==================== rf_op_sequencer
**rf_op_sequencer: metal 1**

Scale: 8 px per um. Supply wires on this layer in grey.
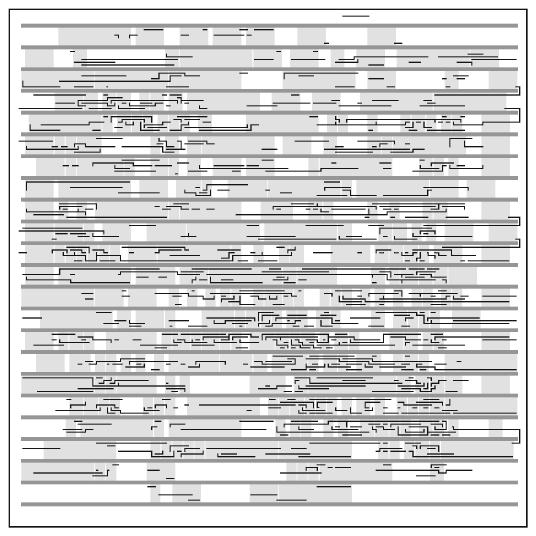

<file path="src/rtl/rf_op_sequencer.sv">
// Purpose : expands one register-level command into 1..n cycles of RF control (FunSel/RSel/TSel/O1Sel/O2Sel/i).
// Latency : accept at edge k; single ops write at k+1, MOV at k+2, ADDI/SUBI n at k+1..k+n; done pulses the cycle after.
// Backpr. : cmd_ready is high only in IDLE; a held cmd_valid is taken on the edge that ends the done cycle.
//
// Ports
//   clk, rst_n            rising-edge clock shared with the RF, async active-low reset
//   cmd_valid/cmd_ready   command handshake (accept on cmd_valid & cmd_ready at a rising edge)
//   cmd_op                000 NOP, 001 CLR, 010 LDI, 011 INC, 100 DEC, 101 MOV, 110 ADDI, 111 SUBI
//   cmd_dst, cmd_src      register codes, O1Sel encoding: 000-011 T1-T4, 100-111 R1-R4
//   cmd_imm               LDI data, or ADDI/SUBI repeat count
//   rf_o1                 RF O1 read data, sampled at the end of the MOV read cycle
//   rf_fun_sel .. rf_i    RF control outputs
//   busy, done            busy = ~cmd_ready; done = one-cycle pulse after a command's final write
module rf_op_sequencer #(
  parameter int WIDTH = 8
) (
  input  logic             clk,
  input  logic             rst_n,
  input  logic             cmd_valid,
  output logic             cmd_ready,
  input  logic [2:0]       cmd_op,
  input  logic [2:0]       cmd_dst,
  input  logic [2:0]       cmd_src,
  input  logic [WIDTH-1:0] cmd_imm,
  input  logic [WIDTH-1:0] rf_o1,
  output logic [1:0]       rf_fun_sel,
  output logic [3:0]       rf_r_sel,
  output logic [3:0]       rf_t_sel,
  output logic [2:0]       rf_o1_sel,
  output logic [2:0]       rf_o2_sel,
  output logic [WIDTH-1:0] rf_i,
  output logic             busy,
  output logic             done
);

  localparam logic [2:0] OP_NOP  = 3'b000;
  localparam logic [2:0] OP_CLR  = 3'b001;
  localparam logic [2:0] OP_LDI  = 3'b010;
  localparam logic [2:0] OP_INC  = 3'b011;
  localparam logic [2:0] OP_DEC  = 3'b100;
  localparam logic [2:0] OP_MOV  = 3'b101;
  localparam logic [2:0] OP_ADDI = 3'b110;
  localparam logic [2:0] OP_SUBI = 3'b111;

  localparam logic [1:0] FUN_CLR  = 2'b00;
  localparam logic [1:0] FUN_LOAD = 2'b01;
  localparam logic [1:0] FUN_DEC  = 2'b10;
  localparam logic [1:0] FUN_INC  = 2'b11;

  localparam logic [WIDTH-1:0] CNT_ONE = {{(WIDTH-1){1'b0}}, 1'b1};

  typedef enum logic [2:0] {
    ST_IDLE   = 3'd0,
    ST_EXEC   = 3'd1,
    ST_READ   = 3'd2,
    ST_WRITE  = 3'd3,
    ST_REPEAT = 3'd4
  } state_t;

  state_t           state_q, state_d;
  logic [2:0]       op_q, op_d;
  logic [2:0]       dst_q, dst_d;
  logic [2:0]       src_q, src_d;
  logic [WIDTH-1:0] cnt_q, cnt_d;
  logic [WIDTH-1:0] data_q, data_d;
  logic             done_q, done_d;

  // RF controls are registered and computed from the next state, so that they
  // line up with the state they describe and all read 0 while in reset.
  logic [1:0]       fun_sel_q, fun_sel_d;
  logic [3:0]       r_sel_q, r_sel_d;
  logic [3:0]       t_sel_q, t_sel_d;

  logic             writing;
  logic [3:0]       dst_onehot;

  // ---------------------------------------------------------------------------
  // Next-state and latch logic
  // ---------------------------------------------------------------------------
  always_comb begin
    state_d = state_q;
    op_d    = op_q;
    dst_d   = dst_q;
    src_d   = src_q;
    cnt_d   = cnt_q;
    data_d  = data_q;
    done_d  = 1'b0;

    case (state_q)
      ST_IDLE: begin
        if (cmd_valid) begin
          op_d  = cmd_op;
          dst_d = cmd_dst;
          src_d = cmd_src;
          // data latch only follows cmd_imm for LDI; ADDI/SUBI use imm as a count
          if (cmd_op == OP_LDI) begin
            data_d = cmd_imm;
          end
          if (cmd_op == OP_MOV) begin
            state_d = ST_READ;
          end else if (((cmd_op == OP_ADDI) || (cmd_op == OP_SUBI)) && (cmd_imm != '0)) begin
            state_d = ST_REPEAT;
            cnt_d   = cmd_imm;
          end else begin
            // includes NOP and zero-count ADDI/SUBI: one busy cycle, no write
            state_d = ST_EXEC;
          end
        end
      end

      ST_EXEC: begin
        state_d = ST_IDLE;
        done_d  = 1'b1;
      end

      ST_READ: begin
        // O1 is already steered to src; capture the read value for the write cycle
        data_d  = rf_o1;
        state_d = ST_WRITE;
      end

      ST_WRITE: begin
        state_d = ST_IDLE;
        done_d  = 1'b1;
      end

      ST_REPEAT: begin
        cnt_d = cnt_q - CNT_ONE;
        if (cnt_q == CNT_ONE) begin
          state_d = ST_IDLE;
          done_d  = 1'b1;
        end
      end

      default: begin
        state_d = ST_IDLE;
      end
    endcase
  end

  // ---------------------------------------------------------------------------
  // Next RF control values, derived from the state the next cycle will be in
  // ---------------------------------------------------------------------------
  always_comb begin
    writing    = 1'b0;
    dst_onehot = 4'b1000 >> dst_d[1:0];
    fun_sel_d  = FUN_LOAD;
    r_sel_d    = 4'b0000;
    t_sel_d    = 4'b0000;

    case (state_d)
      ST_EXEC:   writing = (op_d == OP_CLR) || (op_d == OP_LDI) ||
                           (op_d == OP_INC) || (op_d == OP_DEC);
      ST_WRITE:  writing = 1'b1;
      ST_REPEAT: writing = 1'b1;
      default:   writing = 1'b0;
    endcase

    if (writing) begin
      case (op_d)
        OP_CLR:             fun_sel_d = FUN_CLR;
        OP_LDI, OP_MOV:     fun_sel_d = FUN_LOAD;
        OP_DEC, OP_SUBI:    fun_sel_d = FUN_DEC;
        OP_INC, OP_ADDI:    fun_sel_d = FUN_INC;
        default:            fun_sel_d = FUN_LOAD;
      endcase
      // codes 1xx select R1-R4, 0xx select T1-T4; low two bits pick the register
      if (dst_d[2]) begin
        r_sel_d = dst_onehot;
      end else begin
        t_sel_d = dst_onehot;
      end
    end
  end

  // ---------------------------------------------------------------------------
  // State registers
  // ---------------------------------------------------------------------------
  always_ff @(posedge clk or negedge rst_n) begin
    if (!rst_n) begin
      state_q   <= ST_IDLE;
      op_q      <= OP_NOP;
      dst_q     <= 3'b000;
      src_q     <= 3'b000;
      cnt_q     <= '0;
      data_q    <= '0;
      done_q    <= 1'b0;
      fun_sel_q <= 2'b00;
      r_sel_q   <= 4'b0000;
      t_sel_q   <= 4'b0000;
    end else begin
      state_q   <= state_d;
      op_q      <= op_d;
      dst_q     <= dst_d;
      src_q     <= src_d;
      cnt_q     <= cnt_d;
      data_q    <= data_d;
      done_q    <= done_d;
      fun_sel_q <= fun_sel_d;
      r_sel_q   <= r_sel_d;
      t_sel_q   <= t_sel_d;
    end
  end

  // ---------------------------------------------------------------------------
  // Outputs
  // ---------------------------------------------------------------------------
  assign cmd_ready  = (state_q == ST_IDLE);
  assign busy       = ~cmd_ready;
  assign done       = done_q;
  assign rf_fun_sel = fun_sel_q;
  assign rf_r_sel   = r_sel_q;
  assign rf_t_sel   = t_sel_q;
  // O2 watches the destination so the result can be observed downstream
  assign rf_o1_sel  = src_q;
  assign rf_o2_sel  = dst_q;
  assign rf_i       = data_q;

endmodule

</file>
<file path="config.mk">
export PLATFORM = sky130hd
export DESIGN_NAME = rf_op_sequencer
export DESIGN_NICKNAME = d
export VERILOG_FILES = /design/src/rtl/rf_op_sequencer.sv
export SDC_FILE = /design/constraint.sdc
export NUM_CORES = 1
export LEC_CHECK = 0
export ABC_AREA = 1
export CAP_MARGIN = 10
export CORE_UTILIZATION = 52
export DETAILED_ROUTE_END_ITERATION = 10
export PLACE_DENSITY = 0.89
export SLEW_MARGIN = 20
export SYNTH_ARGS = -nofsm -noshare
export SYNTH_HDL_FRONTEND = slang
export SYNTH_SLANG_ARGS = --single-unit
</file>
<file path="constraint.sdc">
create_clock -name clk -period 4.3 [get_ports clk]
set_clock_uncertainty 0.15 [all_clocks]
set_input_delay 0.86 -clock clk [delete_from_list [all_inputs] [get_ports clk]]
set_output_delay 0.86 -clock clk [all_outputs]
set_load 0.01 [all_outputs]
</file>
==================== seq_det_sequencer_flat
$ cat config.mk
export PLATFORM = sky130hd
export DESIGN_NAME = seq_det_sequencer_flat
export DESIGN_NICKNAME = d
export VERILOG_FILES = /design/src/rtl/seq_det_sequencer_if.sv /design/src/rtl/seq_det_sequencer.sv /design/src/flat_wrapper.sv
export SDC_FILE = /design/constraint.sdc
export NUM_CORES = 1
export LEC_CHECK = 0
export ABC_CLOCK_PERIOD_IN_PS = 2600
export CAP_MARGIN = 20
export CORE_ASPECT_RATIO = 0.6
export CORE_UTILIZATION = 30
export CTS_CLUSTER_DIAMETER = 150
export DETAILED_ROUTE_END_ITERATION = 10
export HOLD_SLACK_MARGIN = 0.1
export PLACE_DENSITY = 0.63
export SYNTH_ARGS = -nofsm -noshare
export SYNTH_HDL_FRONTEND = slang
export SYNTH_SLANG_ARGS = --single-unit
$ cat constraint.sdc
create_clock -name clk -period 2.6 [get_ports clk]
set_clock_uncertainty 0.2 [all_clocks]
set_input_delay 0.39 -clock clk [delete_from_list [all_inputs] [get_ports clk]]
set_output_delay 0.39 -clock clk [all_outputs]
set_load 0.05 [all_outputs]
$ cat src/rtl/seq_det_sequencer_if.sv
// seq_det_sequencer_if: host and detector-side signals of the sequence
// detector sequencer, bundled into one interface.
// Optional macro SEQ_DET_SEQUENCER_CONT_EN adds the 'cont' request bit.
// slave  : the sequencer's view (drives busy/done/results and det_in/det_rst_n).
// master : the host plus detector view (drives start/data/abort and det_seq_out).
interface seq_det_sequencer_if #(
  parameter int WORD_W = 24,
  parameter int CNT_W  = 8
);
  logic              start;
  logic [WORD_W-1:0] data;
  logic              abort;
  logic              busy;
  logic              done;
  logic [CNT_W-1:0]  hit_cnt;
  logic [WORD_W-1:0] hit_map;
  logic              det_in;
  logic              det_rst_n;
  logic              det_seq_out;
`ifdef SEQ_DET_SEQUENCER_CONT_EN
  logic              cont;

  modport slave (
    input  start, data, abort, cont, det_seq_out,
    output busy, done, hit_cnt, hit_map, det_in, det_rst_n
  );

  modport master (
    output start, data, abort, cont, det_seq_out,
    input  busy, done, hit_cnt, hit_map, det_in, det_rst_n
  );
`else
  modport slave (
    input  start, data, abort, det_seq_out,
    output busy, done, hit_cnt, hit_map, det_in, det_rst_n
  );

  modport master (
    output start, data, abort, det_seq_out,
    input  busy, done, hit_cnt, hit_map, det_in, det_rst_n
  );
`endif
endinterface

$ cat src/rtl/seq_det_sequencer.sv
// seq_det_sequencer: accepts a test word, clears the external shift-register
// sequence detector, streams the word MSB-first into it and records which
// bit positions produced a match (hit_map) plus a saturating hit count.
// Optional macro SEQ_DET_SEQUENCER_CONT_EN: a start with cont=1 skips the
// detector clear so patterns spanning consecutive words are detected.
module seq_det_sequencer #(
  parameter int WORD_W     = 24,
  parameter int CNT_W      = 8,
  parameter int CLR_CYCLES = 2,
  parameter int DET_LAT    = 1
) (
  input logic                clk,
  input logic                reset,
  seq_det_sequencer_if.slave sif
);

  // One counter serves CLEAR (cycle index) and SHIFT+DRAIN (step t).
  localparam int MAXC = (WORD_W + DET_LAT > CLR_CYCLES) ? WORD_W + DET_LAT : CLR_CYCLES;
  localparam int CW   = $clog2(MAXC + 1);

  localparam logic [CW-1:0]     CLR_LAST   = CW'(CLR_CYCLES - 1);
  localparam logic [CW-1:0]     SHIFT_LAST = CW'(WORD_W - 1);
  localparam logic [CW-1:0]     DRAIN_LAST = CW'(WORD_W + DET_LAT - 1);
  localparam logic [CW-1:0]     LAT_C      = CW'(DET_LAT);
  localparam logic [WORD_W-1:0] TOP_BIT    = {1'b1, {(WORD_W-1){1'b0}}};

  typedef enum logic [2:0] {
    S_IDLE,
    S_CLEAR,
    S_SHIFT,
    S_DRAIN,
    S_DONE
  } state_t;

  state_t            state_q, state_d;
  logic [CW-1:0]     cnt_q, cnt_d;
  logic [WORD_W-1:0] sh_q, sh_d;
  logic              busy_q, busy_d;
  logic              done_q, done_d;
  logic              det_in_q, det_in_d;
  logic              det_rst_n_q, det_rst_n_d;
  logic [CNT_W-1:0]  hit_cnt_q, hit_cnt_d;
  logic [WORD_W-1:0] hit_map_q, hit_map_d;
  logic              sample_en;

  // Hit counter sticks at all-ones instead of wrapping.
  function automatic logic [CNT_W-1:0] sat_inc(input logic [CNT_W-1:0] v);
    return (&v) ? v : v + CNT_W'(1);
  endfunction

  // Next-state, serial stream and result accumulation.
  always_comb begin
    state_d     = state_q;
    cnt_d       = cnt_q;
    sh_d        = sh_q;
    busy_d      = busy_q;
    done_d      = 1'b0;
    det_in_d    = 1'b0;
    det_rst_n_d = 1'b1;
    hit_cnt_d   = hit_cnt_q;
    hit_map_d   = hit_map_q;
    sample_en   = 1'b0;

    unique case (state_q)
      S_IDLE: begin
        busy_d = 1'b0;
        if (sif.start) begin
          sh_d      = sif.data;
          hit_cnt_d = '0;
          hit_map_d = '0;
          busy_d    = 1'b1;
          cnt_d     = '0;
`ifdef SEQ_DET_SEQUENCER_CONT_EN
          if (sif.cont) begin
            // Keep detector history: first bit goes out right away.
            state_d  = S_SHIFT;
            det_in_d = sif.data[WORD_W-1];
            sh_d     = sif.data << 1;
          end else begin
            state_d     = S_CLEAR;
            det_rst_n_d = 1'b0;
          end
`else
          state_d     = S_CLEAR;
          det_rst_n_d = 1'b0;
`endif
        end
      end
      S_CLEAR: begin
        if (sif.abort) begin
          state_d = S_IDLE;
          busy_d  = 1'b0;
        end else if (cnt_q == CLR_LAST) begin
          state_d  = S_SHIFT;
          cnt_d    = '0;
          det_in_d = sh_q[WORD_W-1];
          sh_d     = sh_q << 1;
        end else begin
          cnt_d       = cnt_q + CW'(1);
          det_rst_n_d = 1'b0;
        end
      end
      S_SHIFT: begin
        if (sif.abort) begin
          state_d = S_IDLE;
          busy_d  = 1'b0;
        end else begin
          sample_en = 1'b1;
          cnt_d     = cnt_q + CW'(1);
          if (cnt_q == SHIFT_LAST) begin
            state_d = S_DRAIN;
          end else begin
            det_in_d = sh_q[WORD_W-1];
            sh_d     = sh_q << 1;
          end
        end
      end
      S_DRAIN: begin
        if (sif.abort) begin
          state_d = S_IDLE;
          busy_d  = 1'b0;
        end else begin
          sample_en = 1'b1;
          cnt_d     = cnt_q + CW'(1);
          if (cnt_q == DRAIN_LAST) begin
            state_d = S_DONE;
            done_d  = 1'b1;
          end
        end
      end
      S_DONE: begin
        // abort is deliberately ignored here so the job completes.
        state_d = S_IDLE;
        busy_d  = 1'b0;
      end
      default: begin
        state_d = S_IDLE;
        busy_d  = 1'b0;
      end
    endcase

    // Result at step t belongs to bit k = t - DET_LAT, stored at WORD_W-1-k.
    if (sample_en && (cnt_q >= LAT_C) && sif.det_seq_out) begin
      hit_cnt_d = sat_inc(hit_cnt_q);
      hit_map_d = hit_map_q | (TOP_BIT >> (cnt_q - LAT_C));
    end
  end

  // State and registered outputs; reset forces the detector into reset too.
  always_ff @(posedge clk or posedge reset) begin
    if (reset) begin
      state_q     <= S_IDLE;
      cnt_q       <= '0;
      sh_q        <= '0;
      busy_q      <= 1'b0;
      done_q      <= 1'b0;
      det_in_q    <= 1'b0;
      det_rst_n_q <= 1'b0;
      hit_cnt_q   <= '0;
      hit_map_q   <= '0;
    end else begin
      state_q     <= state_d;
      cnt_q       <= cnt_d;
      sh_q        <= sh_d;
      busy_q      <= busy_d;
      done_q      <= done_d;
      det_in_q    <= det_in_d;
      det_rst_n_q <= det_rst_n_d;
      hit_cnt_q   <= hit_cnt_d;
      hit_map_q   <= hit_map_d;
    end
  end

  assign sif.busy      = busy_q;
  assign sif.done      = done_q;
  assign sif.det_in    = det_in_q;
  assign sif.det_rst_n = det_rst_n_q;
  assign sif.hit_cnt   = hit_cnt_q;
  assign sif.hit_map   = hit_map_q;

endmodule

$ cat src/flat_wrapper.sv
// flat-port wrapper written by rule: the top's interface ports become plain ports
module seq_det_sequencer_flat 
#(
  parameter int WORD_W     = 24,
  parameter int CNT_W      = 8,
  parameter int CLR_CYCLES = 2,
  parameter int DET_LAT    = 1
)
  (clk, reset, sif_start, sif_data, sif_abort, sif_det_seq_out, sif_busy, sif_done, sif_hit_cnt, sif_hit_map, sif_det_in, sif_det_rst_n);
  seq_det_sequencer_if #(.WORD_W(WORD_W), .CNT_W(CNT_W)) sif_i ();
  input logic clk;
  input logic reset;
  input wire logic [$bits(sif_i.start)-1:0] sif_start;
  input wire logic [$bits(sif_i.data)-1:0] sif_data;
  input wire logic [$bits(sif_i.abort)-1:0] sif_abort;
  input wire logic [$bits(sif_i.det_seq_out)-1:0] sif_det_seq_out;
  output wire logic [$bits(sif_i.busy)-1:0] sif_busy;
  output wire logic [$bits(sif_i.done)-1:0] sif_done;
  output wire logic [$bits(sif_i.hit_cnt)-1:0] sif_hit_cnt;
  output wire logic [$bits(sif_i.hit_map)-1:0] sif_hit_map;
  output wire logic [$bits(sif_i.det_in)-1:0] sif_det_in;
  output wire logic [$bits(sif_i.det_rst_n)-1:0] sif_det_rst_n;
  assign sif_i.start = sif_start;
  assign sif_i.data = sif_data;
  assign sif_i.abort = sif_abort;
  assign sif_i.det_seq_out = sif_det_seq_out;
  assign sif_busy = sif_i.busy;
  assign sif_done = sif_i.done;
  assign sif_hit_cnt = sif_i.hit_cnt;
  assign sif_hit_map = sif_i.hit_map;
  assign sif_det_in = sif_i.det_in;
  assign sif_det_rst_n = sif_i.det_rst_n;
  seq_det_sequencer #(.WORD_W(WORD_W), .CNT_W(CNT_W), .CLR_CYCLES(CLR_CYCLES), .DET_LAT(DET_LAT)) u_core (.clk(clk), .reset(reset), .sif(sif_i));
endmodule
==================== parking_gate_ctrl
[src/rtl/parking_gate_ctrl.sv]
// parking_gate_ctrl: car-park entry gate controller. A password-gated FSM with
// occupancy counting, a capacity limit, password-entry timeout and blinking
// status lamps. Defining PARK_LOCKOUT_EN builds the attempt lockout (LOCKED).
module parking_gate_ctrl #(
  parameter int DIGITS    = 4,
  parameter int DIGIT_W   = 4,
  parameter logic [DIGITS*DIGIT_W-1:0] PASSKEY = 16'h1234,
  parameter int CAPACITY  = 15,
  parameter int CNT_W     = 4,
  parameter int WAIT_CYC  = 8,
  parameter int BLINK_DIV = 2,
  parameter int MAX_TRIES = 3,
  parameter int LOCK_CYC  = 16
) (
  input  logic                      clk,
  input  logic                      reset,
  input  logic                      fs,
  input  logic                      bs,
  input  logic [DIGITS*DIGIT_W-1:0] pass_in,
  input  logic                      pass_valid,
  input  logic                      exit_evt,
  output logic                      g_led,
  output logic                      r_led,
  output logic [CNT_W-1:0]          car_count,
  output logic                      full,
  output logic                      lockout
);

  // One timer is shared by the entry timeout, the fs-low timeout and the lockout.
  localparam int TMR_MAX = (LOCK_CYC > WAIT_CYC) ? LOCK_CYC : WAIT_CYC;
  localparam int TMR_W   = $clog2(TMR_MAX + 1);
  localparam int TRY_W   = $clog2(MAX_TRIES + 1);
  localparam int BLK_W   = $clog2(BLINK_DIV + 1);
  localparam logic [TMR_W-1:0] WAIT_LAST = TMR_W'(WAIT_CYC - 1);
  localparam logic [TRY_W-1:0] TRY_MAX   = TRY_W'(MAX_TRIES);
  localparam logic [BLK_W-1:0] BLK_LAST  = BLK_W'(BLINK_DIV - 1);
  localparam logic [CNT_W-1:0] CAP       = CNT_W'(CAPACITY);
`ifdef PARK_LOCKOUT_EN
  localparam logic [TMR_W-1:0] LOCK_LAST = TMR_W'(LOCK_CYC - 1);
`endif

  typedef enum logic [2:0] {
    IDLE, WAIT_PASS, DENIED, ACCEPT, STOP
`ifdef PARK_LOCKOUT_EN
    , LOCKED
`endif
  } state_t;

  state_t             state, state_next;
  logic [TMR_W-1:0]   tmr, tmr_next;
  logic [TRY_W-1:0]   tries, tries_next, tries_sat;
  logic [BLK_W-1:0]   bcnt, bcnt_next;
  logic               blink, blink_next;
  logic               bs_prev;
  logic [CNT_W-1:0]   count_next;
  logic               full_next, g_next, r_next;
  logic               match, miss, bs_rise, inc;

  assign match     = pass_valid && (pass_in == PASSKEY);
  assign miss      = pass_valid && (pass_in != PASSKEY);
  assign bs_rise   = bs && !bs_prev;
  assign tries_sat = (tries == TRY_MAX) ? tries : tries + 1'b1;

  // Next-state, timer, attempt count, occupancy and lamp values.
  always_comb begin
    state_next = state;
    tmr_next   = tmr;
    tries_next = tries;
    inc        = 1'b0;
    case (state)
      IDLE: begin
        if (fs && !full) begin
          state_next = WAIT_PASS;
          tmr_next   = '0;
        end
      end
      WAIT_PASS: begin
        if (match) begin
          state_next = ACCEPT;
        end else if (miss) begin
          state_next = DENIED;
          tries_next = TRY_W'(1);
          tmr_next   = '0;
        end else if (tmr == WAIT_LAST) begin
          state_next = IDLE;
        end else begin
          tmr_next = tmr + 1'b1;
        end
      end
      DENIED: begin
        if (match) begin
          state_next = ACCEPT;
        end else begin
          if (miss) tries_next = tries_sat;
          // Timer counts consecutive cycles with the front sensor clear.
          tmr_next = fs ? '0 : tmr + 1'b1;
          if (!fs && tmr == WAIT_LAST) state_next = IDLE;
`ifdef PARK_LOCKOUT_EN
          if (miss && tries_sat == TRY_MAX) begin
            state_next = LOCKED;
            tmr_next   = '0;
          end
`endif
        end
      end
      ACCEPT: begin
        if (bs_rise) begin
          if (fs) begin
            state_next = STOP;
          end else begin
            state_next = IDLE;
            inc        = 1'b1;
          end
        end
      end
      STOP: begin
        if (match) begin
          state_next = ACCEPT;
        end else if (miss) begin
          state_next = DENIED;
          tries_next = TRY_W'(1);
          tmr_next   = '0;
        end
      end
`ifdef PARK_LOCKOUT_EN
      LOCKED: begin
        if (tmr == LOCK_LAST) state_next = IDLE;
        else tmr_next = tmr + 1'b1;
      end
`endif
      default: state_next = IDLE;
    endcase
    if (state_next == IDLE || state_next == ACCEPT) tries_next = '0;

    // An entry and an exit in the same cycle cancel out.
    count_next = car_count;
    if (inc && !exit_evt) begin
      count_next = (car_count == CAP) ? car_count : car_count + 1'b1;
    end else if (!inc && exit_evt) begin
      count_next = (car_count == '0) ? car_count : car_count - 1'b1;
    end
    full_next = (count_next == CAP);

    // Blink phase restarts lit on every state change.
    if (state_next != state) begin
      blink_next = 1'b1;
      bcnt_next  = '0;
    end else if (bcnt == BLK_LAST) begin
      blink_next = !blink;
      bcnt_next  = '0;
    end else begin
      blink_next = blink;
      bcnt_next  = bcnt + 1'b1;
    end

    g_next = 1'b0;
    r_next = 1'b0;
    case (state_next)
      IDLE:      r_next = full_next;
      WAIT_PASS: r_next = 1'b1;
      DENIED:    r_next = blink_next;
      ACCEPT:    g_next = blink_next;
      STOP:      r_next = blink_next;
`ifdef PARK_LOCKOUT_EN
      LOCKED:    r_next = 1'b1;
`endif
      default:   r_next = 1'b0;
    endcase
  end

  // State and registered outputs; reset drops occupancy and aborts any state.
  always_ff @(posedge clk or posedge reset) begin
    if (reset) begin
      state     <= IDLE;
      tmr       <= '0;
      tries     <= '0;
      bcnt      <= '0;
      blink     <= 1'b0;
      bs_prev   <= 1'b1;
      car_count <= '0;
      full      <= 1'b0;
      g_led     <= 1'b0;
      r_led     <= 1'b0;
    end else begin
      state     <= state_next;
      tmr       <= tmr_next;
      tries     <= tries_next;
      bcnt      <= bcnt_next;
      blink     <= blink_next;
      bs_prev   <= bs;
      car_count <= count_next;
      full      <= full_next;
      g_led     <= g_next;
      r_led     <= r_next;
    end
  end

`ifdef PARK_LOCKOUT_EN
  // Lockout indicator follows the LOCKED state.
  always_ff @(posedge clk or posedge reset) begin
    if (reset) lockout <= 1'b0;
    else       lockout <= (state_next == LOCKED);
  end
`else
  assign lockout = 1'b0;
`endif

endmodule

[config.mk]
export PLATFORM = sky130hd
export DESIGN_NAME = parking_gate_ctrl
export DESIGN_NICKNAME = d
export VERILOG_FILES = /design/src/rtl/parking_gate_ctrl.sv
export SDC_FILE = /design/constraint.sdc
export NUM_CORES = 1
export LEC_CHECK = 0
export CAP_MARGIN = 20
export CORE_MARGIN = 2
export CORE_UTILIZATION = 45
export DETAILED_ROUTE_END_ITERATION = 7
export GPL_TIMING_DRIVEN = 0
export PLACE_DENSITY = 0.86
export SLEW_MARGIN = 10
export SYNTH_ARGS = -nofsm -noshare
export SYNTH_HDL_FRONTEND = slang
export SYNTH_SLANG_ARGS = --single-unit
[constraint.sdc]
create_clock -name clk -period 2 [get_ports clk]
set_clock_uncertainty 0.2 [all_clocks]
set_input_delay 0.4 -clock clk [delete_from_list [all_inputs] [get_ports clk]]
set_output_delay 0.4 -clock clk [all_outputs]
set_load 0.03 [all_outputs]
**parking_gate_ctrl: wires at chosen ports, followed through buffers**

Scale: 4 px per um.
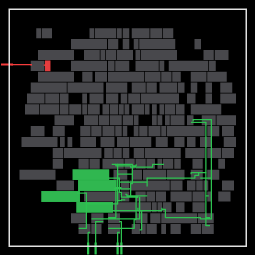
legend:
  red:
    port: reset
    direction: input
    end_cells: 1
    buffers: 1
    wire: 5.60 um
  green:
    port: car_count
    direction: output
    end_cells: 4
    buffers: 5
    wire: 275 um

==> results.toml, parking_gate_ctrl <==
# physical design summary
[yosys]
synthCells = 141
synthArstFlopShare_pct = 100
ys_sh_simple_pct = 25.0
synth.most_common_cell = "dfrtp_1"
synthTopCellsByCount = "dfrtp_1 (18), nand2_1 (11), inv_1 (10), nor2_1 (10)"
ys.flops = 19
syn_area_per_cell_um2 = 9.60

[run_status]
status = "finished with violations"
violations = "design-rule violations, negative setup slack"

[layout]
comb_share_pct = 47.5
syn_to_final_growth_pct = 45.5
nonClkBufAreaFrac_pct = 22.8

[power]
powerDensity_mw_per_mm2 = 1370

[die]
fp.dieW_um = 58.9
placementRows = 19
io_pins = 30

[sta]
setup_viol = 11
min_period_ns = 2.28
layout_setup_ws_ns = -0.281

[detailed_routing]
drc = 5

[global_route]
grt_pass1_vias = 1287

[placed_design]
dp_hpwl_um = 2490

[setup_path]
crit_chain = "clkdlybuf4s15_1 > or4_4 > o41ai_4 > a31oi_1 > or2_4 > nor2_4 > a221o_1"
critical_path_class = "primary input to flop"

[clock_network]
clk_pin_slew_ns = 0.12
==> parking_gate_ctrl: final timing paths <==
kind,start,slack [ns],cells past startpoint,endpoint
max,pass_in[1],-0.28,7,tmr[3]
min,bs,0.16,1,bs_prev
max reg2reg,tmr[1],-0.23,7,tmr[3]
min reg2reg,bcnt[0],0.27,1,bcnt[0]
max in group asynchronous,reset,0.80,2,car_count[0]
min in group asynchronous,reset,0.30,2,r_led
==> parking_gate_ctrl: metrics by stage <==
step / cell area (um2) / power (W) / worst slack, ns / cells / hold WS (ns)
after floorplan: 1360 / 0.00154 / -0.320 / 141 / 0.150
after global placement: 1670 / 0.00181 / -0.858 / 199 / 0.232
after detailed placement: 1670 / 0.00188 / -0.876 / 199 / 0.242
after CTS: 1800 / 0.00223 / -0.231 / 212 / 0.163
after global routing: 1970 / 0.00286 / -0.306 / 225 / 0.154
final: 1970 / 0.00271 / -0.281 / 225 / 0.161
==> parking_gate_ctrl: critical path: cells and delay by family <==
kind	cells	cell delay, ns
AOI/OAI and AO/OA	3	0.78
buffers and inverters	1	0.17
and+or+nand+nor	3	0.97
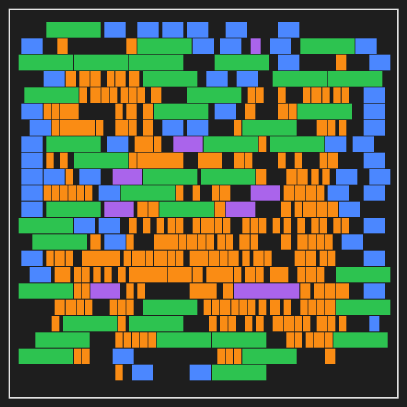
**Above:** rf_op_sequencer (placement by cell class).
Scale: 6 px per um.
legend:
  purple:
    class: clock drivers and dummy loads
    cells: 8
  orange:
    class: remaining logic cells
    cells: 220
  green:
    class: registers
    cells: 39
  blue:
    class: remaining buffers and delay cells
    cells: 54
# rows: 22
fin util: 73.4%
core area: 0.00372 mm2

## Picture notes: 'metal 1' of rf_op_sequencer
longest straight run: 22.5 um
share of all routed wire: 44%
main direction: horizontal
wire length on this layer: 2060 um

==> results.toml, rf_op_sequencer <==
# physical design summary
[placed_design]
place_ws_ns = 1.56
dp_hpwl_um = 3510

[die]
fp_util_pct = 54.7
io_pins = 55

[setup_path]
ff2ff_path_depth = 8
cp-end-kind = "primary output"
r2r-end = "cnt_q[6]"
path_buffers = 2

[layout]
fin_nets = 350

[run_status]
status = "finished, final reports clean"

[global_route]
antenna_found_initial = 0
grt_pass1_vias = 1777
grt_pass1_wl_um = 7760
grtUsageMet3_pct = 6.16

[clock_network]
clk_pin_slew_ns = 0.08
ctsHoldBuffers = 0
cts_buffer_depth = 2

[power]
vdd_ir_drop_max_mv = 0.412
clockPowerShare_pct = 16.3
p_int_w = 0.00112

[yosys]
ys_warn_count = 0
yosysUniqueCellTypes = 24

[detailed_routing]
highest_layer = "met4"
wl_met1_um = 2060
drtIter0Drc = 203

[sta]
whs_ns = 0.338
==> rf_op_sequencer: area by class of cell <==
class	instances	area, um2
well taps	48	60.1
repair buffers	54	536
clock buffers	6	82.6
flip-flops and latches	39	976
clock inverters	2	35.0
multi-input cells	186	907
fillers	289	990
inverters	34	130
==> rf_op_sequencer: flip-flops by register name, indices dropped and copies added, names as in the netlist <==
| register | flops |
|---|---|
| cnt_q | 8 |
| rf_i | 8 |
| rf_r_sel | 4 |
| rf_t_sel | 4 |
| op_q | 3 |
| rf_o1_sel | 3 |
| rf_o2_sel | 3 |
| state_q | 3 |
| rf_fun_sel | 2 |
| done | 1 |
==> rf_op_sequencer: cell families (layout without fill, tap and decap cells) <==
kind of cell             count (synthesis)  count (layout)  share of synthesized area (%)
buffers and inverters                   38              96                           7.33
flip-flops                              39              39                           48.0
AND-OR/OR-AND                           31              31                           8.87
XOR/XNOR                                 1               1                          0.431
adder cells (fa/ha/maj)                  2               2                           1.23
AND/OR/NAND/NOR                        152             152                           34.1
==> rf_op_sequencer: worst reg2reg max path: cells and delay by family, from the launching register on <==
kind | cells | cell delay, ns
simple gates | 5 | 0.81
buf+inv | 3 | 0.44
flops | 1 | 0.43
**seq_det_sequencer_flat: wires at chosen ports, followed through buffers**

Scale: 2 px per um.
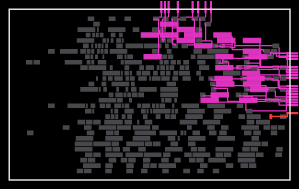
legend:
  magenta:
    port: sif_hit_map
    direction: output
    end_cells: 24
    buffers: 24
    wire: 718 um
  red:
    port: reset
    direction: input
    end_cells: 1
    buffers: 1
    wire: 14.9 um
I/O pin cnt: 65
port buffer count: 64

==> results.toml, seq_det_sequencer_flat <==
# physical design summary
[power]
p_comb_w = 0.00181
vdd_ir_drop_max_mv = 0.357
switching_share_pct = 33.3
p_sw_w = 0.00153

[die]
taps = 139
die_area_mm2 = 0.0118

[setup_path]
cp_max_fo = 7
r2r-end = "u_core.sif.hit_map[11]"
required_ns = 2.66
crit_chain = "buf_4 > inv_1 > ha_1 > nor3b_1 > xor2_2 > nor4_2 > a22o_1"
worstPathArrival_ns = 2.53
cp-end-kind = "flop"

[sta]
setup_viol = 0
slew_headroom_pct = 56.9

[global_route]
grt_max_degree = 40
grt.total_usage_pct = 14.3
grt_remaining_overflow = 0

[layout]
design.seq.count = 68
final_common_cell = "dfrtp_1"
fin_nets = 393
num-multi-input-gates = 190
regArea_mm2 = 0.00170
clkbuf_count = 10

[clock_network]
cts_root_buf = "clkbuf_16"
clock_latency_ns = 0.33
htree_levels = 3
clock-sinks = 68

[detailed_routing]
ant_nets = 0
via_per_inst = 5.06
post_drt_wl_per_cell_um = 15.8

[yosys]
yosysUniqueCellTypes = 51
synthTopCellsByArea = "dfrtp_1 (50%), mux2_2 (9.9%), mux2_1 (5.9%), a22o_1 (5.4%), ha_1 (2.6%)"
syn_area_per_cell_um2 = 12.1

[hold_path]
hold_class = "primary input to async pin"

[placed_design]
place_inst = 485

[run_status]
status = "finished, final reports clean"
## seq_det_sequencer_flat: metal layers
metal	routed length [um]	track usage [%]	vias up
met2	3060	19.2	57
met5	0	0	-
met1	4320	21.0	1255
li1	-	-	1212
met3	416	4.62	12
met4	132	5.79	0
## seq_det_sequencer_flat: cells in the mapped netlist, drive strengths merged (2+ instances only)
| master | instances |
|---|---|
| a211o | 2 |
| a21o | 3 |
| a21oi | 7 |
| a22o | 21 |
| a22oi | 2 |
| a32o | 6 |
| and2 | 2 |
| and3 | 2 |
| buf | 10 |
| clkbuf | 7 |
| dfrtp | 68 |
| ha | 7 |
| inv | 6 |
| mux2 | 48 |
| nand2 | 9 |
| nand2b | 3 |
| nand3 | 7 |
| nand3b | 2 |
| nor2 | 9 |
| nor2b | 5 |
| nor3 | 6 |
| nor3b | 4 |
| nor4 | 2 |
| nor4b | 2 |
| o21a | 2 |
| o21ai | 7 |
| o31a | 2 |
| o31ai | 5 |
| or2 | 2 |
| or3 | 4 |
| or3b | 2 |
| or4b | 3 |
| xnor2 | 3 |
## seq_det_sequencer_flat: worst min-delay path: cells and delay by family
family	cells	cell delay [ns]
buffers and inverters	3	0.73

==> layout pictures side by side <==
Placed standard cells.
(a)
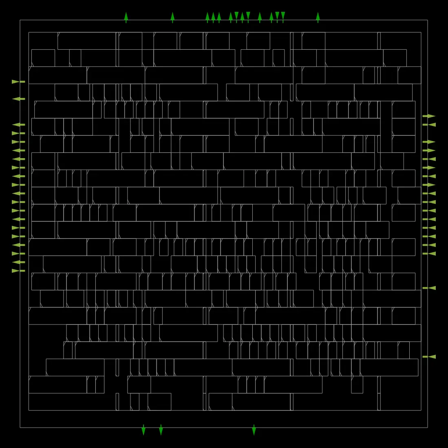
(b)
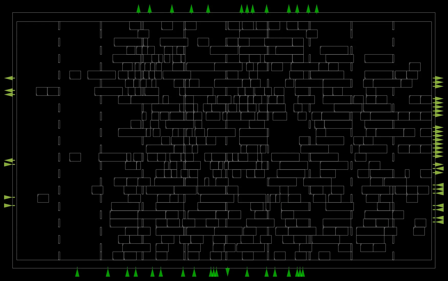
(c)
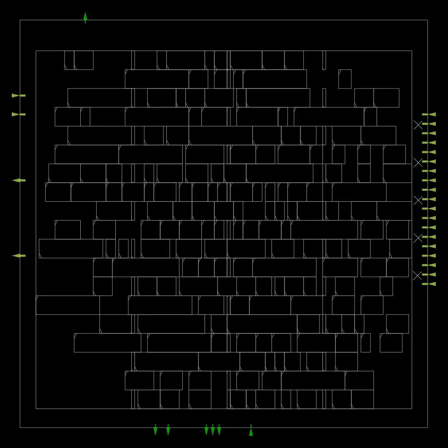
Of these, fewest sequential cells: (c)
Of these, fewest cells: (c)
| from | picture |
|---|---|
| rf_op_sequencer | (a) |
| parking_gate_ctrl | (c) |
| seq_det_sequencer_flat | (b) |


==================== game_state_manager
**game_state_manager: cell density map**

Scale: 4 px per um. 8 x 8 tiles, from dark blue (low) to red (high), 0 to 100% covered.
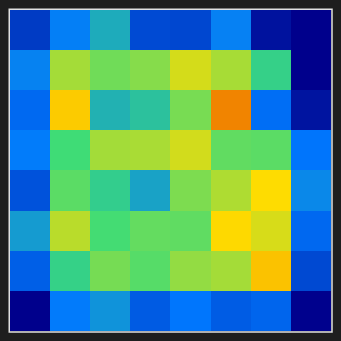

[src/rtl/game_state_manager.sv]
// Game-rules engine: lives, score, invulnerability window, pickups and win/lose state.
// Input edges are buffered into pending flags and applied on the next animation tick.
module game_state_manager #(
  parameter int unsigned LIVES_W      = 3,
  parameter int unsigned MAX_LIVES    = 3,
  parameter int unsigned START_LIVES  = 2,
  parameter int unsigned SCORE_W      = 10,
  parameter int unsigned WIN_SCORE    = 37,
  parameter int unsigned INVULN_TICKS = 60
) (
  input  logic                 CLOCK,
  input  logic                 reset,
  input  logic                 tick,
  input  logic                 start,
  input  logic                 pipe_passed,
  input  logic                 score_clear,
  input  logic                 hit,
  input  logic                 bonus,
  input  logic                 penalty,
  output logic [1:0]           state,
  output logic [LIVES_W-1:0]   lives,
  output logic [SCORE_W-1:0]   score,
  output logic                 invuln,
  output logic [MAX_LIVES-1:0] heart_vis,
  output logic                 sfx_point,
  output logic                 sfx_hit
);

  typedef enum logic [1:0] {
    StIdle = 2'd0,
    StRun  = 2'd1,
    StWon  = 2'd2,
    StLost = 2'd3
  } state_e;

  localparam logic [LIVES_W-1:0] LivesMax   = LIVES_W'(MAX_LIVES);
  localparam logic [LIVES_W-1:0] LivesStart = LIVES_W'(START_LIVES);
  localparam logic [SCORE_W-1:0] ScoreMax   = {SCORE_W{1'b1}};
  localparam logic [SCORE_W-1:0] ScoreWin   = SCORE_W'(WIN_SCORE);
  localparam logic [7:0]         CntLoad    = 8'(INVULN_TICKS);

  state_e             r_state;
  logic [LIVES_W-1:0] r_lives;
  logic [SCORE_W-1:0] r_score;
  logic [7:0]         r_cnt;
  logic               r_pipe_q, r_hit_q, r_bonus_q, r_penalty_q;
  logic               r_pend_pt, r_pend_hit, r_pend_bonus, r_pend_penalty;
  logic               r_sfx_point, r_sfx_hit;

  logic               w_pipe_edge, w_hit_edge, w_bonus_edge, w_penalty_edge;
  logic [SCORE_W-1:0] w_score_nx;
  logic               w_win;
  logic [LIVES_W-1:0] w_lives_pick;

  assign w_pipe_edge    = pipe_passed & ~r_pipe_q;
  assign w_hit_edge     = hit & ~r_hit_q;
  assign w_bonus_edge   = bonus & ~r_bonus_q;
  assign w_penalty_edge = penalty & ~r_penalty_q;

  always_comb begin
    w_score_nx = r_score;
    if (r_pend_pt) begin
      if (score_clear) begin
        w_score_nx = '0;
      end else if (r_score != ScoreMax) begin
        w_score_nx = r_score + SCORE_W'(1);
      end
    end
    w_win = (w_score_nx >= ScoreWin);

    w_lives_pick = r_lives;
    if (r_pend_bonus && !r_pend_penalty && (r_lives < LivesMax)) begin
      w_lives_pick = r_lives + LIVES_W'(1);
    end else if (r_pend_penalty && !r_pend_bonus && (r_lives != '0)) begin
      w_lives_pick = r_lives - LIVES_W'(1);
    end
  end

  always_ff @(posedge CLOCK) begin
    if (reset) begin
      r_state        <= StIdle;
      r_lives        <= LivesStart;
      r_score        <= '0;
      r_cnt          <= '0;
      r_pipe_q       <= 1'b0;
      r_hit_q        <= 1'b0;
      r_bonus_q      <= 1'b0;
      r_penalty_q    <= 1'b0;
      r_pend_pt      <= 1'b0;
      r_pend_hit     <= 1'b0;
      r_pend_bonus   <= 1'b0;
      r_pend_penalty <= 1'b0;
      r_sfx_point    <= 1'b0;
      r_sfx_hit      <= 1'b0;
    end else begin
      r_pipe_q    <= pipe_passed;
      r_hit_q     <= hit;
      r_bonus_q   <= bonus;
      r_penalty_q <= penalty;
      r_sfx_point <= 1'b0;
      r_sfx_hit   <= 1'b0;
      if (tick) begin
        // Pending flags are consumed now; an edge in this same cycle waits for the next tick.
        r_pend_pt      <= w_pipe_edge;
        r_pend_hit     <= w_hit_edge;
        r_pend_bonus   <= w_bonus_edge;
        r_pend_penalty <= w_penalty_edge;
        unique case (r_state)
          StIdle: begin
            if (start) begin
              r_lives <= LivesStart;
              r_score <= '0;
              r_cnt   <= '0;
              r_state <= StRun;
            end
          end
          StRun: begin
            if (r_pend_pt) begin
              r_score     <= w_score_nx;
              r_sfx_point <= 1'b1;
            end
            if (w_win) begin
              r_state <= StWon;
            end else begin
              r_lives <= w_lives_pick;
              if (r_pend_hit && (r_cnt == '0)) begin
                if (w_lives_pick != '0) begin
                  r_lives   <= w_lives_pick - LIVES_W'(1);
                  r_cnt     <= CntLoad;
                  r_sfx_hit <= 1'b1;
                end else begin
                  r_state <= StLost;
                end
              end else if (r_cnt != '0) begin
                r_cnt <= r_cnt - 8'd1;
              end
            end
          end
          StWon, StLost: begin
            if (!start) begin
              r_state <= StIdle;
            end
          end
        endcase
      end else begin
        r_pend_pt      <= r_pend_pt | w_pipe_edge;
        r_pend_hit     <= r_pend_hit | w_hit_edge;
        r_pend_bonus   <= r_pend_bonus | w_bonus_edge;
        r_pend_penalty <= r_pend_penalty | w_penalty_edge;
      end
    end
  end

  always_comb begin
    heart_vis = '0;
    for (int i = 0; i < int'(MAX_LIVES); i++) begin
      heart_vis[i] = (32'(r_lives) > i);
    end
  end

  assign state     = r_state;
  assign lives     = r_lives;
  assign score     = r_score;
  assign invuln    = (r_cnt != '0);
  assign sfx_point = r_sfx_point;
  assign sfx_hit   = r_sfx_hit;

endmodule

[config.mk]
export PLATFORM = sky130hd
export DESIGN_NAME = game_state_manager
export DESIGN_NICKNAME = d
export VERILOG_FILES = /design/src/rtl/game_state_manager.sv
export SDC_FILE = /design/constraint.sdc
export NUM_CORES = 1
export LEC_CHECK = 0
export CAP_MARGIN = 10
export CELL_PAD_IN_SITES_DETAIL_PLACEMENT = 0
export CELL_PAD_IN_SITES_GLOBAL_PLACEMENT = 1
export CORE_MARGIN = 4
export CORE_UTILIZATION = 41
export CTS_CLUSTER_DIAMETER = 60
export DETAILED_ROUTE_END_ITERATION = 16
export PLACE_DENSITY_LB_ADDON = 0.1
export SETUP_SLACK_MARGIN = 0.4
export SLEW_MARGIN = 20
export SYNTH_ARGS = -nofsm -noshare
export SYNTH_HDL_FRONTEND = slang
export SYNTH_SLANG_ARGS = --single-unit
[constraint.sdc]
create_clock -name CLOCK -period 3.2 [get_ports CLOCK]
set_input_delay 0.48 -clock CLOCK [delete_from_list [all_inputs] [get_ports CLOCK]]
set_output_delay 0.48 -clock CLOCK [all_outputs]
set_load 0.01 [all_outputs]
==================== pc_sequencer
<file path="src/rtl/pc_sequencer.sv">
// pc_sequencer: drives the fetch-stage PC counter en/load/data_in pins.
// Optional macro PCSEQ_EXC_EN enables exceptions, misaligned-target traps and epc.
//
// Ports:
//   i_clk, i_clr            clock, synchronous active-high reset
//   i_pc_cur                current counter value
//   i_stall                 hold PC this cycle
//   i_br_req/i_br_target    taken branch and its target
//   i_jmp_req/i_jmp_target  jump and its target
//   i_halt_req, i_resume    enter / leave HALT
//   i_exc_req               exception request (only with PCSEQ_EXC_EN)
//   o_pc_en, o_pc_load      counter enable / load
//   o_pc_data               counter load value
//   o_fetch_valid, o_flush  fetch qualifiers
//   o_halted                high in HALT
//   o_epc                   exception return PC
module pc_sequencer #(
   parameter int                   DATAWIDTH    = 32,
   parameter logic [DATAWIDTH-1:0] RESET_VECTOR = '0,
   parameter logic [DATAWIDTH-1:0] EXC_VECTOR   = DATAWIDTH'(32'h0000_0180)
) (
   input  logic                 i_clk,
   input  logic                 i_clr,
   input  logic [DATAWIDTH-1:0] i_pc_cur,
   input  logic                 i_stall,
   input  logic                 i_br_req,
   input  logic [DATAWIDTH-1:0] i_br_target,
   input  logic                 i_jmp_req,
   input  logic [DATAWIDTH-1:0] i_jmp_target,
   input  logic                 i_halt_req,
   input  logic                 i_resume,
   input  logic                 i_exc_req,
   output logic                 o_pc_en,
   output logic                 o_pc_load,
   output logic [DATAWIDTH-1:0] o_pc_data,
   output logic                 o_fetch_valid,
   output logic                 o_flush,
   output logic                 o_halted,
   output logic [DATAWIDTH-1:0] o_epc
);

   typedef enum logic [1:0] {
      S_BOOT = 2'd0,
      S_RUN  = 2'd1,
      S_HALT = 2'd2
   } state_t;

   state_t r_state;
   state_t w_next;

   logic [DATAWIDTH-1:0] w_br_al;
   logic [DATAWIDTH-1:0] w_jmp_al;
   logic                 w_exc_run;
   logic                 w_exc_halt;
   logic                 w_redir;
   logic                 w_epc_ld;

   assign w_br_al  = {i_br_target[DATAWIDTH-1:2], 2'b00};
   assign w_jmp_al = {i_jmp_target[DATAWIDTH-1:2], 2'b00};

`ifdef PCSEQ_EXC_EN
   // A misaligned redirect target traps with exception priority.
   assign w_exc_run  = i_exc_req
                     | (i_br_req & (|i_br_target[1:0]))
                     | (i_jmp_req & (|i_jmp_target[1:0]));
   assign w_exc_halt = i_exc_req;
`else
   assign w_exc_run  = 1'b0;
   assign w_exc_halt = 1'b0;
`endif

   assign w_redir = w_exc_run | i_jmp_req | i_br_req;

   always_ff @(posedge i_clk) begin
      if (i_clr) r_state <= S_BOOT;
      else       r_state <= w_next;
   end

   always_comb begin
      w_next = r_state;
      case (r_state)
         S_BOOT:  w_next = S_RUN;
         S_RUN:   if (i_halt_req) w_next = S_HALT;
         S_HALT:  if (w_exc_halt | i_resume) w_next = S_RUN;
         default: w_next = S_BOOT;
      endcase
   end

   always_comb begin
      o_pc_en       = 1'b0;
      o_pc_load     = 1'b0;
      o_pc_data     = RESET_VECTOR;
      o_fetch_valid = 1'b0;
      o_flush       = 1'b0;
      o_halted      = 1'b0;
      w_epc_ld      = 1'b0;
      if (!i_clr) begin
         case (r_state)
            S_BOOT: begin
               o_pc_en   = 1'b1;
               o_pc_load = 1'b1;
            end
            S_RUN: begin
               o_fetch_valid = 1'b1;
               if (w_redir) begin
                  // Redirect wins over stall and halt.
                  o_pc_en   = 1'b1;
                  o_pc_load = 1'b1;
                  o_flush   = 1'b1;
                  w_epc_ld  = w_exc_run;
                  if (w_exc_run)      o_pc_data = EXC_VECTOR;
                  else if (i_jmp_req) o_pc_data = w_jmp_al;
                  else                o_pc_data = w_br_al;
               end else if (!i_halt_req && !i_stall) begin
                  o_pc_en = 1'b1;
               end
            end
            S_HALT: begin
               o_halted = 1'b1;
               if (w_exc_halt) begin
                  o_pc_en   = 1'b1;
                  o_pc_load = 1'b1;
                  o_pc_data = EXC_VECTOR;
                  w_epc_ld  = 1'b1;
               end
            end
            default: ;
         endcase
      end
   end

`ifdef PCSEQ_EXC_EN
   logic [DATAWIDTH-1:0] r_epc;

   always_ff @(posedge i_clk) begin
      if (i_clr)         r_epc <= '0;
      else if (w_epc_ld) r_epc <= i_pc_cur;
   end

   assign o_epc = r_epc;
`else
   logic w_unused;

   assign o_epc    = '0;
   assign w_unused = ^{i_exc_req, i_pc_cur, i_br_target[1:0],
                       i_jmp_target[1:0], w_epc_ld, EXC_VECTOR};
`endif

endmodule

</file>
<file path="config.mk">
export PLATFORM = sky130hd
export DESIGN_NAME = pc_sequencer
export DESIGN_NICKNAME = d
export VERILOG_FILES = /design/src/rtl/pc_sequencer.sv
export SDC_FILE = /design/constraint.sdc
export NUM_CORES = 1
export LEC_CHECK = 0
export ABC_AREA = 0
export CELL_PAD_IN_SITES_DETAIL_PLACEMENT = 1
export CELL_PAD_IN_SITES_GLOBAL_PLACEMENT = 1
export CORE_ASPECT_RATIO = 1.5
export CORE_MARGIN = 5
export CORE_UTILIZATION = 11
export CTS_CLUSTER_SIZE = 10
export DETAILED_ROUTE_END_ITERATION = 8
export GPL_ROUTABILITY_DRIVEN = 0
export PLACE_DENSITY = 0.84
export SYNTH_ARGS = -nofsm -noshare
export SYNTH_HDL_FRONTEND = slang
export SYNTH_SLANG_ARGS = --single-unit
</file>
<file path="constraint.sdc">
create_clock -name i_clk -period 3.1 [get_ports i_clk]
set_input_delay 0.465 -clock i_clk [delete_from_list [all_inputs] [get_ports i_clk]]
set_output_delay 0.465 -clock i_clk [all_outputs]
set_load 0.05 [all_outputs]
</file>
**game_state_manager: placement by cell class**

Scale: 4 px per um.
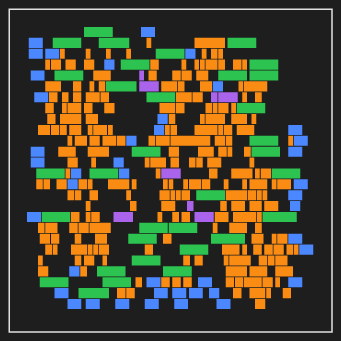
legend:
  purple:
    class: clock drivers and dummy loads
    cells: 8
  blue:
    class: remaining buffers and delay cells
    cells: 42
  orange:
    class: remaining logic cells
    cells: 216
  green:
    class: registers
    cells: 33

Notes on 'cell density map' of game_state_manager above:
nearly empty tiles: 6.2%
emptiest ninth of the die: upper right
mean over tiles: 41%
tiles over 75% full: 6.2%
fullest tile: 85%
densest ninth of the die: centre
FP Util: 42.2%
fin util: 53.9%
core area: 0.00507 mm2

==> results.toml, game_state_manager <==
# physical design summary
[die]
placementRows = 26

[power]
powerDensity_mw_per_mm2 = 351
p_leak_nw = 1.04
pwr-share-seq_pct = 46.2
p_comb_share_pct = 22.3
powerClk_w = 0.000302
switching_share_pct = 29.9
clockPowerShare_pct = 31.5

[detailed_routing]
wl_met1_um = 2650
highest_layer = "met4"
drc = 0

[setup_path]
r2r-end = "r_cnt[5]"
cp_slowest_stage_delay_ns = 0.42
crit_top_cell = "ha_2"
cp-end-kind = "flop"
critical_path_class = "flop to flop"
ff2ff_path_depth = 11
cp_slowest_cell = "dfxtp_1"
worstSetupStartpointType = "flop"

[layout]
largest_reg_flops = 10

[yosys]
syn_area_per_cell_um2 = 8.15
synthArstFlopShare_pct = 0
synthCells = 263

[job]
cap_viol_max_count = 0

[placed_design]
post_dp_cell_area_mm2 = 0.00252
gpl.final_weighted_congestion = 0.832
place_ws_ns = 0.236
port_buffers = 29

[global_route]
grt_pass1_wl_um = 9260
grtUsageMet3_pct = 3.81
grt_use_met1_pct = 24.1
grtUsageMet2_pct = 29.6

[sta]
tightest_slew_ns = 0.812
layout_setup_ws_ns = 0.509
drv_slew = 0

[hold_path]
hold_class = "flop to flop"

[clock_network]
htree_levels = 2
cts_root_buf = "clkbuf_8"
cts_tree = "yes"

[run_status]
status = "finished, final reports clean"
==> game_state_manager: area by class of cell <==
type / instances / area [um2]
clock buffers: 6 / 72.6
repair buffers: 42 / 388
clock inverters: 2 / 10.0
flip-flops and latches: 33 / 672
well taps: 70 / 87.6
multi-input cells: 200 / 1440
fillers: 510 / 2340
inverters: 16 / 62.6
==> game_state_manager: tightest hold or removal path, cell delays in order, from the launching register on <==
cell      delay [ns]
dfxtp_1         0.30
nand2b_1        0.09
a21oi_1         0.05
==> game_state_manager: logic make-up after synthesis <==
kind of cell / after synthesis / share of synthesized area, %
and+or+nand+nor: 107 / 27.2
adders and majority gates: 10 / 5.84
AOI/OAI and AO/OA: 74 / 25.6
buffers and inverters: 30 / 6.42
xor gates and xnor gates: 3 / 1.23
DFF: 33 / 30.8
muxes: 6 / 2.92
==> game_state_manager: timing repair <==
| item | CTS | global route |
|---|---|---|
| setup buffers | 5 | 0 |
| resized | 12 | 16 |
| setup endpoints to repair | 8 | 13 |
| pin swaps | 4 | 3 |
| hold endpoints to repair | 0 | 0 |
**pc_sequencer: metal 1**

Scale: 4 px per um. Supply wires on this layer in grey.
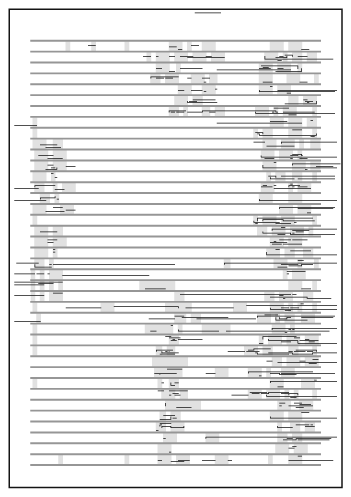
share of all routed wire: 38%
main direction: horizontal
nets with wire on the layer: 216
met1 GRT Util: 8.14%
via count: 1114

**pc_sequencer: placement by cell class**

Scale: 3 px per um.
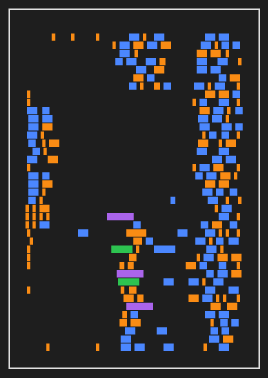
legend:
  orange:
    class: remaining logic cells
    cells: 108
  purple:
    class: clock-net drivers
    cells: 3
  blue:
    class: remaining buffers and delay cells
    cells: 103
  green:
    class: registers
    cells: 2
fin util: 23.9%
Seq/total area: 2.17%
# rows: 39

==> results.toml, pc_sequencer <==
# physical design summary
[sta]
finalHoldViolCount = 0
fmax_ghz = 0.389
tightest_slew_ns = 0.514
fin_crit_sh_pct = 82.9
slew_headroom_pct = 65.6

[layout]
largest_cell_class = "non-clock buffers"
final_common_cell = "clkdlybuf4s50_1"
finalNonFillerCells = 318
drive_above_1_share_pct = 20.4
clkbuf_count = 3
nonClkBufAreaFrac_pct = 51.6
nNonClkInverters = 1

[yosys]
synth_chip_area_um2 = 875
ys_seq_share_pct = 4.58
synthArstFlopShare_pct = 0
synthAoiAreaFrac_pct = 4.72

[setup_path]
worstPathArrival_ns = 2.10
critical_path_class = "primary input to primary output"

[detailed_routing]
drtIter0Drc = 7
ant_nets = 0
routed_wirelength_um = 4020

[clock_network]
cts_resized = 0
htree_levels = 1

[die]
die_area_mm2 = 0.00987
fp.dieH_um = 119

[global_route]
grt_pass1_wl_um = 6040

[power]
p_sw_w = 0.000251
vdd_ir_drop_max_mv = 0.136

[run_status]
status = "finished, final reports clean"
[pc_sequencer: how the worst max path moves through the flow]
stage | startpoint | to | slack, ns | depth (start not counted)
6_report | i_clr | o_fetch_valid | 0.53 | 3
5_1_grt | i_clr | o_fetch_valid | 0.44 | 3
4_1_cts | i_clr | o_fetch_valid | 0.50 | 3
3_5_place_dp | i_clr | o_fetch_valid | 0.50 | 3
3_3_place_gp | i_clr | o_fetch_valid | 0.51 | 3
2_1_floorplan | i_clr | o_pc_data[10] | 0.62 | 4
[pc_sequencer: layer usage]
metal,part of all wire (%),track usage [%],vias up
li1,-,-,518
met1,38,8.14,479
met2,46,13.1,112
met3,16,4.28,5
met4,0.89,1.84,0
met5,0,0,-
[pc_sequencer: power by group through the flow]
stage          Clock (W)  Combinational, W  Sequential (W)
3_3_place_gp           0          0.000340       0.0000311
4_1_cts         0.000199          0.000346       0.0000310
2_1_floorplan          0          0.000252       0.0000305
5_1_grt         0.000205          0.000361       0.0000315
3_5_place_dp           0          0.000345       0.0000313
6_report        0.000196          0.000344       0.0000309
[pc_sequencer: critical path, cell delays in order]
cell and delay [ns]:
clkdlybuf4s50_1 0.54, nor3b_4 0.25, clkdlybuf4s50_1 0.85

==================== alu_writeback
**alu_writeback: metal 1**

Scale: 6 px per um. Supply wires on this layer in grey.
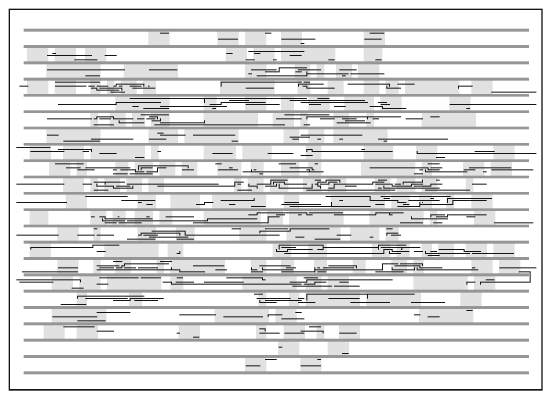

File: src/rtl/alu_writeback.sv
// alu_writeback: latches ALU flags and sequences 8-bit register-file writes (two beats for multiply).
// Define WB_SKID_EN to add a one-entry skid buffer that removes the multiply bubble on in_ready.
module alu_writeback #(
    parameter int REG_ADDR_WIDTH = 3
) (
    input  logic                      clock,
    input  logic                      nreset,
    input  logic                      in_valid,
    output logic                      in_ready,
    input  logic [1:0]                alu_operation,
    input  logic [REG_ADDR_WIDTH-1:0] dest_reg,
    input  logic [2:0]                alu_flags,
    input  logic [15:0]               alu_out,
    output logic                      rf_we,
    output logic [REG_ADDR_WIDTH-1:0] rf_waddr,
    output logic [7:0]                rf_wdata,
    output logic [2:0]                status_flags,
    output logic                      busy
);
    localparam int AW = REG_ADDR_WIDTH;
    localparam logic [1:0] OP_MUL = 2'b10;

    typedef enum logic [1:0] {IDLE, WR_LO, WR_HI} state_t;

    state_t state_q, state_d;
    logic cur_mul_q, cur_mul_d;
    logic [AW-1:0] cur_dest_q, cur_dest_d;
    logic [7:0] cur_hi_q, cur_hi_d;
    logic rf_we_q, rf_we_d;
    logic [AW-1:0] rf_waddr_q, rf_waddr_d;
    logic [7:0] rf_wdata_q, rf_wdata_d;
    logic [2:0] status_q, status_d;
    logic accept, mul_lo;
    logic nx_valid, nx_mul;
    logic [AW-1:0] nx_dest;
    logic [15:0] nx_data;

    assign mul_lo = (state_q == WR_LO) && cur_mul_q;
    assign accept = in_valid && in_ready;

`ifdef WB_SKID_EN
    logic skid_full_q, skid_full_d;
    logic skid_mul_q, skid_mul_d;
    logic [AW-1:0] skid_dest_q, skid_dest_d;
    logic [15:0] skid_data_q, skid_data_d;

    assign in_ready = !skid_full_q;

    // A result arriving during a multiply's low beat is parked; it can only drain from WR_HI.
    always_comb begin
        skid_full_d = skid_full_q;
        skid_mul_d  = skid_mul_q;
        skid_dest_d = skid_dest_q;
        skid_data_d = skid_data_q;
        if (mul_lo && accept) begin
            skid_full_d = 1'b1;
            skid_mul_d  = alu_operation == OP_MUL;
            skid_dest_d = dest_reg;
            skid_data_d = alu_out;
        end else if (state_q == WR_HI && skid_full_q) begin
            skid_full_d = 1'b0;
        end
        nx_valid = skid_full_q || (accept && !mul_lo);
        nx_mul   = skid_full_q ? skid_mul_q : alu_operation == OP_MUL;
        nx_dest  = skid_full_q ? skid_dest_q : dest_reg;
        nx_data  = skid_full_q ? skid_data_q : alu_out;
    end

    always_ff @(posedge clock or negedge nreset) begin
        if (!nreset) begin
            skid_full_q <= 1'b0;
            skid_mul_q  <= 1'b0;
            skid_dest_q <= '0;
            skid_data_q <= '0;
        end else begin
            skid_full_q <= skid_full_d;
            skid_mul_q  <= skid_mul_d;
            skid_dest_q <= skid_dest_d;
            skid_data_q <= skid_data_d;
        end
    end
`else
    assign in_ready = !mul_lo;
    assign nx_valid = accept;
    assign nx_mul   = alu_operation == OP_MUL;
    assign nx_dest  = dest_reg;
    assign nx_data  = alu_out;
`endif

    // Outputs are registered, so they are computed from the state being entered.
    always_comb begin
        state_d    = mul_lo ? WR_HI : (nx_valid ? WR_LO : IDLE);
        cur_mul_d  = nx_valid ? nx_mul : cur_mul_q;
        cur_dest_d = nx_valid ? nx_dest : cur_dest_q;
        cur_hi_d   = nx_valid ? nx_data[15:8] : cur_hi_q;
        rf_we_d    = state_d != IDLE;
        rf_waddr_d = mul_lo ? cur_dest_q + AW'(1) : (nx_valid ? nx_dest : rf_waddr_q);
        rf_wdata_d = mul_lo ? cur_hi_q : (nx_valid ? nx_data[7:0] : rf_wdata_q);
        status_d   = accept ? alu_flags : status_q;
    end

    always_ff @(posedge clock or negedge nreset) begin
        if (!nreset) begin
            state_q    <= IDLE;
            cur_mul_q  <= 1'b0;
            cur_dest_q <= '0;
            cur_hi_q   <= '0;
            rf_we_q    <= 1'b0;
            rf_waddr_q <= '0;
            rf_wdata_q <= '0;
            status_q   <= '0;
        end else begin
            state_q    <= state_d;
            cur_mul_q  <= cur_mul_d;
            cur_dest_q <= cur_dest_d;
            cur_hi_q   <= cur_hi_d;
            rf_we_q    <= rf_we_d;
            rf_waddr_q <= rf_waddr_d;
            rf_wdata_q <= rf_wdata_d;
            status_q   <= status_d;
        end
    end

    assign rf_we        = rf_we_q;
    assign rf_waddr     = rf_waddr_q;
    assign rf_wdata     = rf_wdata_q;
    assign status_flags = status_q;
    assign busy         = state_q != IDLE;
endmodule

File: config.mk
export PLATFORM = sky130hd
export DESIGN_NAME = alu_writeback
export DESIGN_NICKNAME = d
export VERILOG_FILES = /design/src/rtl/alu_writeback.sv
export SDC_FILE = /design/constraint.sdc
export NUM_CORES = 1
export LEC_CHECK = 0
export CAP_MARGIN = 40
export CELL_PAD_IN_SITES_DETAIL_PLACEMENT = 1
export CELL_PAD_IN_SITES_GLOBAL_PLACEMENT = 2
export CORE_ASPECT_RATIO = 0.7
export CORE_MARGIN = 2
export CORE_UTILIZATION = 28
export CTS_CLUSTER_SIZE = 28
export DETAILED_ROUTE_END_ITERATION = 8
export PLACE_DENSITY = 0.83
export SLEW_MARGIN = 20
export SYNTH_ARGS = -nofsm -noshare
export SYNTH_HDL_FRONTEND = slang
export SYNTH_SLANG_ARGS = --single-unit
File: constraint.sdc
create_clock -name clock -period 1.7 [get_ports clock]
set_input_delay 0.34 -clock clock [delete_from_list [all_inputs] [get_ports clock]]
set_output_delay 0.34 -clock clock [all_outputs]
set_load 0.01 [all_outputs]
==================== uart_tx
[config.mk]
export PLATFORM = sky130hd
export DESIGN_NAME = uart_tx
export DESIGN_NICKNAME = d
export VERILOG_FILES = /design/src/rtl/uart_pkg.sv /design/src/rtl/uart_tx_fifo.sv /design/src/rtl/uart_tx.sv
export SDC_FILE = /design/constraint.sdc
export NUM_CORES = 1
export LEC_CHECK = 0
export ABC_AREA = 0
export CAP_MARGIN = 15
export CELL_PAD_IN_SITES_DETAIL_PLACEMENT = 0
export CELL_PAD_IN_SITES_GLOBAL_PLACEMENT = 1
export CORE_MARGIN = 5
export CORE_UTILIZATION = 39
export CTS_CLUSTER_SIZE = 16
export DETAILED_ROUTE_END_ITERATION = 10
export DONT_BUFFER_PORTS = 1
export PLACE_DENSITY_LB_ADDON = 0.2
export REMOVE_ABC_BUFFERS = 1
export SYNTH_ARGS = -nofsm -noshare
export SYNTH_HDL_FRONTEND = slang
export SYNTH_SLANG_ARGS = --single-unit
[constraint.sdc]
create_clock -name clk -period 5.6 [get_ports clk]
set_clock_uncertainty 0.2 [all_clocks]
set_input_delay 1.12 -clock clk [delete_from_list [all_inputs] [get_ports clk]]
set_output_delay 1.12 -clock clk [all_outputs]
set_load 0.01 [all_outputs]
[src/rtl/uart_pkg.sv]
// Shared UART constants for the 27 MHz fabric: line rate, bit timing and TX state encoding.
// Both the transmitter and the receiver derive their timing from these values.
package uart_pkg;

    localparam int CLK_HZ = 27000000;
    localparam int BAUD   = 115200;

    // Rounded down: 234.375 -> 234, about 0.16 % fast, well inside 8N1 tolerance.
    localparam int CLKS_PER_BIT_DEFAULT = CLK_HZ / BAUD;
    localparam int CLKS_PER_BIT_HALF    = CLKS_PER_BIT_DEFAULT / 2;

    localparam int DATA_BITS = 8;

    typedef logic [2:0] tx_state_t;

    localparam tx_state_t TX_IDLE  = 3'd0;
    localparam tx_state_t TX_START = 3'd1;
    localparam tx_state_t TX_DATA  = 3'd2;
    localparam tx_state_t TX_STOP  = 3'd3;

endpackage

[src/rtl/uart_tx_fifo.sv]
// Show-ahead byte FIFO feeding the UART transmitter; dout is valid whenever !empty.
// Pointers carry one extra wrap bit so full and empty are distinguishable without a counter.
module uart_tx_fifo
    import uart_pkg::*;
#(
    parameter int DEPTH = 4,
    parameter int WIDTH = DATA_BITS
) (
    input  logic                     clk,
    input  logic                     rst_n,
    input  logic                     push,
    input  logic [WIDTH-1:0]         din,
    input  logic                     pop,
    output logic [WIDTH-1:0]         dout,
    output logic                     full,
    output logic                     empty,
    output logic [$clog2(DEPTH):0]   count
);

    localparam int AW = $clog2(DEPTH);

    logic [WIDTH-1:0] mem [DEPTH];
    logic [AW:0]      wr_ptr;
    logic [AW:0]      rd_ptr;
    logic             do_push;
    logic             do_pop;

    assign full    = (wr_ptr[AW] != rd_ptr[AW]) && (wr_ptr[AW-1:0] == rd_ptr[AW-1:0]);
    assign empty   = (wr_ptr == rd_ptr);
    assign count   = wr_ptr - rd_ptr;
    assign dout    = mem[rd_ptr[AW-1:0]];

    assign do_push = push && !full;
    assign do_pop  = pop && !empty;

    always_ff @(posedge clk or negedge rst_n) begin
        if (!rst_n) begin
            wr_ptr <= '0;
            rd_ptr <= '0;
        end else begin
            if (do_push) wr_ptr <= wr_ptr + 1'b1;
            if (do_pop)  rd_ptr <= rd_ptr + 1'b1;
        end
    end

    // NOTE: storage is deliberately left out of reset; clearing the pointers already makes
    // every entry unreadable, and an unreset array maps onto plain RAM/LUTRAM.
    always_ff @(posedge clk) begin
        if (do_push) mem[wr_ptr[AW-1:0]] <= din;
    end

endmodule

[src/rtl/uart_tx.sv]
// 8N1 UART transmitter, LSB first, idle-high line driven straight from a flop.
// Bytes are queued in a small FIFO; queued frames go out back-to-back with no idle gap.
module uart_tx
    import uart_pkg::*;
#(
    parameter int CLKS_PER_BIT = CLKS_PER_BIT_DEFAULT,
    parameter int FIFO_DEPTH   = 4
) (
    input  logic                          clk,
    input  logic                          rst_n,
    input  logic [7:0]                    tx_data,
    input  logic                          tx_valid,
    output logic                          tx_ready,
    output logic                          tx,
    output logic                          busy,
    output logic [$clog2(FIFO_DEPTH):0]   fifo_count,
    output logic [2:0]                    state_out
);

    localparam int CW = $clog2(CLKS_PER_BIT);

    tx_state_t     state;
    logic [CW-1:0] clk_count;
    logic [2:0]    bit_index;
    logic [7:0]    sh;

    logic          fifo_full;
    logic          fifo_empty;
    logic [7:0]    fifo_dout;
    logic          push;
    logic          pop;
    logic          terminal;

    uart_tx_fifo #(
        .DEPTH (FIFO_DEPTH),
        .WIDTH (DATA_BITS)
    ) u_fifo (
        .clk   (clk),
        .rst_n (rst_n),
        .push  (push),
        .din   (tx_data),
        .pop   (pop),
        .dout  (fifo_dout),
        .full  (fifo_full),
        .empty (fifo_empty),
        .count (fifo_count)
    );

    // tx_ready depends only on the FIFO pointers, never on tx_valid.
    assign tx_ready  = !fifo_full;
    assign push      = tx_valid && tx_ready;
    assign terminal  = (clk_count == CW'(CLKS_PER_BIT - 1));
    assign busy      = (state != TX_IDLE) || (fifo_count != '0);
    assign state_out = state;

    always_comb begin
        // NOTE: assign a default before any branch; a path that leaves pop unassigned infers a latch.
        pop = 1'b0;
        if (!fifo_empty) begin
            if (state == TX_IDLE)                 pop = 1'b1;
            else if (state == TX_STOP && terminal) pop = 1'b1;
        end
    end

    // NOTE: every register here uses <= so all updates see pre-edge values, as the flops do.
    always_ff @(posedge clk or negedge rst_n) begin
        if (!rst_n) begin
            state     <= TX_IDLE;
            tx        <= 1'b1;
            clk_count <= '0;
            bit_index <= '0;
            sh        <= '0;
        end else begin
            case (state)
                TX_IDLE: begin
                    clk_count <= '0;
                    tx        <= 1'b1;
                    if (pop) begin
                        sh    <= fifo_dout;
                        tx    <= 1'b0;
                        state <= TX_START;
                    end
                end

                TX_START: begin
                    if (terminal) begin
                        clk_count <= '0;
                        tx        <= sh[0];
                        bit_index <= '0;
                        state     <= TX_DATA;
                    end else begin
                        clk_count <= clk_count + CW'(1);
                    end
                end

                TX_DATA: begin
                    if (terminal) begin
                        clk_count <= '0;
                        if (bit_index == 3'd7) begin
                            tx    <= 1'b1;
                            state <= TX_STOP;
                        end else begin
                            sh        <= {1'b0, sh[7:1]};
                            tx        <= sh[1];
                            bit_index <= bit_index + 3'd1;
                        end
                    end else begin
                        clk_count <= clk_count + CW'(1);
                    end
                end

                TX_STOP: begin
                    if (terminal) begin
                        clk_count <= '0;
                        // A queued byte starts its start bit right after this stop bit.
                        if (pop) begin
                            sh    <= fifo_dout;
                            tx    <= 1'b0;
                            state <= TX_START;
                        end else begin
                            state <= TX_IDLE;
                        end
                    end else begin
                        clk_count <= clk_count + CW'(1);
                    end
                end

                default: begin
                    tx        <= 1'b1;
                    clk_count <= '0;
                    state     <= TX_IDLE;
                end
            endcase
        end
    end

endmodule

==================== rps_match_master
File: src/rtl/rps_match_master.sv
// Rock-paper-scissors match sequencer: pairs a human move with an LFSR
// opponent, hands the round to an external judge and keeps the score.
//
// Ports:
//   clk, reset        rising-edge clock, asynchronous active-high reset
//   go                player button level; a rising edge requests a round
//   clear             synchronous score clear / new match
//   p1_move_in        human move (00 stone, 01 paper, 10 scissors)
//   winner_in         judge verdict (00 tie, 01 p1, 10 p2, 11 invalid)
//   winner_valid      judge strobe qualifying winner_in
//   p1_move, p2_move  moves presented to the judge
//   start             one-cycle round-start strobe to the judge
//   p1_score, p2_score, ties  saturating round tallies
//   match_done        match finished; match_winner 01 p1, 10 p2
//   busy              round in flight; err sticky fault flag

module rps_match_master #(
    parameter int WINS_NEEDED = 3,
    parameter int TIMEOUT     = 15
) (
    input  logic       clk,
    input  logic       reset,
    input  logic       go,
    input  logic       clear,
    input  logic [1:0] p1_move_in,
    input  logic [1:0] winner_in,
    input  logic       winner_valid,
    output logic [1:0] p1_move,
    output logic [1:0] p2_move,
    output logic       start,
    output logic [2:0] p1_score,
    output logic [2:0] p2_score,
    output logic [2:0] ties,
    output logic       match_done,
    output logic [1:0] match_winner,
    output logic       busy,
    output logic       err
);

    typedef enum logic [2:0] {
        S_IDLE,
        S_ISSUE,
        S_WAIT,
        S_TALLY,
        S_DONE
    } state_t;

    localparam logic [2:0] WINS = 3'(WINS_NEEDED);
    localparam logic [3:0] TMO  = 4'(TIMEOUT);
    localparam logic [2:0] SAT  = 3'd7;

    state_t     state;
    state_t     state_nxt;

    logic [7:0] lfsr;
    logic       lfsr_fb;
    logic [1:0] p2_map;

    logic       go_prev;
    logic       go_edge;

    logic [3:0] tmo_cnt;
    logic [3:0] tmo_inc;
    logic       tmo_hit;

    logic [1:0] verdict;

    logic [2:0] p1_nxt;
    logic [2:0] p2_nxt;
    logic [2:0] ties_nxt;
    logic       tally_err;
    logic       reach;

    // Opponent source, free-running from reset release
    // (taps 8,6,5,4 -> bits 7,5,4,3).
    assign lfsr_fb = lfsr[7] ^ lfsr[5] ^ lfsr[4] ^ lfsr[3];

    always_ff @(posedge clk or posedge reset) begin
        if (reset) begin
            lfsr <= 8'hA5;
        end else begin
            lfsr <= {lfsr[6:0], lfsr_fb};
        end
    end

    // Fold the illegal code 11 back onto stone/paper.
    assign p2_map = (lfsr[1:0] == 2'b11) ? {1'b0, lfsr[2]}
                                         : lfsr[1:0];

    always_ff @(posedge clk or posedge reset) begin
        if (reset) begin
            go_prev <= 1'b0;
        end else begin
            go_prev <= go;
        end
    end

    assign go_edge = go & ~go_prev;

    assign tmo_inc = tmo_cnt + 4'd1;
    assign tmo_hit = (tmo_inc == TMO);

    // Score update applied on the TALLY edge.
    always_comb begin
        p1_nxt    = p1_score;
        p2_nxt    = p2_score;
        ties_nxt  = ties;
        tally_err = 1'b0;
        case (verdict)
            2'b01: begin
                if (p1_score != SAT) begin
                    p1_nxt = p1_score + 3'd1;
                end
            end
            2'b10: begin
                if (p2_score != SAT) begin
                    p2_nxt = p2_score + 3'd1;
                end
            end
            2'b00: begin
                if (ties != SAT) begin
                    ties_nxt = ties + 3'd1;
                end
            end
            default: begin
                tally_err = 1'b1;
            end
        endcase
    end

    assign reach = (p1_nxt == WINS) || (p2_nxt == WINS);

    // State register.
    always_ff @(posedge clk or posedge reset) begin
        if (reset) begin
            state <= S_IDLE;
        end else begin
            state <= state_nxt;
        end
    end

    // Next-state logic; clear overrides everything.
    always_comb begin
        state_nxt = state;
        if (clear) begin
            state_nxt = S_IDLE;
        end else begin
            case (state)
                S_IDLE: begin
                    if (go_edge) begin
                        state_nxt = S_ISSUE;
                    end
                end
                S_ISSUE: begin
                    state_nxt = S_WAIT;
                end
                S_WAIT: begin
                    // A verdict on the timeout cycle still counts.
                    if (winner_valid) begin
                        state_nxt = S_TALLY;
                    end else if (tmo_hit) begin
                        state_nxt = S_IDLE;
                    end
                end
                S_TALLY: begin
                    state_nxt = reach ? S_DONE : S_IDLE;
                end
                S_DONE: begin
                    state_nxt = S_DONE;
                end
                default: begin
                    state_nxt = S_IDLE;
                end
            endcase
        end
    end

    // Datapath registers.
    always_ff @(posedge clk or posedge reset) begin
        if (reset) begin
            p1_move      <= 2'b00;
            p2_move      <= 2'b00;
            verdict      <= 2'b00;
            tmo_cnt      <= 4'd0;
            p1_score     <= 3'd0;
            p2_score     <= 3'd0;
            ties         <= 3'd0;
            match_winner <= 2'b00;
            err          <= 1'b0;
        end else if (clear) begin
            // Moves are left alone so the judge bus stays stable.
            tmo_cnt      <= 4'd0;
            p1_score     <= 3'd0;
            p2_score     <= 3'd0;
            ties         <= 3'd0;
            match_winner <= 2'b00;
            err          <= 1'b0;
        end else begin
            case (state)
                S_IDLE: begin
                    if (go_edge) begin
                        p1_move <= p1_move_in;
                        p2_move <= p2_map;
                    end
                end
                S_ISSUE: begin
                    tmo_cnt <= 4'd0;
                end
                S_WAIT: begin
                    if (winner_valid) begin
                        verdict <= winner_in;
                    end else begin
                        tmo_cnt <= tmo_inc;
                        if (tmo_hit) begin
                            err <= 1'b1;
                        end
                    end
                end
                S_TALLY: begin
                    p1_score <= p1_nxt;
                    p2_score <= p2_nxt;
                    ties     <= ties_nxt;
                    if (tally_err) begin
                        err <= 1'b1;
                    end
                    if (reach) begin
                        match_winner <= (p1_nxt == WINS) ? 2'b01
                                                         : 2'b10;
                    end
                end
                default: begin
                end
            endcase
        end
    end

    // Moore outputs decoded from the state.
    always_comb begin
        start      = 1'b0;
        busy       = 1'b0;
        match_done = 1'b0;
        unique case (1'b1)
            (state == S_ISSUE): begin
                start = 1'b1;
                busy  = 1'b1;
            end
            (state == S_WAIT),
            (state == S_TALLY): begin
                busy = 1'b1;
            end
            (state == S_DONE): begin
                match_done = 1'b1;
            end
            default: begin
            end
        endcase
    end

endmodule
File: config.mk
export PLATFORM = sky130hd
export DESIGN_NAME = rps_match_master
export DESIGN_NICKNAME = d
export VERILOG_FILES = /design/src/rtl/rps_match_master.sv
export SDC_FILE = /design/constraint.sdc
export NUM_CORES = 1
export LEC_CHECK = 0
export CAP_MARGIN = 20
export CORE_ASPECT_RATIO = 1.25
export CORE_UTILIZATION = 55
export CTS_CLUSTER_SIZE = 14
export DETAILED_ROUTE_END_ITERATION = 6
export GPL_ROUTABILITY_DRIVEN = 0
export GPL_TIMING_DRIVEN = 1
export PLACE_DENSITY = 0.83
export SLEW_MARGIN = 30
export SYNTH_ARGS = -nofsm -noshare
export SYNTH_HDL_FRONTEND = slang
export SYNTH_SLANG_ARGS = --single-unit
File: constraint.sdc
create_clock -name clk -period 3.1 [get_ports clk]
set_clock_uncertainty 0.1 [all_clocks]
set_input_delay 0.93 -clock clk [delete_from_list [all_inputs] [get_ports clk]]
set_output_delay 0.93 -clock clk [all_outputs]
set_load 0.05 [all_outputs]
==================== seg7_scan
`src/rtl/seg7_scan_pkg.sv`:
```
// Shared constants for the multiplexed seven-segment driver: off patterns,
// hex glyph table and the slot-counter width helper.
package seg7_scan_pkg;

  localparam logic [6:0] SEG_OFF = 7'h7F;
  localparam logic [3:0] AN_OFF  = 4'hF;

  // Active-low {g,f,e,d,c,b,a} glyphs, entry F first so GLYPH_TABLE[n] is nibble n.
  localparam logic [15:0][6:0] GLYPH_TABLE = {
    7'h0E, 7'h06, 7'h21, 7'h46, 7'h03, 7'h08, 7'h10, 7'h00,
    7'h78, 7'h02, 7'h12, 7'h19, 7'h30, 7'h24, 7'h79, 7'h40
  };

  function automatic int tick_w(input int div);
    return (div > 1) ? $clog2(div) : 1;
  endfunction

endpackage

```
`src/rtl/seg7_scan_hex7seg.sv`:
```
// Combinational hex nibble to active-low seven-segment glyph decoder.
module hex7seg
  import seg7_scan_pkg::*;
(
  input  logic [3:0] i_nib,
  output logic [6:0] o_seg
);

  assign o_seg = GLYPH_TABLE[i_nib];

endmodule

```
`src/rtl/seg7_scan.sv`:
```
// Four-digit multiplexed hex display driver with frame snapshot, anode guard
// interval, leading-zero blanking and per-digit decimal points.
module seg7_scan
  import seg7_scan_pkg::*;
#(
  parameter int SIZE  = 4,
  parameter int DIV   = 50000,
  parameter int GUARD = 500
) (
  input  logic              clk,
  input  logic              rst,
  input  logic [SIZE*4-1:0] value,
  input  logic [SIZE-1:0]   dp_in,
  input  logic              lz_en,
  input  logic              blank,
  output logic [3:0]        an,
  output logic [6:0]        seg,
  output logic              dp
);

  localparam int             TW         = tick_w(DIV);
  localparam logic [TW-1:0]  TICK_LAST  = TW'(DIV - 1);
  localparam logic [TW-1:0]  TICK_GUARD = TW'(GUARD);
  localparam logic [1:0]     IDX_LAST   = 2'(SIZE - 1);

  logic [TW-1:0]     r_tick;
  logic [1:0]        r_idx;
  logic [SIZE*4-1:0] r_val_s;
  logic [SIZE-1:0]   r_dp_s;
  logic              r_lz_s;
  logic [3:0]        r_an;
  logic [6:0]        r_seg;
  logic              r_dp;

  logic              w_tick_last;
  logic              w_frame_end;
  logic [15:0]       w_val_pad;
  logic [3:0]        w_dp_pad;
  logic [3:0]        w_upper_zero;
  logic [3:0]        w_nib;
  logic [6:0]        w_glyph;
  logic              w_lz_blank;
  logic              w_dark;

  assign w_tick_last = (r_tick == TICK_LAST);
  assign w_frame_end = w_tick_last && (r_idx == IDX_LAST);

  // Missing upper digits read as zero, which is what blanking wants anyway.
  assign w_val_pad = 16'(r_val_s);
  assign w_dp_pad  = 4'(r_dp_s);

  genvar gi;
  generate
    for (gi = 0; gi < 4; gi++) begin : g_upper_zero
      assign w_upper_zero[gi] = ~|w_val_pad[15:gi*4];
    end
  endgenerate

  assign w_nib      = w_val_pad[{r_idx, 2'b00} +: 4];
  assign w_lz_blank = r_lz_s && (r_idx != 2'd0) && w_upper_zero[r_idx];
  assign w_dark     = blank || (r_tick < TICK_GUARD);

  hex7seg u_hex7seg (
    .i_nib (w_nib),
    .o_seg (w_glyph)
  );

  always_ff @(posedge clk or negedge rst) begin
    if (!rst) begin
      r_tick <= '0;
      r_idx  <= '0;
    end else if (w_tick_last) begin
      r_tick <= '0;
      r_idx  <= (r_idx == IDX_LAST) ? 2'd0 : r_idx + 2'd1;
    end else begin
      r_tick <= r_tick + TW'(1);
    end
  end

  // Inputs are only sampled at frame end so a frame never mixes two values.
  always_ff @(posedge clk or negedge rst) begin
    if (!rst) begin
      r_val_s <= '0;
      r_dp_s  <= '0;
      r_lz_s  <= 1'b0;
    end else if (w_frame_end) begin
      r_val_s <= value;
      r_dp_s  <= dp_in;
      r_lz_s  <= lz_en;
    end
  end

  always_ff @(posedge clk or negedge rst) begin
    if (!rst) begin
      r_an  <= AN_OFF;
      r_seg <= SEG_OFF;
      r_dp  <= 1'b1;
    end else if (w_dark) begin
      r_an  <= AN_OFF;
      r_seg <= SEG_OFF;
      r_dp  <= 1'b1;
    end else begin
      r_an  <= ~(4'b0001 << r_idx);
      r_seg <= w_lz_blank ? SEG_OFF : w_glyph;
      r_dp  <= ~w_dp_pad[r_idx];
    end
  end

  assign an  = r_an;
  assign seg = r_seg;
  assign dp  = r_dp;

endmodule

```
`config.mk`:
```
export PLATFORM = sky130hd
export DESIGN_NAME = seg7_scan
export DESIGN_NICKNAME = d
export VERILOG_FILES = /design/src/rtl/seg7_scan_pkg.sv /design/src/rtl/seg7_scan_hex7seg.sv /design/src/rtl/seg7_scan.sv
export SDC_FILE = /design/constraint.sdc
export NUM_CORES = 1
export LEC_CHECK = 0
export CAP_MARGIN = 10
export CORE_ASPECT_RATIO = 0.5
export CORE_UTILIZATION = 35
export DETAILED_ROUTE_END_ITERATION = 16
export GPL_ROUTABILITY_DRIVEN = 1
export MAX_ROUTING_LAYER = met4
export PLACE_DENSITY = 0.55
export SYNTH_ARGS = -nofsm -noshare
export SYNTH_HDL_FRONTEND = slang
export SYNTH_SLANG_ARGS = --single-unit
```
`constraint.sdc`:
```
create_clock -name clk -period 2 [get_ports clk]
set_clock_uncertainty 0.1 [all_clocks]
set_input_delay 0.4 -clock clk [delete_from_list [all_inputs] [get_ports clk]]
set_output_delay 0.4 -clock clk [all_outputs]
set_load 0.02 [all_outputs]
```

==> notes/layouts.md <==
Pictures saved along the way, in no particular order.

Placement by cell class.
panel A
Scale: 4 px per um.
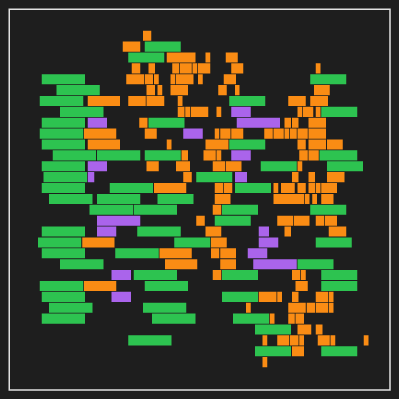
panel B
Scale: 4 px per um.
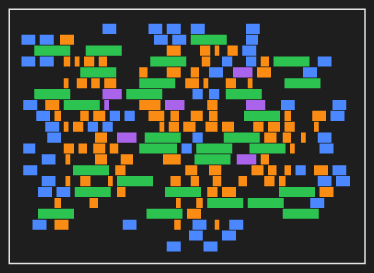
panel C
Scale: 6 px per um.
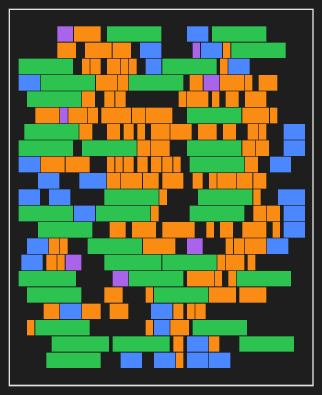
panel D
Scale: 4 px per um.
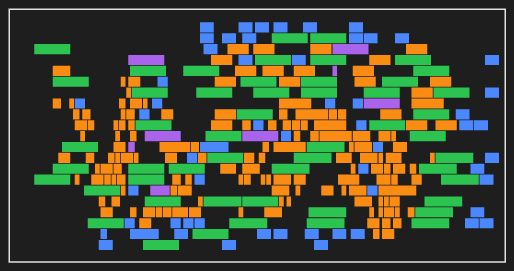
- panel A = uart_tx
- panel C = rps_match_master
- panel B = alu_writeback
- panel D = seg7_scan

Key to panel C:
legend:
  blue:
    class: remaining buffers and delay cells
    cells: 29
  orange:
    class: remaining logic cells
    cells: 108
  green:
    class: registers
    cells: 34
  purple:
    class: clock drivers and dummy loads
    cells: 7

**alu_writeback: placed standard cells**

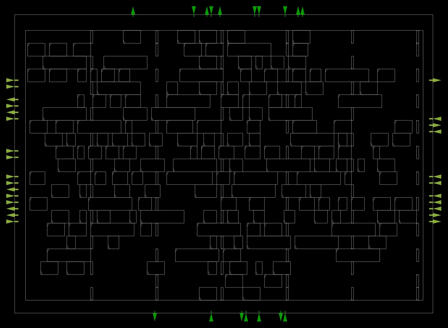
Seq cells: 29
core area: 0.00481 mm2

## Picture notes: 'metal 1' of alu_writeback
longest straight run: 29.4 um
share of all routed wire: 47%
wire length on this layer: 1720 um
Routed Wire Length: 3640 um
via count: 1154

==> results.toml, alu_writeback <==
# physical design summary
[power]
seq_cell_power_w = 0.000944
p_comb_share_pct = 31.3

[layout]
largest_cell_class = "flip-flops and latches"

[setup_path]
cp_slowest_stage_delay_ns = 0.43
r2r-end = "rf_waddr[1]"
cp-end-kind = "primary output"

[detailed_routing]
via_per_inst = 4.67
drtIter0Drc = 48

[clock_network]
cts_tree = "yes"
ctsHoldBuffers = 0

[run_status]
status = "finished, final reports clean"

[yosys]
yosysUniqueCellTypes = 19
netlist.area_leader.share_pct = 51.8

[sta]
setup_viol = 0
whs_ns = 0.473
fmax_ghz = 0.614
drv_slew = 0

[global_route]
antenna_found_initial = 0
## alu_writeback: layout by cell type, fill, tap and decap left out, drive strengths merged
cell,n
clkdlybuf4s50,41
dfrtp,29
nand2b,16
nand2,15
o211ai,15
nand4b,14
mux2i,11
buf,11
o21ai,8
clkbuf,7
dlygate4sd2,2
mux2,2
and3b,1
inv,1
and2,1
or2,1
a21boi,1
xnor2,1
ha,1
## alu_writeback: routing by layer
| layer | up-vias | part of all wire (%) | global-route usage, % |
|---|---|---|---|
| met2 | 33 | 48 | 22.4 |
| met4 | 0 | 0.22 | 3.98 |
| met5 | - | 0 | 0 |
| li1 | 554 | - | - |
| met1 | 565 | 47 | 18.5 |
| met3 | 2 | 5.0 | 4.33 |
## alu_writeback: state kept, by name, summed over array words and instances, names as in the netlist
register,count
cur_dest_q,3
status_flags,3
rf_we,1
cur_hi_q,8
rf_wdata,8
rf_waddr,3
state_q,2
cur_mul_q,1
## alu_writeback: worst register-to-register path: cells and delay by family (launching register included)
kind	cells	cell delay, ns
multiplexers	1	0.29
flip-flops	1	0.43
AND/OR/NAND/NOR	1	0.28
buffers and inverters	2	0.19
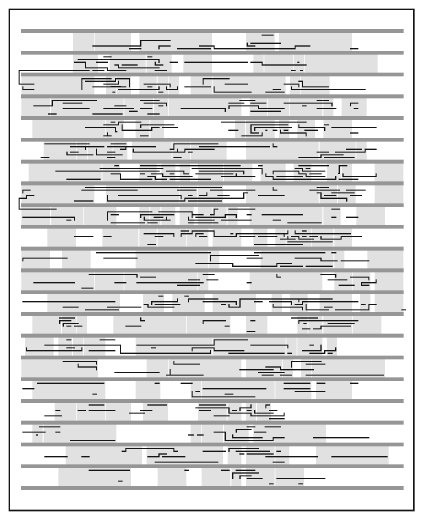
**Above:** rps_match_master (metal 1).
Scale: 8 px per um. Supply wires on this layer in grey.
main direction: horizontal
longest straight run: 17.0 um
share of all routed wire: 40%

==> results.toml, rps_match_master <==
# physical design summary
[sta]
min_period_ns = 2.96
drv_slew = 0
whs_ns = 0.258
fin_crit_sh_pct = 95.5

[clock_network]
postCtsSetupRepairBufs = 0
cts_tree = "yes"

[global_route]
antenna_found_initial = 0
grt_pass1_vias = 1248

[layout]
clkbuf_count = 7
num-multi-input-gates = 100
finalNonFillerCells = 212
num_antenna_cells = 0
nonClkBufAreaFrac_pct = 14.7
comb_share_pct = 35.8
layout_top_cells = "dfrtp_1 (30), clkdlybuf4s50_1 (25), nor2_1 (13)"
clkCellAreaFrac_pct = 2.29
signal_buffers = 29

[placed_design]
dp_hpwl_um = 2320
port_buffers = 27

[die]
fp_util_pct = 58.9
io_pins = 28
fp.dieH_um = 62.5

[yosys]
fa_ha_area_share_pct = 4.67
ys_seq_share_pct = 53.2
yosysUniqueCellTypes = 40
ys.flops = 34
netlist.area_leader.share_pct = 46.7

[hold_path]
hold_class = "flop to flop"

[run_status]
status = "finished, final reports clean"
[rps_match_master: per-layer routing]
metal / GRT usage [%] / vias to the layer above / routed length, um
met1: 25.7 / 606 / 1310
met4: 13.9 / 0 / 65
met3: 7.30 / 5 / 157
met5: 0 / - / 0
met2: 40.3 / 30 / 1720
li1: - / 578 / -
[rps_match_master: critical path, stage by stage (launching register included)]
cell,delay (ns)
dfrtp_1,0.50
nor2_1,0.14
nor2_1,0.13
clkdlybuf4s50_1,0.82
[rps_match_master: report_power, final]
group / switching [W] / leakage [nW] / internal (W)
logic: 0.0000753 / 0.445 / 0.0000604
clock network: 0.000138 / 0.0254 / 0.0000854
registers: 0.0000295 / 0.450 / 0.000462
total: 0.000243 / 0.920 / 0.000608
[rps_match_master: cell families after synthesis]
group                    count (synthesis)
AND/OR/NAND/NOR                         52
flip-flops                              34
AND-OR/OR-AND                           28
buffers and inverters                   12
multiplexers                             8
XOR/XNOR                                 6
adder cells (fa/ha/maj)                  6
[rps_match_master: state kept, by name (all words and copies together), names as in the netlist]
signal and count:
err 1, verdict 2, p1_score 3, ties 3, go_prev 1, p2_score 3, match_winner 2, p1_move 2
lfsr 8, state 3, p2_move 2, tmo_cnt 4
**uart_tx: placed standard cells**

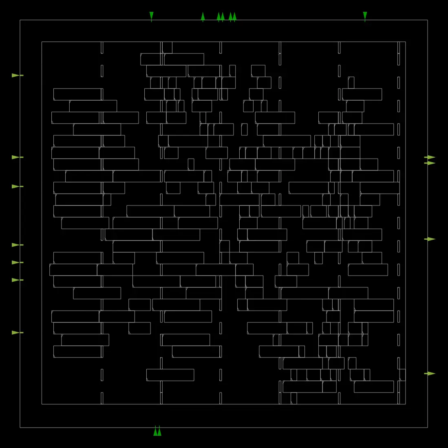
Seq cells: 60
core area: 0.00714 mm2
tap cells: 99
fin util: 44.2%

==> results.toml, uart_tx <==
# physical design summary
[placed_design]
port_buffers = 0
gpl.final_weighted_congestion = 0.757

[detailed_routing]
drc = 0
routed_wirelength_um = 5080
num_vias = 1552

[power]
powerClk_w = 0.000478
vdd_ir_drop_max_mv = 0.184

[clock_network]
cts_tree = "yes"

[global_route]
antenna_found_initial = 0

[sta]
whs_ns = 0.280
rsz0062_at_grt = "false"
setup_tns_ns = 0

[run_status]
status = "finished, final reports clean"

[yosys]
fa_ha_area_share_pct = 7.85

[layout]
design_area_mm2 = 0.00315

[setup_path]
worst_path_dominant_cell_family = "adder cells"
cp.depth = 4
==> uart_tx: cell usage in the layout, fill, tap and decap left out, types with 3 or more instances in the layout <==
| master | count |
|---|---|
| nand2b_1 | 9 |
| nand2_1 | 10 |
| xnor2_1 | 5 |
| clkbuf_8 | 10 |
| nor2_1 | 12 |
| xor2_1 | 7 |
| inv_1 | 10 |
| o221a_1 | 6 |
| and3_1 | 6 |
| o21ai_0 | 6 |
| bufinv_16 | 3 |
| edfxtp_1 | 32 |
| mux4_2 | 8 |
| nand3_1 | 5 |
| dfrtp_1 | 27 |
| ha_1 | 16 |
==> uart_tx: layer usage <==
layer  wire, um  part of all wire (%)  up-vias
met4         63                   1.2        0
met3        209                   4.1        8
li1           -                     -      746
met5          0                     0        -
met2       2540                    50       30
met1       2270                    45      768
==> uart_tx: cell type report <==
| type | instances | area [um2] |
|---|---|---|
| Sequential cell | 60 | 1660 |
| Clock buffer | 10 | 138 |
| Inverter | 10 | 37.5 |
| Multi-Input combinational cell | 123 | 1080 |
| Tap cell | 99 | 124 |
| Fill cell | 666 | 3980 |
| Clock inverter | 6 | 111 |
**seg7_scan: cell density map**

Scale: 4 px per um. 12 x 6 tiles, from dark blue (low) to red (high), 0 to 100% covered.
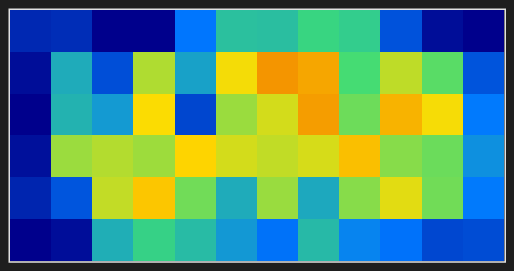
tiles over 75% full: 9.7%
mean over tiles: 42%
densest ninth of the die: centre
emptiest ninth of the die: upper left
nearly empty tiles: 6.9%
fullest tile: 83%
fin util: 48.9%
core area: 0.00691 mm2
FP Util: 37.5%

==> results.toml, seg7_scan <==
# physical design summary
[run_status]
status = "finished with violations"
violations = "negative setup slack"

[hold_path]
hold_path.startpoint = "r_lz_s"

[layout]
final_common_cell = "dfrtp_1"
num_antenna_cells = 0
fin_nets = 298

[yosys]
ys.flops = 51
mux_share_pct = 19.3

[die]
fp.dieH_um = 62.8
fp.dieW_um = 124

[clock_network]
clk_pin_slew_ns = 0.06
htree_levels = 2

[global_route]
grtUsageMet2_pct = 23.2
antenna_found_initial = 0

[sta]
setup_viol = 1
layout_setup_ws_ns = -0.000411

[detailed_routing]
via_per_inst = 5.06

[power]
seq_cell_power_w = 0.00108

[placed_design]
place_ws_ns = 0.00871
dp_hpwl_um = 3840
port_buffers = 35
## seg7_scan: path summary, 6_finish.rpt
| kind | endpoint | cells past startpoint |
|---|---|---|
| max | r_val_s[4] | 5 |
| min | r_lz_s | 1 |
| max reg2reg | r_val_s[4] | 5 |
| min reg2reg | r_lz_s | 1 |
| max in group asynchronous | r_val_s[11] | 3 |
| min in group asynchronous | r_lz_s | 2 |
## seg7_scan: final cells by class
cell class / count / share of cell area, %
inverters: 10 / 1.11
flip-flops and latches: 51 / 38.3
clock inverters: 1 / 0.148
clock buffers: 7 / 4.23
multi-input cells: 138 / 36.9
repair buffers: 57 / 15.9
well taps: 92 / 3.41
## seg7_scan: synthesized netlist by cell type, types with 2 or more instances
cell       number
ha_1           11
nand3_1         9
dfrtp_1        39
nor3_1          3
mux2_4         20
a2bb2oi_1       2
inv_1          10
o2111ai_1       2
buf_6           2
mux2_2          3
nand3b_1        2
mux4_2          6
xor2_1          6
xnor2_1         5
nand2_1        13
a21oi_1         6
nand4_1         5
nor2b_1         5
dfstp_2        12
or3_1           2
nor4_1          6
o21ai_0         5
nor2_1         10
a211o_1         2
mux2i_1         3
clkbuf_1        5


==> layout pictures side by side <==
Placed standard cells.
Plate I
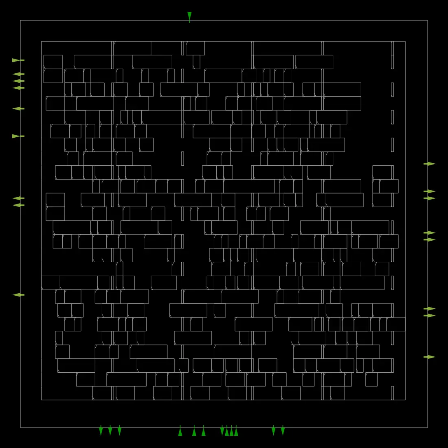
Plate II
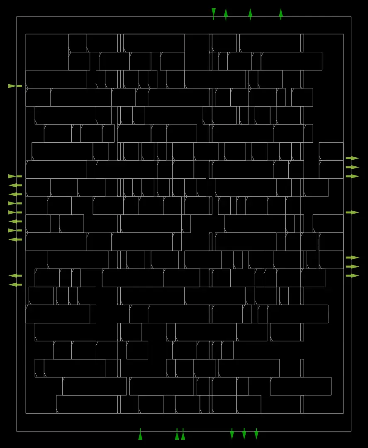
Plate III
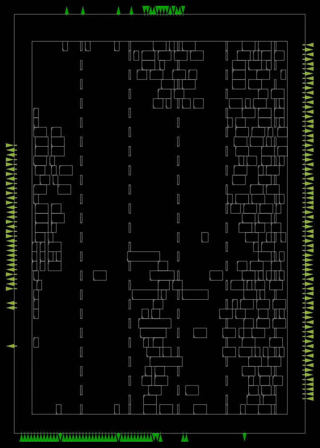
| picture | from |
|---|---|
| Plate II | rps_match_master |
| Plate I | game_state_manager |
| Plate III | pc_sequencer |
The one with the highest utilization is Plate II.
The one with the most cells is Plate I.


## Gallery

Wires at chosen ports, followed through buffers.
picture 1
Scale: 3 px per um.
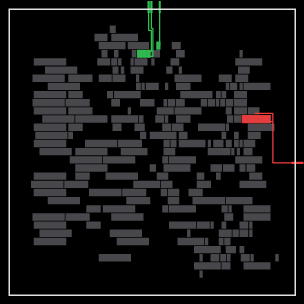
picture 2
Scale: 2 px per um.
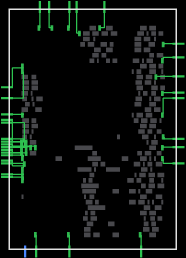
picture 3
Scale: 3 px per um.
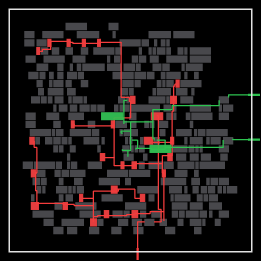
picture 4
Scale: 4 px per um.
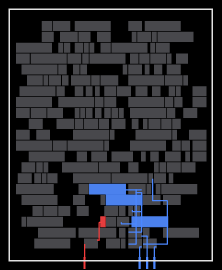
picture 5
Scale: 4 px per um.
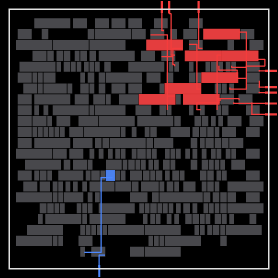
picture 6
Scale: 3 px per um.
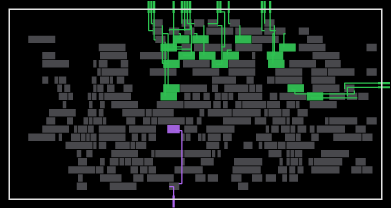
For rps_match_master, see picture 4.
For uart_tx, see picture 1.
For seg7_scan, see picture 6.
For game_state_manager, see picture 3.
For rf_op_sequencer, see picture 5.
For pc_sequencer, see picture 2.
- fewest cells: picture 4
- smallest die: picture 4

Power and IR drop assume default switching activity.
